# block 1

[src/rtl/alu_op_sequencer_pkg.sv]
// Shared types and op encoding for the ALU op sequencer.
package alu_seq_pkg;

   localparam logic [1:0] OP_ADD = 2'b00;
   localparam logic [1:0] OP_SUB = 2'b01;
   localparam logic [1:0] OP_CMP = 2'b10;
   localparam logic [1:0] OP_AND = 2'b11;

   typedef enum logic {
      IDLE  = 1'b0,
      DRIVE = 1'b1
   } state_t;

   // Returns {s1, s0} for the ALU select pins.
   function automatic logic [1:0] op_to_sel(input logic [1:0] op);
      logic [1:0] sel;
      case (op)
         OP_ADD:  sel = 2'b00;
         OP_SUB:  sel = 2'b01;
         OP_CMP:  sel = 2'b10;
         default: sel = 2'b11;
      endcase
      return sel;
   endfunction

endpackage

[src/rtl/alu_op_sequencer_if.sv]
// Command, ALU-pin and result streams between the sequencer and its environment.
interface alu_op_sequencer_if #(
   parameter int TAG_W = 3
);
   logic             cmd_valid;
   logic             cmd_ready;
   logic [1:0]       cmd_op;
   logic [3:0]       cmd_a;
   logic [3:0]       cmd_b;
   logic             alu_s0;
   logic             alu_s1;
   logic [3:0]       alu_a;
   logic [3:0]       alu_b;
   logic             alu_en;
   logic [4:0]       alu_y;
   logic             res_valid;
   logic             res_ready;
   logic [4:0]       res_data;
   logic [1:0]       res_op;
   logic [TAG_W-1:0] res_tag;

   modport master (
      input  cmd_valid, cmd_op, cmd_a, cmd_b, alu_y, res_ready,
      output cmd_ready, alu_s0, alu_s1, alu_a, alu_b, alu_en,
             res_valid, res_data, res_op, res_tag
   );

   modport slave (
      output cmd_valid, cmd_op, cmd_a, cmd_b, alu_y, res_ready,
      input  cmd_ready, alu_s0, alu_s1, alu_a, alu_b, alu_en,
             res_valid, res_data, res_op, res_tag
   );
endinterface

[src/rtl/alu_res_fifo.sv]
// Small synchronous result FIFO; head entry is presented straight from registered storage.
module alu_res_fifo #(
   parameter  int W     = 10,
   parameter  int DEPTH = 4,
   localparam int AW    = $clog2(DEPTH),
   localparam int CW    = AW + 1
) (
   input  logic          clk,
   input  logic          rst_n,
   input  logic          push_i,
   input  logic          pop_i,
   input  logic [W-1:0]  din_i,
   output logic [W-1:0]  dout_o,
   output logic          full_o,
   output logic          empty_o,
   output logic [CW-1:0] count_o
);
   logic [W-1:0]  mem_q [DEPTH];
   logic [AW-1:0] wr_ptr_q;
   logic [AW-1:0] rd_ptr_q;
   logic [CW-1:0] count_q;
   logic          do_push;
   logic          do_pop;

   assign full_o  = (count_q == CW'(DEPTH));
   assign empty_o = (count_q == '0);
   assign count_o = count_q;
   assign dout_o  = mem_q[rd_ptr_q];
   assign do_push = push_i && !full_o;
   assign do_pop  = pop_i && !empty_o;

   // Storage is reset too so the head reads as zero out of reset.
   always_ff @(posedge clk or negedge rst_n) begin
      if (!rst_n) begin
         for (int i = 0; i < DEPTH; i++) mem_q[i] <= '0;
         wr_ptr_q <= '0;
         rd_ptr_q <= '0;
         count_q  <= '0;
      end else begin
         if (do_push) begin
            mem_q[wr_ptr_q] <= din_i;
            wr_ptr_q        <= wr_ptr_q + 1'b1;
         end
         if (do_pop) rd_ptr_q <= rd_ptr_q + 1'b1;
         case ({do_push, do_pop})
            2'b10:   count_q <= count_q + 1'b1;
            2'b01:   count_q <= count_q - 1'b1;
            default: count_q <= count_q;
         endcase
      end
   end
endmodule

[src/rtl/alu_op_sequencer.sv]
// Drives the 4-bit ALU for a settle window per command and queues tagged results.
//  state | meaning
//  IDLE  | ALU pins low; accept a command when a FIFO slot is free
//  DRIVE | ALU pins driven from latched command; push result when counter hits 0
module alu_op_sequencer
   import alu_seq_pkg::*;
#(
   parameter int SETTLE_CYCLES = 1,
   parameter int RES_DEPTH     = 4,
   parameter int TAG_W         = 3
) (
   input  logic                clk,
   input  logic                rst_n,
   alu_op_sequencer_if.master  bus,
   output logic                busy
);
   localparam int CNT_W = (SETTLE_CYCLES > 1) ? $clog2(SETTLE_CYCLES) : 1;
   localparam int CW    = $clog2(RES_DEPTH) + 1;
   localparam int FW    = 5 + 2 + TAG_W;
   localparam logic [CNT_W-1:0] CNT_LOAD = CNT_W'(SETTLE_CYCLES - 1);

   state_t           state_q, state_d;
   logic [CNT_W-1:0] cnt_q, cnt_d;
   logic [TAG_W-1:0] tag_q, tag_d;
   logic [TAG_W-1:0] cmd_tag_q, cmd_tag_d;
   logic [1:0]       op_q, op_d;
   logic [3:0]       a_q, a_d;
   logic [3:0]       b_q, b_d;
   logic [1:0]       sel;

   logic             accept;
   logic             push;
   logic             pop;
   logic             fifo_full;
   logic             fifo_empty;
   logic [CW-1:0]    fifo_count;
   logic [FW-1:0]    fifo_din;
   logic [FW-1:0]    fifo_dout;

   // Accepting only in IDLE with a free slot reserves room for the in-flight result.
   assign accept   = (state_q == IDLE) && bus.cmd_valid && !fifo_full;
   assign push     = (state_q == DRIVE) && (cnt_q == '0);
   assign pop      = !fifo_empty && bus.res_ready;
   assign fifo_din = {bus.alu_y, op_q, cmd_tag_q};

   always_ff @(posedge clk or negedge rst_n) begin
      if (!rst_n) begin
         state_q   <= IDLE;
         cnt_q     <= '0;
         tag_q     <= '0;
         cmd_tag_q <= '0;
         op_q      <= '0;
         a_q       <= '0;
         b_q       <= '0;
      end else begin
         state_q   <= state_d;
         cnt_q     <= cnt_d;
         tag_q     <= tag_d;
         cmd_tag_q <= cmd_tag_d;
         op_q      <= op_d;
         a_q       <= a_d;
         b_q       <= b_d;
      end
   end

   always_comb begin
      state_d   = state_q;
      cnt_d     = cnt_q;
      tag_d     = tag_q;
      cmd_tag_d = cmd_tag_q;
      op_d      = op_q;
      a_d       = a_q;
      b_d       = b_q;
      unique case (state_q)
         IDLE: begin
            if (accept) begin
               op_d      = bus.cmd_op;
               a_d       = bus.cmd_a;
               b_d       = bus.cmd_b;
               cmd_tag_d = tag_q;
               tag_d     = tag_q + 1'b1;
               cnt_d     = CNT_LOAD;
               state_d   = DRIVE;
            end
         end
         DRIVE: begin
            if (cnt_q == '0) state_d = IDLE;
            else             cnt_d   = cnt_q - 1'b1;
         end
         default: state_d = IDLE;
      endcase
   end

   always_comb begin
      bus.cmd_ready = 1'b0;
      bus.alu_en    = 1'b0;
      bus.alu_a     = 4'd0;
      bus.alu_b     = 4'd0;
      sel           = 2'b00;
      unique case (state_q)
         IDLE:  bus.cmd_ready = !fifo_full;
         DRIVE: begin
            bus.alu_en = 1'b1;
            bus.alu_a  = a_q;
            bus.alu_b  = b_q;
            sel        = op_to_sel(op_q);
         end
         default: ;
      endcase
      bus.alu_s1 = sel[1];
      bus.alu_s0 = sel[0];
   end

   assign bus.res_valid = !fifo_empty;
   assign {bus.res_data, bus.res_op, bus.res_tag} = fifo_dout;
   assign busy = (state_q != IDLE) || (fifo_count != '0);

   alu_res_fifo #(
      .W     (FW),
      .DEPTH (RES_DEPTH)
   ) u_fifo (
      .clk     (clk),
      .rst_n   (rst_n),
      .push_i  (push),
      .pop_i   (pop),
      .din_i   (fifo_din),
      .dout_o  (fifo_dout),
      .full_o  (fifo_full),
      .empty_o (fifo_empty),
      .count_o (fifo_count)
   );
endmodule

[src/flat_wrapper.sv]
// flat-port wrapper written by rule: the top's interface ports become plain ports
module alu_op_sequencer_flat import alu_seq_pkg::*;
#(
   parameter int SETTLE_CYCLES = 1,
   parameter int RES_DEPTH     = 4,
   parameter int TAG_W         = 3
)
  (clk, rst_n, busy, bus_cmd_valid, bus_cmd_op, bus_cmd_a, bus_cmd_b, bus_alu_y, bus_res_ready, bus_cmd_ready, bus_alu_s0, bus_alu_s1, bus_alu_a, bus_alu_b, bus_alu_en, bus_res_valid, bus_res_data, bus_res_op, bus_res_tag);
  alu_op_sequencer_if #(.TAG_W(TAG_W)) bus_i ();
  input  logic clk;
  input  logic rst_n;
  output logic busy;
  input wire logic [$bits(bus_i.cmd_valid)-1:0] bus_cmd_valid;
  input wire logic [$bits(bus_i.cmd_op)-1:0] bus_cmd_op;
  input wire logic [$bits(bus_i.cmd_a)-1:0] bus_cmd_a;
  input wire logic [$bits(bus_i.cmd_b)-1:0] bus_cmd_b;
  input wire logic [$bits(bus_i.alu_y)-1:0] bus_alu_y;
  input wire logic [$bits(bus_i.res_ready)-1:0] bus_res_ready;
  output wire logic [$bits(bus_i.cmd_ready)-1:0] bus_cmd_ready;
  output wire logic [$bits(bus_i.alu_s0)-1:0] bus_alu_s0;
  output wire logic [$bits(bus_i.alu_s1)-1:0] bus_alu_s1;
  output wire logic [$bits(bus_i.alu_a)-1:0] bus_alu_a;
  output wire logic [$bits(bus_i.alu_b)-1:0] bus_alu_b;
  output wire logic [$bits(bus_i.alu_en)-1:0] bus_alu_en;
  output wire logic [$bits(bus_i.res_valid)-1:0] bus_res_valid;
  output wire logic [$bits(bus_i.res_data)-1:0] bus_res_data;
  output wire logic [$bits(bus_i.res_op)-1:0] bus_res_op;
  output wire logic [$bits(bus_i.res_tag)-1:0] bus_res_tag;
  assign bus_i.cmd_valid = bus_cmd_valid;
  assign bus_i.cmd_op = bus_cmd_op;
  assign bus_i.cmd_a = bus_cmd_a;
  assign bus_i.cmd_b = bus_cmd_b;
  assign bus_i.alu_y = bus_alu_y;
  assign bus_i.res_ready = bus_res_ready;
  assign bus_cmd_ready = bus_i.cmd_ready;
  assign bus_alu_s0 = bus_i.alu_s0;
  assign bus_alu_s1 = bus_i.alu_s1;
  assign bus_alu_a = bus_i.alu_a;
  assign bus_alu_b = bus_i.alu_b;
  assign bus_alu_en = bus_i.alu_en;
  assign bus_res_valid = bus_i.res_valid;
  assign bus_res_data = bus_i.res_data;
  assign bus_res_op = bus_i.res_op;
  assign bus_res_tag = bus_i.res_tag;
  alu_op_sequencer #(.SETTLE_CYCLES(SETTLE_CYCLES), .RES_DEPTH(RES_DEPTH), .TAG_W(TAG_W)) u_core (.clk(clk), .rst_n(rst_n), .bus(bus_i), .busy(busy));
endmodule
[config.mk]
export PLATFORM = sky130hd
export DESIGN_NAME = alu_op_sequencer_flat
export DESIGN_NICKNAME = d
export VERILOG_FILES = /design/src/rtl/alu_op_sequencer_pkg.sv /design/src/rtl/alu_op_sequencer_if.sv /design/src/rtl/alu_res_fifo.sv /design/src/rtl/alu_op_sequencer.sv /design/src/flat_wrapper.sv
export SDC_FILE = /design/constraint.sdc
export NUM_CORES = 1
export LEC_CHECK = 0
export CAP_MARGIN = 20
export CORE_MARGIN = 2
export CORE_UTILIZATION = 58
export DETAILED_ROUTE_END_ITERATION = 8
export GPL_TIMING_DRIVEN = 0
export PLACE_DENSITY = 0.91
export SLEW_MARGIN = 30
export SYNTH_ARGS = -nofsm -noshare
export SYNTH_HDL_FRONTEND = slang
export SYNTH_SLANG_ARGS = --single-unit
export TNS_END_PERCENT = 10
[constraint.sdc]
create_clock -name clk -period 4.5 [get_ports clk]
set_input_delay 1.125 -clock clk [delete_from_list [all_inputs] [get_ports clk]]
set_output_delay 1.125 -clock clk [all_outputs]
set_load 0.02 [all_outputs]
# block 2

### src/rtl/sr_drv_pkg.sv
// Shared types, constants and sizing helpers for the pushbutton-to-SR-latch driver.
package sr_drv_pkg;

    // Sequencer states: idle, driving s, driving r, and the mandatory gap between pulses.
    typedef enum logic [1:0] {
        ST_IDLE    = 2'd0,
        ST_PULSE_S = 2'd1,
        ST_PULSE_R = 2'd2,
        ST_GAP     = 2'd3
    } drv_state_e;

    // Number of all-zero cycles inserted after every pulse.
    localparam int GAP_CYCLES = 1;

    // Debounce counter width: must be able to hold DEBOUNCE_CYCLES.
    function automatic int dbc_width(input int cycles);
        return $clog2(cycles + 1);
    endfunction

    // Width of a counter that counts 0 .. n-1 (at least one bit).
    function automatic int cnt_width(input int n);
        return (n <= 1) ? 1 : $clog2(n);
    endfunction

endpackage

### src/rtl/sr_debounce.sv
// One pushbutton front end: 2-flop synchroniser, debounce counter, stable level
// and a one-cycle press (rising edge of stable) event.
module sr_debounce
    import sr_drv_pkg::*;
#(
    parameter int DEBOUNCE_CYCLES = 4
) (
    input  logic clk,
    input  logic rst,
    input  logic btn_i,
    output logic rise_o
);

    localparam int             CW       = dbc_width(DEBOUNCE_CYCLES);
    // The flip happens on the edge where the count would reach DEBOUNCE_CYCLES,
    // i.e. when the count already sits at DEBOUNCE_CYCLES-1.
    localparam logic [CW-1:0]  CNT_LAST = CW'(DEBOUNCE_CYCLES - 1);

    logic          sync1_q;
    logic          sync2_q;
    logic          stable_q;
    logic          stable_d;
    logic          rise_q;
    logic          rise_d;
    logic [CW-1:0] cnt_q;
    logic [CW-1:0] cnt_d;

    // Two-flop synchroniser for the raw asynchronous button.
    always_ff @(posedge clk) begin
        if (rst) begin
            sync1_q <= 1'b0;
            sync2_q <= 1'b0;
        end else begin
            sync1_q <= btn_i;
            sync2_q <= sync1_q;
        end
    end

    // Count consecutive disagreeing cycles; flip stable once enough have been seen.
    always_comb begin
        stable_d = stable_q;
        cnt_d    = '0;
        rise_d   = 1'b0;
        if (sync2_q != stable_q) begin
            if (cnt_q == CNT_LAST) begin
                stable_d = ~stable_q;
                rise_d   = ~stable_q;
            end else begin
                cnt_d = cnt_q + 1'b1;
            end
        end
    end

    // Debounce state register; the press event is registered alongside stable.
    always_ff @(posedge clk) begin
        if (rst) begin
            stable_q <= 1'b0;
            cnt_q    <= '0;
            rise_q   <= 1'b0;
        end else begin
            stable_q <= stable_d;
            cnt_q    <= cnt_d;
            rise_q   <= rise_d;
        end
    end

    assign rise_o = rise_q;

endmodule

### src/rtl/sr_latch_driver.sv
// Turns two bouncing pushbuttons into mutually exclusive, fixed-width set/reset
// pulses for an SR latch, with a one-deep queue for presses that arrive while busy.
module sr_latch_driver
    import sr_drv_pkg::*;
#(
    parameter int DEBOUNCE_CYCLES = 4,
    parameter int PULSE_CYCLES    = 2
) (
    input  logic clk,
    input  logic rst,
    input  logic set_btn,
    input  logic reset_btn,
    output logic s,
    output logic r,
    output logic busy,
    output logic conflict
);

    localparam int            PMAX       = (PULSE_CYCLES > GAP_CYCLES) ? PULSE_CYCLES : GAP_CYCLES;
    localparam int            PW         = cnt_width(PMAX);
    localparam logic [PW-1:0] PULSE_LAST = PW'(PULSE_CYCLES - 1);
    localparam logic [PW-1:0] GAP_LAST   = PW'(GAP_CYCLES - 1);

    // Index 0 is the set button, index 1 the reset button.
    logic [1:0] btn_raw;
    logic [1:0] press_ev;

    assign btn_raw = {reset_btn, set_btn};

    genvar gi;
    generate
        for (gi = 0; gi < 2; gi++) begin : g_btn
            sr_debounce #(
                .DEBOUNCE_CYCLES (DEBOUNCE_CYCLES)
            ) u_debounce (
                .clk    (clk),
                .rst    (rst),
                .btn_i  (btn_raw[gi]),
                .rise_o (press_ev[gi])
            );
        end
    endgenerate

    logic set_ev;
    logic rst_ev;
    logic both_ev;
    logic one_ev;

    assign set_ev  = press_ev[0];
    assign rst_ev  = press_ev[1];
    assign both_ev = set_ev & rst_ev;
    assign one_ev  = set_ev ^ rst_ev;

    drv_state_e    state_q;
    drv_state_e    state_d;
    logic [PW-1:0] pcnt_q;
    logic [PW-1:0] pcnt_d;
    logic          pend_valid_q;
    logic          pend_valid_d;
    logic          pend_set_q;
    logic          pend_set_d;
    logic          conflict_d;
    logic          s_q;
    logic          r_q;
    logic          busy_q;
    logic          conflict_q;

    // Next-state logic: sequencing of pulses, gap timing and the pending slot.
    always_comb begin
        state_d      = state_q;
        pcnt_d       = pcnt_q;
        pend_valid_d = pend_valid_q;
        pend_set_d   = pend_set_q;
        conflict_d   = 1'b0;

        // While a pulse or gap is in progress, the first new press is queued;
        // a simultaneous pair into an empty slot is reported and discarded.
        if ((state_q != ST_IDLE) && !pend_valid_q) begin
            if (both_ev) begin
                conflict_d = 1'b1;
            end else if (one_ev) begin
                pend_valid_d = 1'b1;
                pend_set_d   = set_ev;
            end
        end

        case (state_q)
            ST_IDLE: begin
                if (pend_valid_q) begin
                    // A press latched during the final gap cycle is served here.
                    state_d      = pend_set_q ? ST_PULSE_S : ST_PULSE_R;
                    pcnt_d       = '0;
                    pend_valid_d = 1'b0;
                end else if (both_ev) begin
                    conflict_d = 1'b1;
                end else if (set_ev) begin
                    state_d = ST_PULSE_S;
                    pcnt_d  = '0;
                end else if (rst_ev) begin
                    state_d = ST_PULSE_R;
                    pcnt_d  = '0;
                end
            end
            ST_PULSE_S, ST_PULSE_R: begin
                if (pcnt_q == PULSE_LAST) begin
                    state_d = ST_GAP;
                    pcnt_d  = '0;
                end else begin
                    pcnt_d = pcnt_q + 1'b1;
                end
            end
            ST_GAP: begin
                if (pcnt_q == GAP_LAST) begin
                    pcnt_d = '0;
                    if (pend_valid_q) begin
                        state_d      = pend_set_q ? ST_PULSE_S : ST_PULSE_R;
                        pend_valid_d = 1'b0;
                    end else begin
                        state_d = ST_IDLE;
                    end
                end else begin
                    pcnt_d = pcnt_q + 1'b1;
                end
            end
            default: begin
                state_d = ST_IDLE;
                pcnt_d  = '0;
            end
        endcase
    end

    // State, counters, pending slot and registered outputs derived from the next state.
    always_ff @(posedge clk) begin
        if (rst) begin
            state_q      <= ST_IDLE;
            pcnt_q       <= '0;
            pend_valid_q <= 1'b0;
            pend_set_q   <= 1'b0;
            s_q          <= 1'b0;
            r_q          <= 1'b0;
            busy_q       <= 1'b0;
            conflict_q   <= 1'b0;
        end else begin
            state_q      <= state_d;
            pcnt_q       <= pcnt_d;
            pend_valid_q <= pend_valid_d;
            pend_set_q   <= pend_set_d;
            s_q          <= (state_d == ST_PULSE_S);
            r_q          <= (state_d == ST_PULSE_R);
            busy_q       <= (state_d != ST_IDLE);
            conflict_q   <= conflict_d;
        end
    end

    assign s        = s_q;
    assign r        = r_q;
    assign busy     = busy_q;
    assign conflict = conflict_q;

endmodule

### config.mk
export PLATFORM = sky130hd
export DESIGN_NAME = sr_latch_driver
export DESIGN_NICKNAME = d
export VERILOG_FILES = /design/src/rtl/sr_drv_pkg.sv /design/src/rtl/sr_debounce.sv /design/src/rtl/sr_latch_driver.sv
export SDC_FILE = /design/constraint.sdc
export NUM_CORES = 1
export LEC_CHECK = 0
export ABC_AREA = 1
export CORE_UTILIZATION = 30
export CTS_CLUSTER_DIAMETER = 100
export CTS_CLUSTER_SIZE = 10
export DETAILED_ROUTE_END_ITERATION = 6
export GPL_TIMING_DRIVEN = 0
export HOLD_SLACK_MARGIN = 0.06
export PLACE_DENSITY_LB_ADDON = 0.3
export SYNTH_ARGS = -nofsm -noshare
export SYNTH_HDL_FRONTEND = slang
export SYNTH_HIERARCHICAL = 1
export SYNTH_SLANG_ARGS = --single-unit
### constraint.sdc
create_clock -name clk -period 1.6 [get_ports clk]
set_clock_uncertainty 0.15 [all_clocks]
set_input_delay 0.32 -clock clk [delete_from_list [all_inputs] [get_ports clk]]
set_output_delay 0.32 -clock clk [all_outputs]
set_load 0.01 [all_outputs]
**Block 1: signal wires by layer**

Only two layers are drawn.
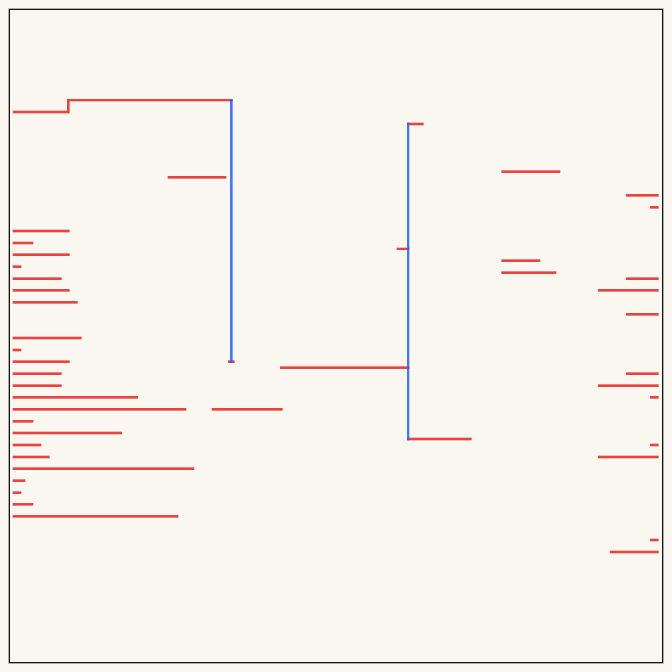
met3: in red, wire length 280 um. met4: in blue, wire length 66.0 um.
GRT Total Usage: 0.2071
DR vias: 1654
Routed WL: 5009 um

==> results.ini, block 1 <==
[detailed_routing]
vias_per_cell = 5.335
drc_errors = 0
wl_met1_um = 2241
drt-initial-drc-count = 57

[synthesis]
ys_sh_adder = 0.03291
fp_nets = 210
top_area_frac = 0.5544
ys_ff = 64
synthTopLogicFamily = multiplexers
synth_area_mm2 = 0.002889
synth_stat.cells = 184

[placement]
dp.cells = 294
place_area_mm2 = 0.003418
dp_hpwl_um = 3335

[finish]
clkbuf_count = 13
finish.instance_area_mm2 = 0.003617
num-multi-input-gates = 110
ff_latch_area_mm2 = 0.001602
nNetsFinal = 264
most-common-layout-cells = dfrtp_1, mux2_2, clkdlybuf4s50_1
largest_reg_flops = 40

[clock_network]
clockBufferDepth = 2
cts_tree = built
ctsHtreeMaxLevel = 3

[global_route]
grt_pass1_vias = 1725
grt_use_met1 = 0.2654

[pwr]
power-per-cell-area_mw_per_mm2 = 787.0
comb_power_share = 0.453
power_leader = combinational logic
seq_cell_power_mw = 1.06
finalPower_mw = 2.847

[critical_path]
start_kind = flop
crit_path_top_delay_cell = mux4_2
required_ns = 3.38
cp_top_family = buffers and inverters

[die]
fp.dieArea_mm2 = 0.005561
die_width_um = 74.58

[outcome]
status = finished clean

[timing]
grt_setup_unrepaired = no
finalSetupTns_ns = 0
setup_viol = 0
min_period_over_period = 0.7420
worst_slew_pin_slew_ns = 0.6839
relSlewSlack = 0.5440
fin_crit_ns = 3.339

[run]
drv_cap = 0

block 1: worst paths after layout:
path / start / slack [ns] / cells past startpoint / to
max in group asynchronous: rst_n / 3.32 / 2 / u_core.u_fifo.rd_ptr_q[0]
min: u_core.tag_q[2] / 0.48 / 1 / u_core.tag_q[2]
max: u_core.u_fifo.rd_ptr_q[0] / 1.16 / 3 / bus_res_tag[2]
min reg2reg: u_core.tag_q[2] / 0.48 / 1 / u_core.tag_q[2]
min in group asynchronous: rst_n / 0.66 / 1 / u_core.u_fifo.mem_q[38]
max reg2reg: u_core.u_fifo.count_o[1] / 2.14 / 8 / u_core.u_fifo.count_o[2]
**Block 2: port wiring**

The bar under the picture is 20 um long.
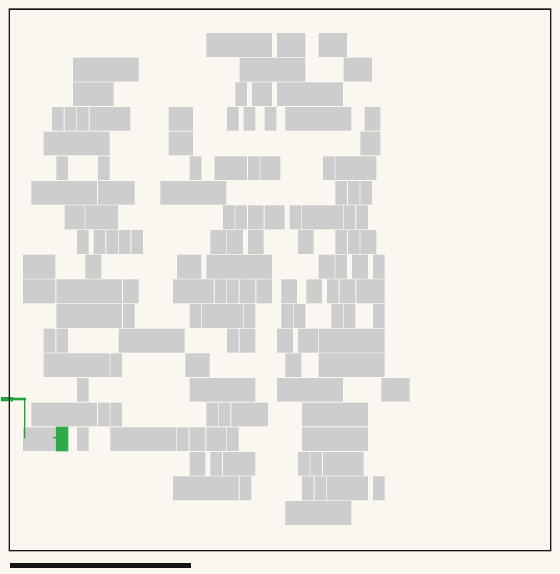
set_btn: in green, direction input, edge left, end cells 1, buffers 1, wire 6.00 um.
I/O Pins: 8
number of I/O port buffers: 7

==> results.ini, block 2 <==
[outcome]
status = finished clean

[critical_path]
required_ns = 1.70
crit_path_top_delay_cell = dfxtp_1
endpoint = s
start_kind = flop
rr_endpoint = s
ff2ff_setup_slack_ns = 0.11
cp_max_fo = 4

[placement]
gp_congestion = 0.7822
dp_hpwl_um = 1147
pre_cts_slack_ns = -0.1883

[global_route]
grt_use_met2 = 0.1734
gr-total-overflow = 0

[detailed_routing]
drc_errors = 0
wl_met1_um = 659
vias_per_cell = 4.156

[hold_path]
hold_start = g_btn[0].u_debounce/sync1_q

[die]
fp.dieH_um = 59.62

[finish]
nNetsFinal = 149
final_layout_size_suffix_gt1_frac = 0.1544
seq_share = 0.4017

[clock_network]
cts_tree = built

[timing]
setup_viol = 0

==> block 2: stage by stage <==
stage | area, um^2 | hold WS [ns]
floorplan | 996.0 | 0.2383
global placement | 1121 | 0.2411
detailed placement | 1121 | 0.2425
CTS | 1146 | 0.2609
global route | 1146 | 0.2862
finish | 1146 | 0.2591
==> block 2: power by group <==
group	internal (mW)	total [mW]	switching, mW
registers	0.617	0.644	0.0265
clock network	0.0951	0.263	0.168
logic	0.107	0.274	0.167
total	0.819	1.18	0.361

==> gallery <==
Routing congestion.
(a)
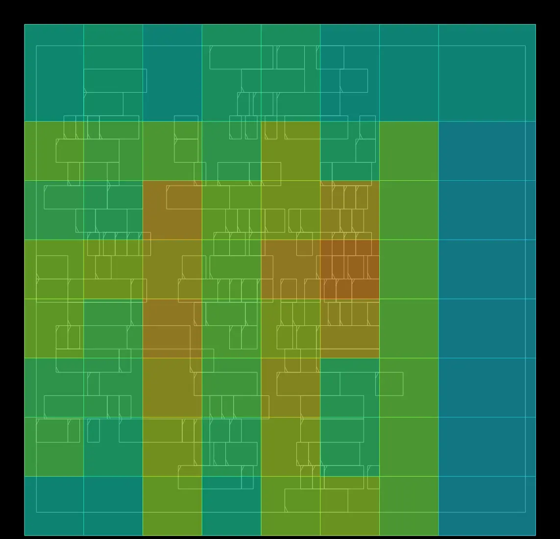
(b)
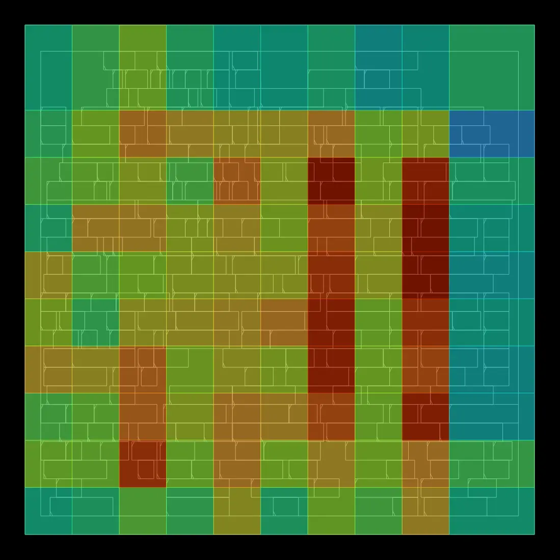
Of these, most wire per cell: (b)
| picture | from |
|---|---|
| (a) | block 2 |
| (b) | block 1 |


# block 3

**Block 3: sequential cells colored by netlist name**

Other sequential cells in the stronger gray, the rest of the logic in the fainter gray.
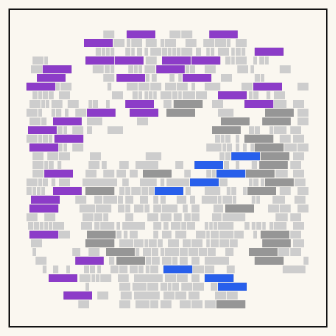

==> config.mk <==
export PLATFORM = sky130hd
export DESIGN_NAME = fetch_stage_flat
export DESIGN_NICKNAME = d
export VERILOG_FILES = /design/src/rtl/fetch_stage_pkg.sv /design/src/rtl/fetch_stage_if.sv /design/src/rtl/fetch_next_pc.sv /design/src/rtl/fetch_stage.sv /design/src/flat_wrapper.sv
export SDC_FILE = /design/constraint.sdc
export NUM_CORES = 1
export LEC_CHECK = 0
export CAP_MARGIN = 10
export CORE_MARGIN = 5
export CORE_UTILIZATION = 39
export CTS_CLUSTER_DIAMETER = 100
export DETAILED_ROUTE_END_ITERATION = 10
export PLACE_DENSITY = 0.92
export SETUP_SLACK_MARGIN = 0.15
export SYNTH_ARGS = -nofsm -noshare
export SYNTH_HDL_FRONTEND = slang
export SYNTH_SLANG_ARGS = --single-unit
==> constraint.sdc <==
create_clock -name SYS_clk -period 2.4 [get_ports SYS_clk]
set_input_delay 0.72 -clock SYS_clk [delete_from_list [all_inputs] [get_ports SYS_clk]]
set_output_delay 0.72 -clock SYS_clk [all_outputs]
set_load 0.01 [all_outputs]
==> src/rtl/fetch_stage_pkg.sv <==
// Shared fetch-stage definitions: default reset/exception addresses, the NOP
// encoding and the next-PC source, listed in ascending priority.
package fetch_stage_pkg;

  localparam logic [7:0]  DEF_RESET_PC   = 8'h00;
  localparam logic [7:0]  DEF_EXC_VECTOR = 8'h80;
  localparam logic [31:0] NOP_INSTR      = 32'h0000_0000;

  typedef enum logic [2:0] {
    SEL_SEQ,
    SEL_HOLD,
    SEL_BRANCH,
    SEL_JUMP,
    SEL_EXC,
    SEL_LOAD
  } pc_sel_e;

  // Every source other than sequential/hold discards the IF/ID instruction.
  function automatic logic is_redirect(input pc_sel_e sel);
    return (sel == SEL_BRANCH) || (sel == SEL_JUMP) ||
           (sel == SEL_EXC)    || (sel == SEL_LOAD);
  endfunction

endpackage

==> src/rtl/fetch_stage_if.sv <==
// Fetch-stage bus: the system/ID-stage control inputs, the instruction-memory
// port and the IF/ID register outputs.
interface fetch_stage_if #(
  parameter int PC_WIDTH = 8
);
  logic                SYS_load;
  logic [PC_WIDTH-1:0] SYS_pc_val;
  logic                FETCH_stall;
  logic                FETCH_flush;
  logic                FETCH_branch_taken;
  logic [31:0]         FETCH_branch_offset;
  logic                FETCH_jump;
  logic [25:0]         FETCH_jump_index;
  logic                FETCH_exception;
  logic [PC_WIDTH-1:0] IMEM_PC;
  logic [31:0]         IMEM_instruction;
  logic [31:0]         FETCH_instr_out;
  logic [PC_WIDTH-1:0] FETCH_pc_out;
  logic [PC_WIDTH-1:0] FETCH_pc_plus4;
  logic                FETCH_valid;
  logic [PC_WIDTH-1:0] FETCH_epc;

  modport master (
    input  SYS_load, SYS_pc_val, FETCH_stall, FETCH_flush,
           FETCH_branch_taken, FETCH_branch_offset, FETCH_jump,
           FETCH_jump_index, FETCH_exception, IMEM_instruction,
    output IMEM_PC, FETCH_instr_out, FETCH_pc_out, FETCH_pc_plus4,
           FETCH_valid, FETCH_epc
  );

  modport slave (
    output SYS_load, SYS_pc_val, FETCH_stall, FETCH_flush,
           FETCH_branch_taken, FETCH_branch_offset, FETCH_jump,
           FETCH_jump_index, FETCH_exception, IMEM_instruction,
    input  IMEM_PC, FETCH_instr_out, FETCH_pc_out, FETCH_pc_plus4,
           FETCH_valid, FETCH_epc
  );

endinterface

==> src/rtl/fetch_next_pc.sv <==
// Combinational next-PC select: sequential adder, branch shift-add, jump
// concatenation, exception vector and external load, in priority order.
module fetch_next_pc
  import fetch_stage_pkg::*;
#(
  parameter int                  PC_WIDTH   = 8,
  parameter logic [PC_WIDTH-1:0] EXC_VECTOR = PC_WIDTH'(DEF_EXC_VECTOR)
) (
  input  logic [PC_WIDTH-1:0] pc,
  input  logic [PC_WIDTH-1:0] pc_plus4,
  input  logic                valid,
  input  logic                load,
  input  logic [PC_WIDTH-1:0] pc_val,
  input  logic                exception,
  input  logic                jump,
  input  logic [25:0]         jump_index,
  input  logic                branch_taken,
  input  logic [31:0]         branch_offset,
  input  logic                stall,
  output pc_sel_e             sel,
  output logic [PC_WIDTH-1:0] next_pc
);

  // ID-stage redirects only count while IF/ID holds a live instruction.
  always_comb begin
    sel     = SEL_SEQ;
    next_pc = pc + PC_WIDTH'(4);
    if (load) begin
      sel     = SEL_LOAD;
      next_pc = pc_val & ~PC_WIDTH'(3);
    end else if (valid && exception) begin
      sel     = SEL_EXC;
      next_pc = EXC_VECTOR;
    end else if (valid && jump) begin
      sel     = SEL_JUMP;
      next_pc = PC_WIDTH'({jump_index, 2'b00});
    end else if (valid && branch_taken) begin
      sel     = SEL_BRANCH;
      next_pc = pc_plus4 + PC_WIDTH'(branch_offset << 2);
    end else if (stall) begin
      sel     = SEL_HOLD;
      next_pc = pc;
    end
  end

endmodule

==> src/rtl/fetch_stage.sv <==
// MIPS instruction-fetch stage: PC register, IF/ID pipeline register with
// valid/stall/flush, and exception PC capture.
module fetch_stage
  import fetch_stage_pkg::*;
#(
  parameter int                  PC_WIDTH   = 8,
  parameter logic [PC_WIDTH-1:0] RESET_PC   = PC_WIDTH'(DEF_RESET_PC),
  parameter logic [PC_WIDTH-1:0] EXC_VECTOR = PC_WIDTH'(DEF_EXC_VECTOR)
) (
  input  logic          SYS_clk,
  input  logic          SYS_reset,
  fetch_stage_if.master bus
);

  logic [PC_WIDTH-1:0] pc_q;
  logic [PC_WIDTH-1:0] pc_out_q;
  logic [PC_WIDTH-1:0] pc_plus4_q;
  logic [PC_WIDTH-1:0] epc_q;
  logic [31:0]         instr_q;
  logic                valid_q;
  pc_sel_e             sel;
  logic [PC_WIDTH-1:0] next_pc;
  logic                ifid_clear;
  logic                ifid_fill;

  fetch_next_pc #(
    .PC_WIDTH   (PC_WIDTH),
    .EXC_VECTOR (EXC_VECTOR)
  ) u_next_pc (
    .pc            (pc_q),
    .pc_plus4      (pc_plus4_q),
    .valid         (valid_q),
    .load          (bus.SYS_load),
    .pc_val        (bus.SYS_pc_val),
    .exception     (bus.FETCH_exception),
    .jump          (bus.FETCH_jump),
    .jump_index    (bus.FETCH_jump_index),
    .branch_taken  (bus.FETCH_branch_taken),
    .branch_offset (bus.FETCH_branch_offset),
    .stall         (bus.FETCH_stall),
    .sel           (sel),
    .next_pc       (next_pc)
  );

  // Flush invalidates IF/ID whether or not the PC advances; a stall without
  // flush leaves IF/ID untouched.
  always_comb begin
    ifid_clear = is_redirect(sel) || bus.FETCH_flush;
    ifid_fill  = (sel == SEL_SEQ) && !bus.FETCH_flush;
  end

  always_ff @(posedge SYS_clk or negedge SYS_reset) begin
    if (!SYS_reset) begin
      pc_q       <= RESET_PC;
      pc_out_q   <= '0;
      pc_plus4_q <= '0;
      epc_q      <= '0;
      instr_q    <= NOP_INSTR;
      valid_q    <= 1'b0;
    end else begin
      if (sel != SEL_HOLD) pc_q <= next_pc;
      if (sel == SEL_EXC) epc_q <= pc_out_q;
      if (ifid_clear) begin
        instr_q    <= NOP_INSTR;
        pc_out_q   <= '0;
        pc_plus4_q <= '0;
        valid_q    <= 1'b0;
      end else if (ifid_fill) begin
        instr_q    <= bus.IMEM_instruction;
        pc_out_q   <= pc_q;
        pc_plus4_q <= next_pc;
        valid_q    <= 1'b1;
      end
    end
  end

  assign bus.IMEM_PC         = pc_q;
  assign bus.FETCH_instr_out = instr_q;
  assign bus.FETCH_pc_out    = pc_out_q;
  assign bus.FETCH_pc_plus4  = pc_plus4_q;
  assign bus.FETCH_valid     = valid_q;
  assign bus.FETCH_epc       = epc_q;

endmodule

==> src/flat_wrapper.sv <==
// flat-port wrapper written by rule: the top's interface ports become plain ports
module fetch_stage_flat import fetch_stage_pkg::*;
#(
  parameter int                  PC_WIDTH   = 8,
  parameter logic [PC_WIDTH-1:0] RESET_PC   = PC_WIDTH'(DEF_RESET_PC),
  parameter logic [PC_WIDTH-1:0] EXC_VECTOR = PC_WIDTH'(DEF_EXC_VECTOR)
)
  (SYS_clk, SYS_reset, bus_SYS_load, bus_SYS_pc_val, bus_FETCH_stall, bus_FETCH_flush, bus_FETCH_branch_taken, bus_FETCH_branch_offset, bus_FETCH_jump, bus_FETCH_jump_index, bus_FETCH_exception, bus_IMEM_instruction, bus_IMEM_PC, bus_FETCH_instr_out, bus_FETCH_pc_out, bus_FETCH_pc_plus4, bus_FETCH_valid, bus_FETCH_epc);
  fetch_stage_if #(.PC_WIDTH(PC_WIDTH)) bus_i ();
  input  logic SYS_clk;
  input  logic SYS_reset;
  input wire logic [$bits(bus_i.SYS_load)-1:0] bus_SYS_load;
  input wire logic [$bits(bus_i.SYS_pc_val)-1:0] bus_SYS_pc_val;
  input wire logic [$bits(bus_i.FETCH_stall)-1:0] bus_FETCH_stall;
  input wire logic [$bits(bus_i.FETCH_flush)-1:0] bus_FETCH_flush;
  input wire logic [$bits(bus_i.FETCH_branch_taken)-1:0] bus_FETCH_branch_taken;
  input wire logic [$bits(bus_i.FETCH_branch_offset)-1:0] bus_FETCH_branch_offset;
  input wire logic [$bits(bus_i.FETCH_jump)-1:0] bus_FETCH_jump;
  input wire logic [$bits(bus_i.FETCH_jump_index)-1:0] bus_FETCH_jump_index;
  input wire logic [$bits(bus_i.FETCH_exception)-1:0] bus_FETCH_exception;
  input wire logic [$bits(bus_i.IMEM_instruction)-1:0] bus_IMEM_instruction;
  output wire logic [$bits(bus_i.IMEM_PC)-1:0] bus_IMEM_PC;
  output wire logic [$bits(bus_i.FETCH_instr_out)-1:0] bus_FETCH_instr_out;
  output wire logic [$bits(bus_i.FETCH_pc_out)-1:0] bus_FETCH_pc_out;
  output wire logic [$bits(bus_i.FETCH_pc_plus4)-1:0] bus_FETCH_pc_plus4;
  output wire logic [$bits(bus_i.FETCH_valid)-1:0] bus_FETCH_valid;
  output wire logic [$bits(bus_i.FETCH_epc)-1:0] bus_FETCH_epc;
  assign bus_i.SYS_load = bus_SYS_load;
  assign bus_i.SYS_pc_val = bus_SYS_pc_val;
  assign bus_i.FETCH_stall = bus_FETCH_stall;
  assign bus_i.FETCH_flush = bus_FETCH_flush;
  assign bus_i.FETCH_branch_taken = bus_FETCH_branch_taken;
  assign bus_i.FETCH_branch_offset = bus_FETCH_branch_offset;
  assign bus_i.FETCH_jump = bus_FETCH_jump;
  assign bus_i.FETCH_jump_index = bus_FETCH_jump_index;
  assign bus_i.FETCH_exception = bus_FETCH_exception;
  assign bus_i.IMEM_instruction = bus_IMEM_instruction;
  assign bus_IMEM_PC = bus_i.IMEM_PC;
  assign bus_FETCH_instr_out = bus_i.FETCH_instr_out;
  assign bus_FETCH_pc_out = bus_i.FETCH_pc_out;
  assign bus_FETCH_pc_plus4 = bus_i.FETCH_pc_plus4;
  assign bus_FETCH_valid = bus_i.FETCH_valid;
  assign bus_FETCH_epc = bus_i.FETCH_epc;
  fetch_stage #(.PC_WIDTH(PC_WIDTH), .RESET_PC(RESET_PC), .EXC_VECTOR(EXC_VECTOR)) u_core (.SYS_clk(SYS_clk), .SYS_reset(SYS_reset), .bus(bus_i));
endmodule
# block 4

### src/rtl/calendar_param.sv
// rtl/calendar_param.sv - calendar date counter with validated external load
// Define CAL_WEEKDAY_EN to build the weekday register, its load path and its range check.
module calendar_param #(
    parameter int YEAR_W      = 7,
    parameter int YEAR_BASE   = 2000,
    parameter int RESET_DAY   = 3,
    parameter int RESET_MONTH = 3,
    parameter int RESET_YEAR  = 24,
    parameter int RESET_WDAY  = 6
) (
    input  logic              clk,
    input  logic              reset,
    input  logic              day_tick,
    input  logic              set,
    input  logic              inc_day,
    input  logic              inc_month,
    input  logic              inc_year,
    input  logic              load_valid,
    output logic              load_ready,
    input  logic [4:0]        load_day,
    input  logic [3:0]        load_month,
    input  logic [YEAR_W-1:0] load_year,
    input  logic [2:0]        load_wday,
    output logic [4:0]        day,
    output logic [3:0]        month,
    output logic [YEAR_W-1:0] year,
    output logic [2:0]        weekday,
    output logic              load_ok,
    output logic              load_err,
    output logic              year_wrap
);
    typedef enum logic {IDLE = 1'b0, CHECK = 1'b1} state_t;

    function automatic logic leap_of(input logic [YEAR_W-1:0] y);
        int f;
        f = YEAR_BASE + int'(y);
        return ((f % 4) == 0) && (((f % 100) != 0) || ((f % 400) == 0));
    endfunction

    function automatic logic [4:0] mlen(input logic [3:0] m, input logic lp);
        case (m)
            4'd4, 4'd6, 4'd9, 4'd11: mlen = 5'd30;
            4'd2:                    mlen = lp ? 5'd29 : 5'd28;
            default:                 mlen = 5'd31;
        endcase
    endfunction

    state_t            state, next_state;
    logic              tick_q, inc_day_q, inc_month_q, inc_year_q;
    logic              tick_edge, manual, advance, pending, pending_n;
    logic [2:0]        key_edges;
    logic [4:0]        hold_day, day_q, day_n;
    logic [3:0]        hold_month, month_q, month_n, month_inc;
    logic [YEAR_W-1:0] hold_year, year_q, year_n, year_inc;
    logic              hold_valid, commit, reject, year_wrap_n, cur_leap;
    logic [4:0]        cur_len, len_next_month, len_next_year;

`ifdef CAL_WEEKDAY_EN
    logic [2:0] hold_wday, wday_q, wday_n;
`endif

    assign tick_edge      = day_tick & ~tick_q;
    assign key_edges      = {inc_day & ~inc_day_q, inc_month & ~inc_month_q, inc_year & ~inc_year_q};
    assign manual         = set && $onehot(key_edges);
    // A tick edge seen during CHECK is replayed on the following cycle
    assign pending_n      = (state == CHECK) && tick_edge && !set;
    assign advance        = pending || (tick_edge && !set && (state == IDLE));
    assign month_inc      = (month_q == 4'd12) ? 4'd1 : month_q + 4'd1;
    assign year_inc       = year_q + YEAR_W'(1);
    assign cur_leap       = leap_of(year_q);
    assign cur_len        = mlen(month_q, cur_leap);
    assign len_next_month = mlen(month_inc, cur_leap);
    assign len_next_year  = mlen(month_q, leap_of(year_inc));

    always_comb begin
        hold_valid = (hold_month >= 4'd1) && (hold_month <= 4'd12) && (hold_day >= 5'd1)
                  && (hold_day <= mlen(hold_month, leap_of(hold_year)));
`ifdef CAL_WEEKDAY_EN
        hold_valid = hold_valid && (hold_wday <= 3'd6);
`endif
    end

    always_ff @(posedge clk or negedge reset) begin
        if (!reset) state <= IDLE;
        else        state <= next_state;
    end

    always_comb begin
        next_state = state;
        case (state)
            IDLE:  if (load_valid) next_state = CHECK;
            CHECK: next_state = IDLE;
        endcase
    end

    always_comb begin
        load_ready = (state == IDLE);
        commit     = (state == CHECK) && hold_valid;
        reject     = (state == CHECK) && !hold_valid;
    end

    always_comb begin
        day_n       = day_q;
        month_n     = month_q;
        year_n      = year_q;
        year_wrap_n = 1'b0;
        if (commit) begin
            day_n   = hold_day;
            month_n = hold_month;
            year_n  = hold_year;
        end else if (manual) begin
            if (key_edges[2]) begin
                day_n = (day_q >= cur_len) ? 5'd1 : day_q + 5'd1;
            end else if (key_edges[1]) begin
                month_n = month_inc;
                day_n   = (day_q > len_next_month) ? len_next_month : day_q;
            end else begin
                year_n      = year_inc;
                year_wrap_n = &year_q;
                day_n       = (day_q > len_next_year) ? len_next_year : day_q;
            end
        end else if (advance) begin
            if (day_q < cur_len) begin
                day_n = day_q + 5'd1;
            end else begin
                day_n = 5'd1;
                if (month_q == 4'd12) begin
                    month_n     = 4'd1;
                    year_n      = year_inc;
                    year_wrap_n = &year_q;
                end else begin
                    month_n = month_q + 4'd1;
                end
            end
        end
    end

    always_ff @(posedge clk or negedge reset) begin
        if (!reset) begin
            tick_q      <= 1'b0;
            inc_day_q   <= 1'b0;
            inc_month_q <= 1'b0;
            inc_year_q  <= 1'b0;
            pending     <= 1'b0;
            hold_day    <= '0;
            hold_month  <= '0;
            hold_year   <= '0;
            day_q       <= 5'(RESET_DAY);
            month_q     <= 4'(RESET_MONTH);
            year_q      <= YEAR_W'(RESET_YEAR);
            load_ok     <= 1'b0;
            load_err    <= 1'b0;
            year_wrap   <= 1'b0;
        end else begin
            tick_q      <= day_tick;
            inc_day_q   <= inc_day;
            inc_month_q <= inc_month;
            inc_year_q  <= inc_year;
            pending     <= pending_n;
            if (load_valid && load_ready) begin
                hold_day   <= load_day;
                hold_month <= load_month;
                hold_year  <= load_year;
            end
            day_q     <= day_n;
            month_q   <= month_n;
            year_q    <= year_n;
            load_ok   <= commit;
            load_err  <= reject;
            year_wrap <= year_wrap_n;
        end
    end

    assign day   = day_q;
    assign month = month_q;
    assign year  = year_q;

`ifdef CAL_WEEKDAY_EN
    always_comb begin
        wday_n = wday_q;
        if (commit)                wday_n = hold_wday;
        else if (!manual && advance) wday_n = (wday_q >= 3'd6) ? 3'd0 : wday_q + 3'd1;
    end

    always_ff @(posedge clk or negedge reset) begin
        if (!reset) begin
            wday_q    <= 3'(RESET_WDAY);
            hold_wday <= '0;
        end else begin
            wday_q <= wday_n;
            if (load_valid && load_ready) hold_wday <= load_wday;
        end
    end

    assign weekday = wday_q;
`else
    logic unused_wday;
    assign unused_wday = ^load_wday;
    assign weekday     = 3'd0;
`endif
endmodule

### config.mk
export PLATFORM = sky130hd
export DESIGN_NAME = calendar_param
export DESIGN_NICKNAME = d
export VERILOG_FILES = /design/src/rtl/calendar_param.sv
export SDC_FILE = /design/constraint.sdc
export NUM_CORES = 1
export LEC_CHECK = 0
export CAP_MARGIN = 10
export CORE_MARGIN = 3
export CORE_UTILIZATION = 66
export CTS_CLUSTER_SIZE = 10
export DETAILED_ROUTE_END_ITERATION = 6
export GPL_TIMING_DRIVEN = 0
export PLACE_DENSITY = 0.89
export SYNTH_ARGS = -nofsm -noshare
export SYNTH_HDL_FRONTEND = slang
export SYNTH_SLANG_ARGS = --single-unit
### constraint.sdc
create_clock -name clk -period 21.7 [get_ports clk]
set_input_delay 4.34 -clock clk [delete_from_list [all_inputs] [get_ports clk]]
set_output_delay 4.34 -clock clk [all_outputs]
set_load 0.02 [all_outputs]
# block 5

File: config.mk
export PLATFORM = sky130hd
export DESIGN_NAME = fetch_unit_flat
export DESIGN_NICKNAME = d
export VERILOG_FILES = /design/src/rtl/fetch_unit_if.sv /design/src/rtl/fetch_unit.sv /design/src/flat_wrapper.sv
export SDC_FILE = /design/constraint.sdc
export NUM_CORES = 1
export LEC_CHECK = 0
export CORE_MARGIN = 3
export CORE_UTILIZATION = 50
export DETAILED_ROUTE_END_ITERATION = 10
export PLACE_DENSITY = 0.73
export SKIP_LAST_GASP = 1
export SYNTH_ARGS = -nofsm -noshare
export SYNTH_HDL_FRONTEND = slang
export SYNTH_SLANG_ARGS = --single-unit
File: constraint.sdc
create_clock -name clock -period 3.55 [get_ports clock]
set_input_delay 0.355 -clock clock [delete_from_list [all_inputs] [get_ports clock]]
set_output_delay 0.355 -clock clock [all_outputs]
set_load 0.1 [all_outputs]
File: src/rtl/fetch_unit_if.sv
// Fetch unit bus: instruction-memory port, decode handshake, redirect
// and queue occupancy, bundled for the fetch_unit port list.
interface fetch_unit_if #(
   parameter int XLEN  = 32,
   parameter int ILEN  = 32,
   parameter int DEPTH = 4
);
   localparam int CW = $clog2(DEPTH) + 1;

   logic            imem_req;
   logic [XLEN-1:0] imem_addr;
   logic [ILEN-1:0] imem_rdata;

   logic            out_valid;
   logic            out_ready;
   logic [XLEN-1:0] out_pc;
   logic [ILEN-1:0] out_insn;

   logic            redirect_valid;
   logic [XLEN-1:0] redirect_pc;

   logic [CW-1:0]   occupancy;

   modport master (
      output imem_req,
      output imem_addr,
      input  imem_rdata,
      output out_valid,
      input  out_ready,
      output out_pc,
      output out_insn,
      input  redirect_valid,
      input  redirect_pc,
      output occupancy
   );

   modport slave (
      input  imem_req,
      input  imem_addr,
      output imem_rdata,
      input  out_valid,
      output out_ready,
      input  out_pc,
      input  out_insn,
      output redirect_valid,
      output redirect_pc,
      input  occupancy
   );
endinterface

File: src/rtl/fetch_unit.sv
// Credit-controlled instruction fetch: issues reads to a sync-read imem
// and buffers {pc, insn} pairs in a DEPTH-entry queue for decode.
module fetch_unit #(
   parameter int              XLEN     = 32,
   parameter int              ILEN     = 32,
   parameter int              DEPTH    = 4,
   parameter logic [XLEN-1:0] RESET_PC = XLEN'(32'h0100_0000)
) (
   input  logic         clock,
   input  logic         reset,
   fetch_unit_if.master bus
);
   localparam int PW = $clog2(DEPTH);
   localparam int CW = PW + 1;

   if (DEPTH < 2 || (DEPTH & (DEPTH - 1)) != 0) begin : g_bad_depth
      $error("fetch_unit: DEPTH must be a power of two >= 2");
   end

   logic [XLEN-1:0] fetch_pc_q, fetch_pc_d;
   logic            inflight_q, inflight_d;
   logic [XLEN-1:0] inflight_pc_q, inflight_pc_d;
   logic [PW-1:0]   rd_ptr_q, rd_ptr_d;
   logic [PW-1:0]   wr_ptr_q, wr_ptr_d;
   logic [CW-1:0]   count_q, count_d;

   logic [XLEN-1:0] pc_mem   [DEPTH];
   logic [ILEN-1:0] insn_mem [DEPTH];

   logic            req;
   logic            push;
   logic            pop;
   logic            head_valid;
   logic [CW:0]     credits_used;

   // Credits count both buffered entries and the read still in flight.
   assign credits_used = {1'b0, count_q} + (CW+1)'(inflight_q);
   assign req = !reset && !bus.redirect_valid
             && (credits_used < (CW+1)'(DEPTH));
   assign head_valid = (count_q != '0);
   assign pop  = head_valid && bus.out_ready;
   assign push = inflight_q && !bus.redirect_valid;

   always_comb begin
      fetch_pc_d    = fetch_pc_q;
      inflight_d    = inflight_q;
      inflight_pc_d = inflight_pc_q;
      rd_ptr_d      = rd_ptr_q;
      wr_ptr_d      = wr_ptr_q;
      count_d       = count_q;
      if (bus.redirect_valid) begin
         fetch_pc_d = bus.redirect_pc & ~XLEN'(3);
         inflight_d = 1'b0;
         rd_ptr_d   = '0;
         wr_ptr_d   = '0;
         count_d    = '0;
      end else begin
         if (push) wr_ptr_d = wr_ptr_q + PW'(1);
         if (pop)  rd_ptr_d = rd_ptr_q + PW'(1);
         unique case ({push, pop})
            2'b10:   count_d = count_q + CW'(1);
            2'b01:   count_d = count_q - CW'(1);
            default: count_d = count_q;
         endcase
         if (req) begin
            fetch_pc_d    = fetch_pc_q + XLEN'(4);
            inflight_d    = 1'b1;
            inflight_pc_d = fetch_pc_q;
         end else begin
            inflight_d = 1'b0;
         end
      end
   end

   always_ff @(posedge clock) begin
      if (reset) begin
         fetch_pc_q    <= RESET_PC;
         inflight_q    <= 1'b0;
         inflight_pc_q <= '0;
         rd_ptr_q      <= '0;
         wr_ptr_q      <= '0;
         count_q       <= '0;
      end else begin
         fetch_pc_q    <= fetch_pc_d;
         inflight_q    <= inflight_d;
         inflight_pc_q <= inflight_pc_d;
         rd_ptr_q      <= rd_ptr_d;
         wr_ptr_q      <= wr_ptr_d;
         count_q       <= count_d;
      end
   end

   // Entry storage needs no reset; count gates what is visible.
   always_ff @(posedge clock) begin
      if (push && !reset) begin
         pc_mem[wr_ptr_q]   <= inflight_pc_q;
         insn_mem[wr_ptr_q] <= bus.imem_rdata;
      end
   end

   assign bus.imem_req  = req;
   assign bus.imem_addr = fetch_pc_q;
   assign bus.out_valid = head_valid;
   assign bus.out_pc    = head_valid ? pc_mem[rd_ptr_q] : '0;
   assign bus.out_insn  = head_valid ? insn_mem[rd_ptr_q] : '0;
   assign bus.occupancy = count_q;
endmodule
File: src/flat_wrapper.sv
// flat-port wrapper written by rule: the top's interface ports become plain ports
module fetch_unit_flat 
#(
   parameter int              XLEN     = 32,
   parameter int              ILEN     = 32,
   parameter int              DEPTH    = 4,
   parameter logic [XLEN-1:0] RESET_PC = XLEN'(32'h0100_0000)
)
  (clock, reset, bus_imem_req, bus_imem_addr, bus_imem_rdata, bus_out_valid, bus_out_ready, bus_out_pc, bus_out_insn, bus_redirect_valid, bus_redirect_pc, bus_occupancy);
  fetch_unit_if #(.XLEN(XLEN), .ILEN(ILEN), .DEPTH(DEPTH)) bus_i ();
  input  logic clock;
  input  logic reset;
  output wire logic [$bits(bus_i.imem_req)-1:0] bus_imem_req;
  output wire logic [$bits(bus_i.imem_addr)-1:0] bus_imem_addr;
  input wire logic [$bits(bus_i.imem_rdata)-1:0] bus_imem_rdata;
  output wire logic [$bits(bus_i.out_valid)-1:0] bus_out_valid;
  input wire logic [$bits(bus_i.out_ready)-1:0] bus_out_ready;
  output wire logic [$bits(bus_i.out_pc)-1:0] bus_out_pc;
  output wire logic [$bits(bus_i.out_insn)-1:0] bus_out_insn;
  input wire logic [$bits(bus_i.redirect_valid)-1:0] bus_redirect_valid;
  input wire logic [$bits(bus_i.redirect_pc)-1:0] bus_redirect_pc;
  output wire logic [$bits(bus_i.occupancy)-1:0] bus_occupancy;
  assign bus_imem_req = bus_i.imem_req;
  assign bus_imem_addr = bus_i.imem_addr;
  assign bus_i.imem_rdata = bus_imem_rdata;
  assign bus_out_valid = bus_i.out_valid;
  assign bus_i.out_ready = bus_out_ready;
  assign bus_out_pc = bus_i.out_pc;
  assign bus_out_insn = bus_i.out_insn;
  assign bus_i.redirect_valid = bus_redirect_valid;
  assign bus_i.redirect_pc = bus_redirect_pc;
  assign bus_occupancy = bus_i.occupancy;
  fetch_unit #(.XLEN(XLEN), .ILEN(ILEN), .DEPTH(DEPTH), .RESET_PC(RESET_PC)) u_core (.clock(clock), .reset(reset), .bus(bus_i));
endmodule
# block 6

<file path="src/rtl/timer_counter01.sv">
// rtl/timer_counter01.sv - dual 8051 timer/counter (T0, T1) with TMOD/TCON and counter SFRs
module timer_counter01 #(
    parameter logic [7:0] ADDR_TCON = 8'h88,
    parameter logic [7:0] ADDR_TMOD = 8'h89,
    parameter logic [7:0] ADDR_TL0  = 8'h8A,
    parameter logic [7:0] ADDR_TL1  = 8'h8B,
    parameter logic [7:0] ADDR_TH0  = 8'h8C,
    parameter logic [7:0] ADDR_TH1  = 8'h8D
) (
    input  logic       clk,
    input  logic       reset,
    input  logic       tick,
    input  logic       t0_pin,
    input  logic       t1_pin,
    input  logic       int0_n,
    input  logic       int1_n,
    input  logic [7:0] sfr_addr,
    input  logic [7:0] sfr_wdata,
    input  logic       sfr_we,
    output logic [7:0] sfr_rdata,
    input  logic       int_ack0,
    input  logic       int_ack1,
    output logic [7:0] tcon,
    output logic [7:0] tmod,
    output logic       t1_ovf
);

    logic [7:0] tcon_r, tmod_r, tl0, th0, tl1, th1;
    logic [1:0] t0_s, t1_s, i0_s, i1_s;
    logic       t0_prev, t1_prev;

    // Returns {overflow, next TH, next TL} for one increment in mode m.
    function automatic logic [16:0] step(input logic [1:0] m, input logic [7:0] tl, input logic [7:0] th);
        logic [5:0]  lo;
        logic [8:0]  hi;
        logic [16:0] r;
        lo = 6'd0;
        hi = 9'd0;
        case (m)
            2'd0: begin
                lo = {1'b0, tl[4:0]} + 6'd1;
                hi = lo[5] ? ({1'b0, th} + 9'd1) : {1'b0, th};
                r  = {hi[8], hi[7:0], tl[7:5], lo[4:0]};
            end
            2'd1: r = {1'b0, th, tl} + 17'd1;
            2'd2: r = (tl == 8'hFF) ? {1'b1, th, th} : {1'b0, th, tl + 8'd1};
            default: r = {tl == 8'hFF, th, tl + 8'd1};
        endcase
        return r;
    endfunction

    logic [1:0]  m0, m1;
    logic        t0_m3, tr0, tr1;
    logic        cnt_ev0, cnt_ev1, run0, run1, inc0, inc1;
    logic        t0_wr, t1_wr, tcon_wr, th0_inc;
    logic        ovf0, ovf1, th0_ovf, tf0_nxt, tf1_nxt;
    logic [16:0] s0, s1;

    assign m0      = tmod_r[1:0];
    assign m1      = tmod_r[5:4];
    assign t0_m3   = (m0 == 2'd3);
    assign tr0     = tcon_r[4];
    assign tr1     = tcon_r[6];
    assign cnt_ev0 = tick & t0_prev & ~t0_s[1];
    assign cnt_ev1 = tick & t1_prev & ~t1_s[1];
    assign run0    = tr0 & (~tmod_r[3] | i0_s[1]);
    assign run1    = tr1 & (~tmod_r[7] | i1_s[1]);
    assign t0_wr   = sfr_we & ((sfr_addr == ADDR_TL0) | (sfr_addr == ADDR_TH0));
    assign t1_wr   = sfr_we & ((sfr_addr == ADDR_TL1) | (sfr_addr == ADDR_TH1));
    assign tcon_wr = sfr_we & (sfr_addr == ADDR_TCON);
    // A write to either byte of a timer freezes the whole timer for that cycle.
    assign inc0    = run0 & (tmod_r[2] ? cnt_ev0 : tick) & ~t0_wr;
    assign inc1    = run1 & (tmod_r[6] ? cnt_ev1 : tick) & ~t1_wr & (m1 != 2'd3);
    assign th0_inc = t0_m3 & tick & tr1 & ~t0_wr;
    assign s0      = step(m0, tl0, th0);
    assign s1      = step(m1, tl1, th1);
    assign ovf0    = inc0 & s0[16];
    assign ovf1    = inc1 & s1[16];
    assign th0_ovf = th0_inc & (th0 == 8'hFF);

    // Hardware set beats a TCON write, which beats the interrupt acknowledge.
    always_comb begin
        tf0_nxt = ovf0 ? 1'b1 : tcon_wr ? sfr_wdata[5] : int_ack0 ? 1'b0 : tcon_r[5];
        tf1_nxt = (t0_m3 ? th0_ovf : ovf1) ? 1'b1 :
                  tcon_wr ? sfr_wdata[7] : int_ack1 ? 1'b0 : tcon_r[7];
    end

    always_ff @(posedge clk or posedge reset) begin
        if (reset) begin
            tcon_r  <= 8'h00;
            tmod_r  <= 8'h00;
            tl0     <= 8'h00;
            th0     <= 8'h00;
            tl1     <= 8'h00;
            th1     <= 8'h00;
            t1_ovf  <= 1'b0;
            t0_s    <= 2'b11;
            t1_s    <= 2'b11;
            i0_s    <= 2'b11;
            i1_s    <= 2'b11;
            t0_prev <= 1'b1;
            t1_prev <= 1'b1;
        end else begin
            t0_s <= {t0_s[0], t0_pin};
            t1_s <= {t1_s[0], t1_pin};
            i0_s <= {i0_s[0], int0_n};
            i1_s <= {i1_s[0], int1_n};
            if (tick) begin
                t0_prev <= t0_s[1];
                t1_prev <= t1_s[1];
            end
            t1_ovf <= ovf1;

            if (inc0) begin
                tl0 <= s0[7:0];
                if (!t0_m3) th0 <= s0[15:8];
            end
            if (th0_inc) th0 <= th0 + 8'd1;
            if (inc1) begin
                tl1 <= s1[7:0];
                th1 <= s1[15:8];
            end

            if (sfr_we) begin
                case (sfr_addr)
                    ADDR_TMOD: tmod_r <= sfr_wdata;
                    ADDR_TL0:  tl0    <= sfr_wdata;
                    ADDR_TH0:  th0    <= sfr_wdata;
                    ADDR_TL1:  tl1    <= sfr_wdata;
                    ADDR_TH1:  th1    <= sfr_wdata;
                    default: ;
                endcase
            end
            if (tcon_wr) tcon_r[6] <= sfr_wdata[6];
            if (tcon_wr) tcon_r[4:0] <= sfr_wdata[4:0];
            tcon_r[7] <= tf1_nxt;
            tcon_r[5] <= tf0_nxt;
        end
    end

    always_comb begin
        sfr_rdata = 8'h00;
        case (sfr_addr)
            ADDR_TCON: sfr_rdata = tcon_r;
            ADDR_TMOD: sfr_rdata = tmod_r;
            ADDR_TL0:  sfr_rdata = tl0;
            ADDR_TH0:  sfr_rdata = th0;
            ADDR_TL1:  sfr_rdata = tl1;
            ADDR_TH1:  sfr_rdata = th1;
            default:   sfr_rdata = 8'h00;
        endcase
    end

    assign tcon = tcon_r;
    assign tmod = tmod_r;

endmodule

</file>
<file path="config.mk">
export PLATFORM = sky130hd
export DESIGN_NAME = timer_counter01
export DESIGN_NICKNAME = d
export VERILOG_FILES = /design/src/rtl/timer_counter01.sv
export SDC_FILE = /design/constraint.sdc
export NUM_CORES = 1
export LEC_CHECK = 0
export CORE_MARGIN = 2
export CORE_UTILIZATION = 25
export DETAILED_ROUTE_END_ITERATION = 12
export SYNTH_ARGS = -nofsm -noshare
export SYNTH_HDL_FRONTEND = slang
export SYNTH_SLANG_ARGS = --single-unit
</file>
<file path="constraint.sdc">
create_clock -name clk -period 2.6 [get_ports clk]
set_input_delay 0.26 -clock clk [delete_from_list [all_inputs] [get_ports clk]]
set_output_delay 0.26 -clock clk [all_outputs]
set_load 0.005 [all_outputs]
</file>
**Block 5: signal wires on met3**

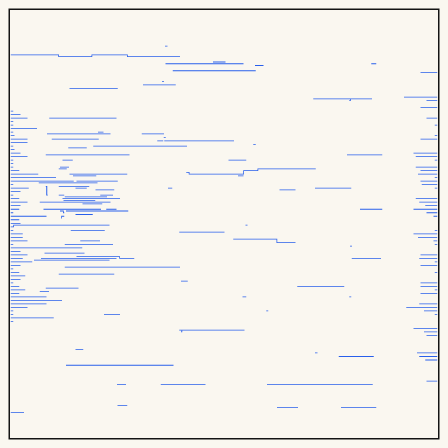
The longest straight run is 44.4 um. 167 nets have wire on it. The wires run mostly horizontal.

==> results.ini, block 5 <==
[synthesis]
ys_sh_mux = 0.1114
top_area_frac = 0.5816
flop_cell = edfxtp_1
yosysUniqueCellTypes = 50
synth_stat.cells = 840
simple_gate_share = 0.1159
ys_top_cells_by_count = edfxtp_1, nand2_1, dfxtp_1
synthTopLogicFamily = simple AND/OR/NAND/NOR gates
synth_area_mm2 = 0.01280
async_flop_share = 0

[clock_network]
post_cts_buffers = 0

[outcome]
status = finished clean

[finish]
area_growth_pct = 22.49
comb_area_mm2 = 0.003694
final_layout_size_suffix_gt1_frac = 0.2084
clk_share = 0.06493
num-multi-input-gates = 454
nonClkBufAreaFrac = 0.1058
top_regs = u_core.insn_mem: 128 flops, u_core.pc_mem: 120 flops
inv_count = 14
most-common-layout-cells = edfxtp_1, clkdlybuf4s50_1, nand2_1
clkbuf_count = 39
ff_latch_area_mm2 = 0.008856
antenna_cells = 0
seq_share = 0.5646

[critical_path]
endpoint = bus_out_insn[13]
ff2ff_setup_slack_ns = 1.02
required_ns = 3.19
crit_type = reg2out
cp_top_family = buffers and inverters
critPathBufInv = 2

[die]
design.core.area_mm2 = 0.02475
fp_util = 0.5174
ioPinCount = 169
die_width_um = 166.0

[timing]
worst_slew_pin_slew_ns = 1.021
hold_viol_final = 0
finalWorstSetupSlack_ns = 0.6103
report.final.slew_viol_count = 0
fin_skew_ns = 0.01406

[placement]
dp.cells = 1289

[detailed_routing]
vias_per_cell = 5.678
ant_nets = 0

[hold_path]
hold_start = reset

block 5: per-layer routing:
| metal | share of wire | vias up | track usage |
|---|---|---|---|
| met3 | 0.069 | 29 | 0.03333 |
| met5 | 0 | - | 0 |
| met1 | 0.45 | 3783 | 0.2854 |
| li1 | - | 3548 | - |
| met2 | 0.47 | 283 | 0.3040 |
| met4 | 0.015 | 0 | 0.03834 |
**Block 3: signal wires by layer**

Only two layers are drawn.
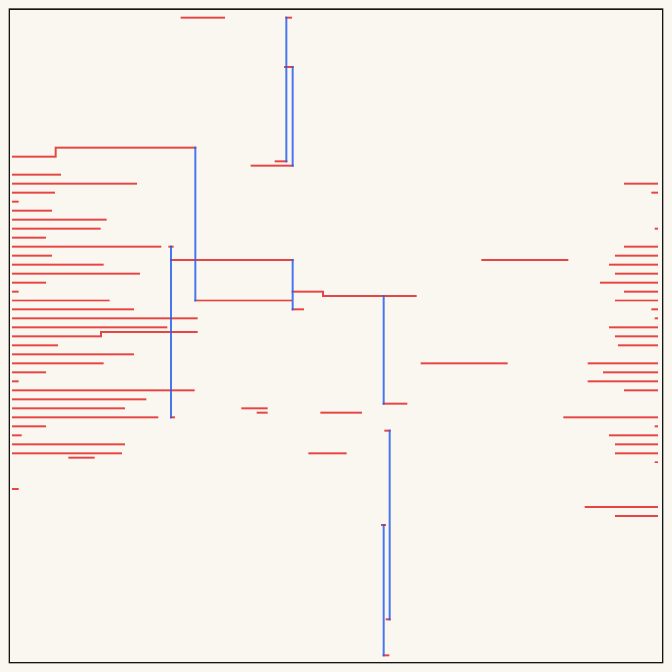
met3: in red, wire length 724 um. met4: in blue, wire length 158 um.

**Block 3: routing congestion**

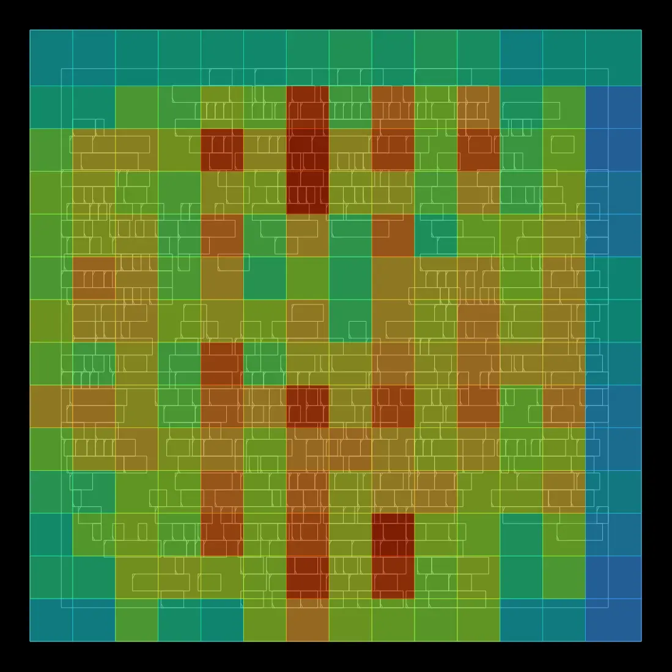
most used routing layer: met2
DR WL/cell: 15.78 um
GRT Total Usage: 0.1896

Notes on 'sequential cells colored by netlist name' of block 3 above:
u_core.bus.FETCH_instr_out: in purple, sequential cells 32. u_core.bus.IMEM_PC: in blue, sequential cells 8.
Another 25 sequential cells are not colored.
Reg area: 0.001627 mm^2
final core utilization: 0.6172
Seq area share: 0.3428

==> results.ini, block 3 <==
[critical_path]
crit_start = u_core.bus.IMEM_PC[4]
crit_type = reg2out
cp-end-kind = output pin
endpoint = bus_IMEM_PC[4]
worstPathCellList = clkdlybuf4s50_1
cp_max_fo = 6

[clock_network]
root_buffer = clkbuf_8
ctsHoldBuffers = 0
clkSlewWorstSetupHoldPaths_ns = 0.07

[synthesis]
syn_area_per_cell_um2 = 9.506
postSynthSeqShare = 0.5297
synthCells = 323
synthTopLogicFamily = simple AND/OR/NAND/NOR gates
synth_area_leader_cell = dfrtp_1
flop_cell = dfrtp_1

[global_route]
grt_pass1_vias = 2951
grt_use_met1 = 0.2252

[outcome]
status = finished clean

[hold_path]
hp-class = in2async

[timing]
fin_crit_ns = 2.148
hold_viol_final = 0
finalSetupTns_ns = 0

[detailed_routing]
wl_met2_um = 4522

[placement]
port_buffers = 122

[finish]
comb_area_mm2 = 0.001363
clk_share = 0.04114

[die]
ioPinCount = 171

[block 3: sequential cells by signal, summed over array words and instances (netlist names)]
register                    flops
u_core.bus.IMEM_PC              8
u_core.bus.FETCH_pc_out         8
u_core.bus.FETCH_epc            8
u_core.bus.FETCH_instr_out     32
u_core.bus.FETCH_valid          1
u_core.bus.FETCH_pc_plus4       8
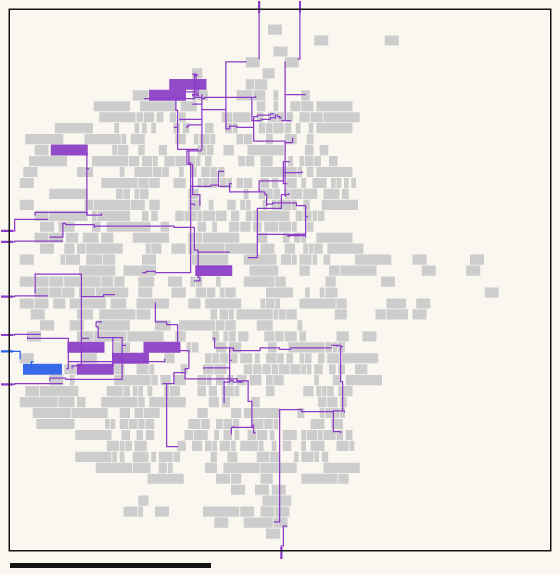
**Above:** block 6 (port wiring).
The bar under the picture is 50 um long.
int0_n: in blue, direction input, edge left, end cells 1, buffers 1, wire 6.40 um. tmod: in purple, direction output, edge 5 left, 2 top, 1 bottom, end cells 8, buffers 11, wire 950 um.

==> results.ini, block 6 <==
[finish]
fillers = 1720
n_all_buffers = 86
num-multi-input-gates = 376
flop-count = 59
clk_share = 0.05389
seq_share = 0.2718
inv_count = 13
largestClassByArea = logic gates
ff_latch_area_mm2 = 0.001489
final_layout_size_suffix_gt1_frac = 0.1818

[hold_path]
hp-class = in2reg

[placement]
dp.cells = 753
place_area_mm2 = 0.005171
dp_hpwl_um = 11180
gp_congestion = 0.9153
port_buffers = 50
pre_cts_slack_ns = 0.03510

[detailed_routing]
vias_per_cell = 5.691
drt-initial-drc-count = 457
wl_met2_um = 6862

[clock_network]
clkSlewWorstSetupHoldPaths_ns = 0.05
ctsHtreeMaxLevel = 3
root_buffer = clkbuf_16
cts_num_sinks = 59
clk_latency_ns = 0.33
ctsHoldBuffers = 0

[timing]
min_period_over_period = 0.9771
grt_setup_unrepaired = no
relSlewSlack = 0.4859
worst_slew_pin_slew_ns = 0.7712

[die]
tapCellCount = 220
design.core.area_mm2 = 0.01658
num_rows = 47
fp_util = 0.2550
ioPinCount = 51

[global_route]
grt_pass1_vias = 4146
grt_use_met1 = 0.2315
grtUsageMet3 = 0.04082
gr-total-overflow = 0
grt_usage = 0.1728

[synthesis]
synth_stat.cells = 482
area_leaders = dfrtp_1, dfstp_2, mux2_2
top_area_frac = 0.2899
yosysMostFrequentCell = nand2_1
async_flop_share = 1.000
postSynthSeqShare = 0.3521
synth_area_leader_cell = dfrtp_1
synth_area_mm2 = 0.004229
ys_ff = 59

[critical_path]
crit_type = in2out
endpoint = sfr_rdata[3]
rr_startpoint = tl0[0]
rr_endpoint = tl0[1]
required_ns = 2.34
crit_path_top_delay_cell = or4b_4
worstPathArrival_ns = 2.28

[outcome]
status = finished clean

[run]
warnings = 26

-- block 6: logic make-up after synthesis --
| logic type | Yosys count | synth area share |
|---|---|---|
| buffers and inverters | 47 | 0.04319 |
| adders and majority gates | 4 | 0.01183 |
| DFF | 59 | 0.3521 |
| muxes | 40 | 0.1240 |
| xor gates and xnor gates | 10 | 0.02071 |
| and+or+nand+nor | 187 | 0.2281 |
| AOI/OAI and AO/OA | 135 | 0.2201 |
-- block 6: what timing repair did --
item,4_1_cts,5_1_grt
gates resized,0,1
buffers inserted,0,1
setup endpoints to repair,0,8
**Block 4: signal wires by layer**

Only two layers are drawn.
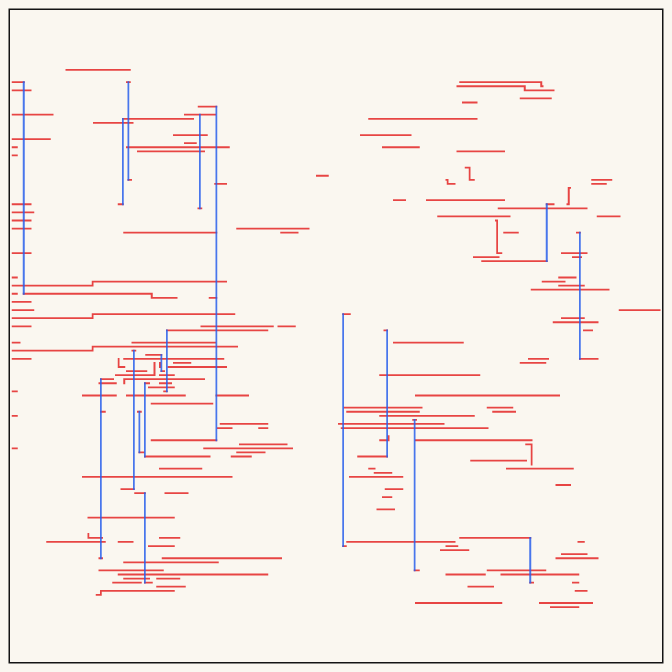
met4: in blue, wire length 360 um. met3: in red, wire length 1240 um.
DR vias: 7298
Routed WL: 18100 um
GRT Total Usage: 0.3098

==> results.ini, block 4 <==
[outcome]
status = finished clean

[timing]
report.final.slew_viol_count = 0
whs_ns = 0.5624

[detailed_routing]
dr_wl_met3_um = 1242

[hold_path]
hold_start = day[1]
hp-class = reg2reg

[clock_network]
cts.repair.resized = 0
numCtsBuffers = 5

[critical_path]
cp-end-kind = flop
critPathBufInv = 6
start_kind = flop
r2r_cells = 37
cp_top_family = AND-OR/OR-AND gates
endpoint = day[0]

[die]
fp.dieH_um = 109.0

[placement]
dp.cells = 1104

[finish]
layout_top_cell = nor2_1

[synthesis]
synthCells = 925

==> block 4: final cells by class <==
class,instances,area [um^2]
multi-input combinational,800,5569
inverter,46,182.7
fill,776,2291
timing repair buffer,44,445.4
clock buffer,5,68.82
sequential,41,1033
tap,133,166.4
clock inverter,3,68.82
buffer,40,219.0
==> block 4: sequential cells by signal, summed over array words and instances, names as in the netlist <==
register / cells
load_err: 1
state: 1
hold_day: 5
inc_year_q: 1
year_wrap: 1
inc_day_q: 1
load_ok: 1
month: 4
hold_month: 4
pending: 1
day: 5
hold_year: 7
year: 7
tick_q: 1
inc_month_q: 1


==> gallery <==
Sequential cells colored by netlist name.
Other sequential cells in the stronger gray, the rest of the logic in the fainter gray.
image #1
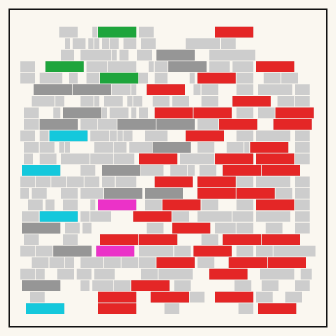
image #2
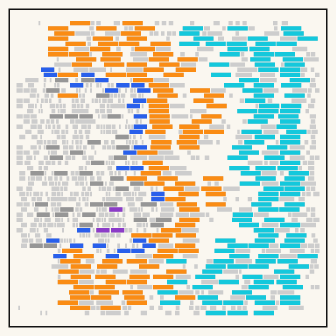
image #3
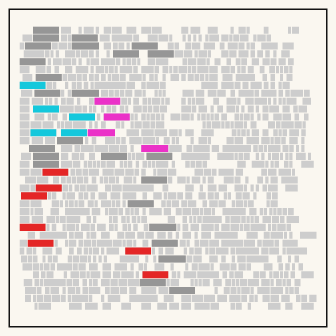
image #4
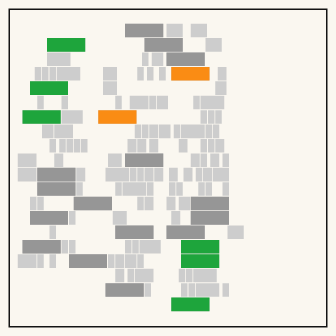
| picture | from |
|---|---|
| image #4 | block 2 |
| image #3 | block 4 |
| image #1 | block 1 |
| image #2 | block 5 |
The one with the most sequential cells is image #2.
The one with the most cells is image #2.


==> gallery <==
Pin placement.
Pins as bars across the die edge, other pins in gray.
panel A
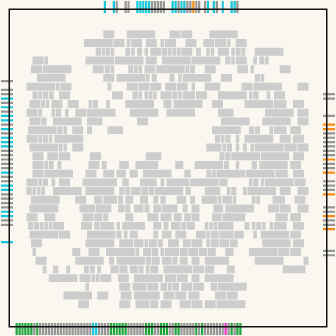
panel B
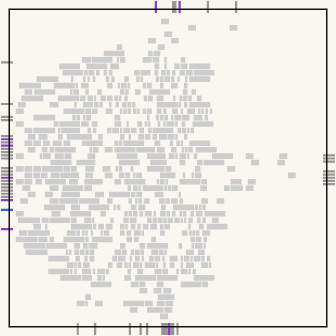
panel C
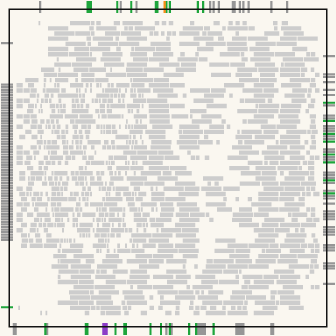
panel D
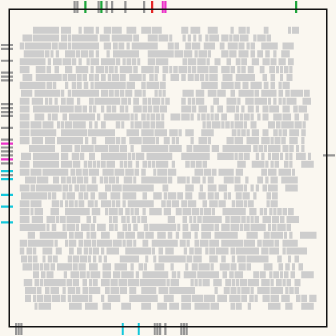
panel E
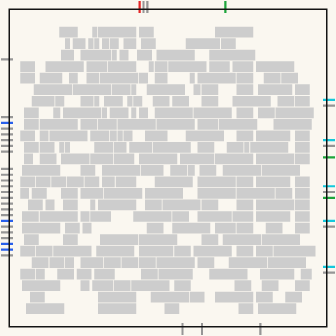
block 6 -> panel B
block 1 -> panel E
block 4 -> panel D
block 5 -> panel C
block 3 -> panel A

Key to panel E:
bus_cmd_a: in blue, pins 4, direction input, edge left. bus_res_data: in cyan, pins 5, direction output, edge right. bus_res_valid: in red, pins 1, direction output, edge top. bus_res_tag: in green, pins 3, direction output, edge 2 right, 1 top.
All pins by edge: 24 left, 12 right, 4 top, 3 bottom.

Power figures rest on the tool's default switching activity, not on a simulated workload.
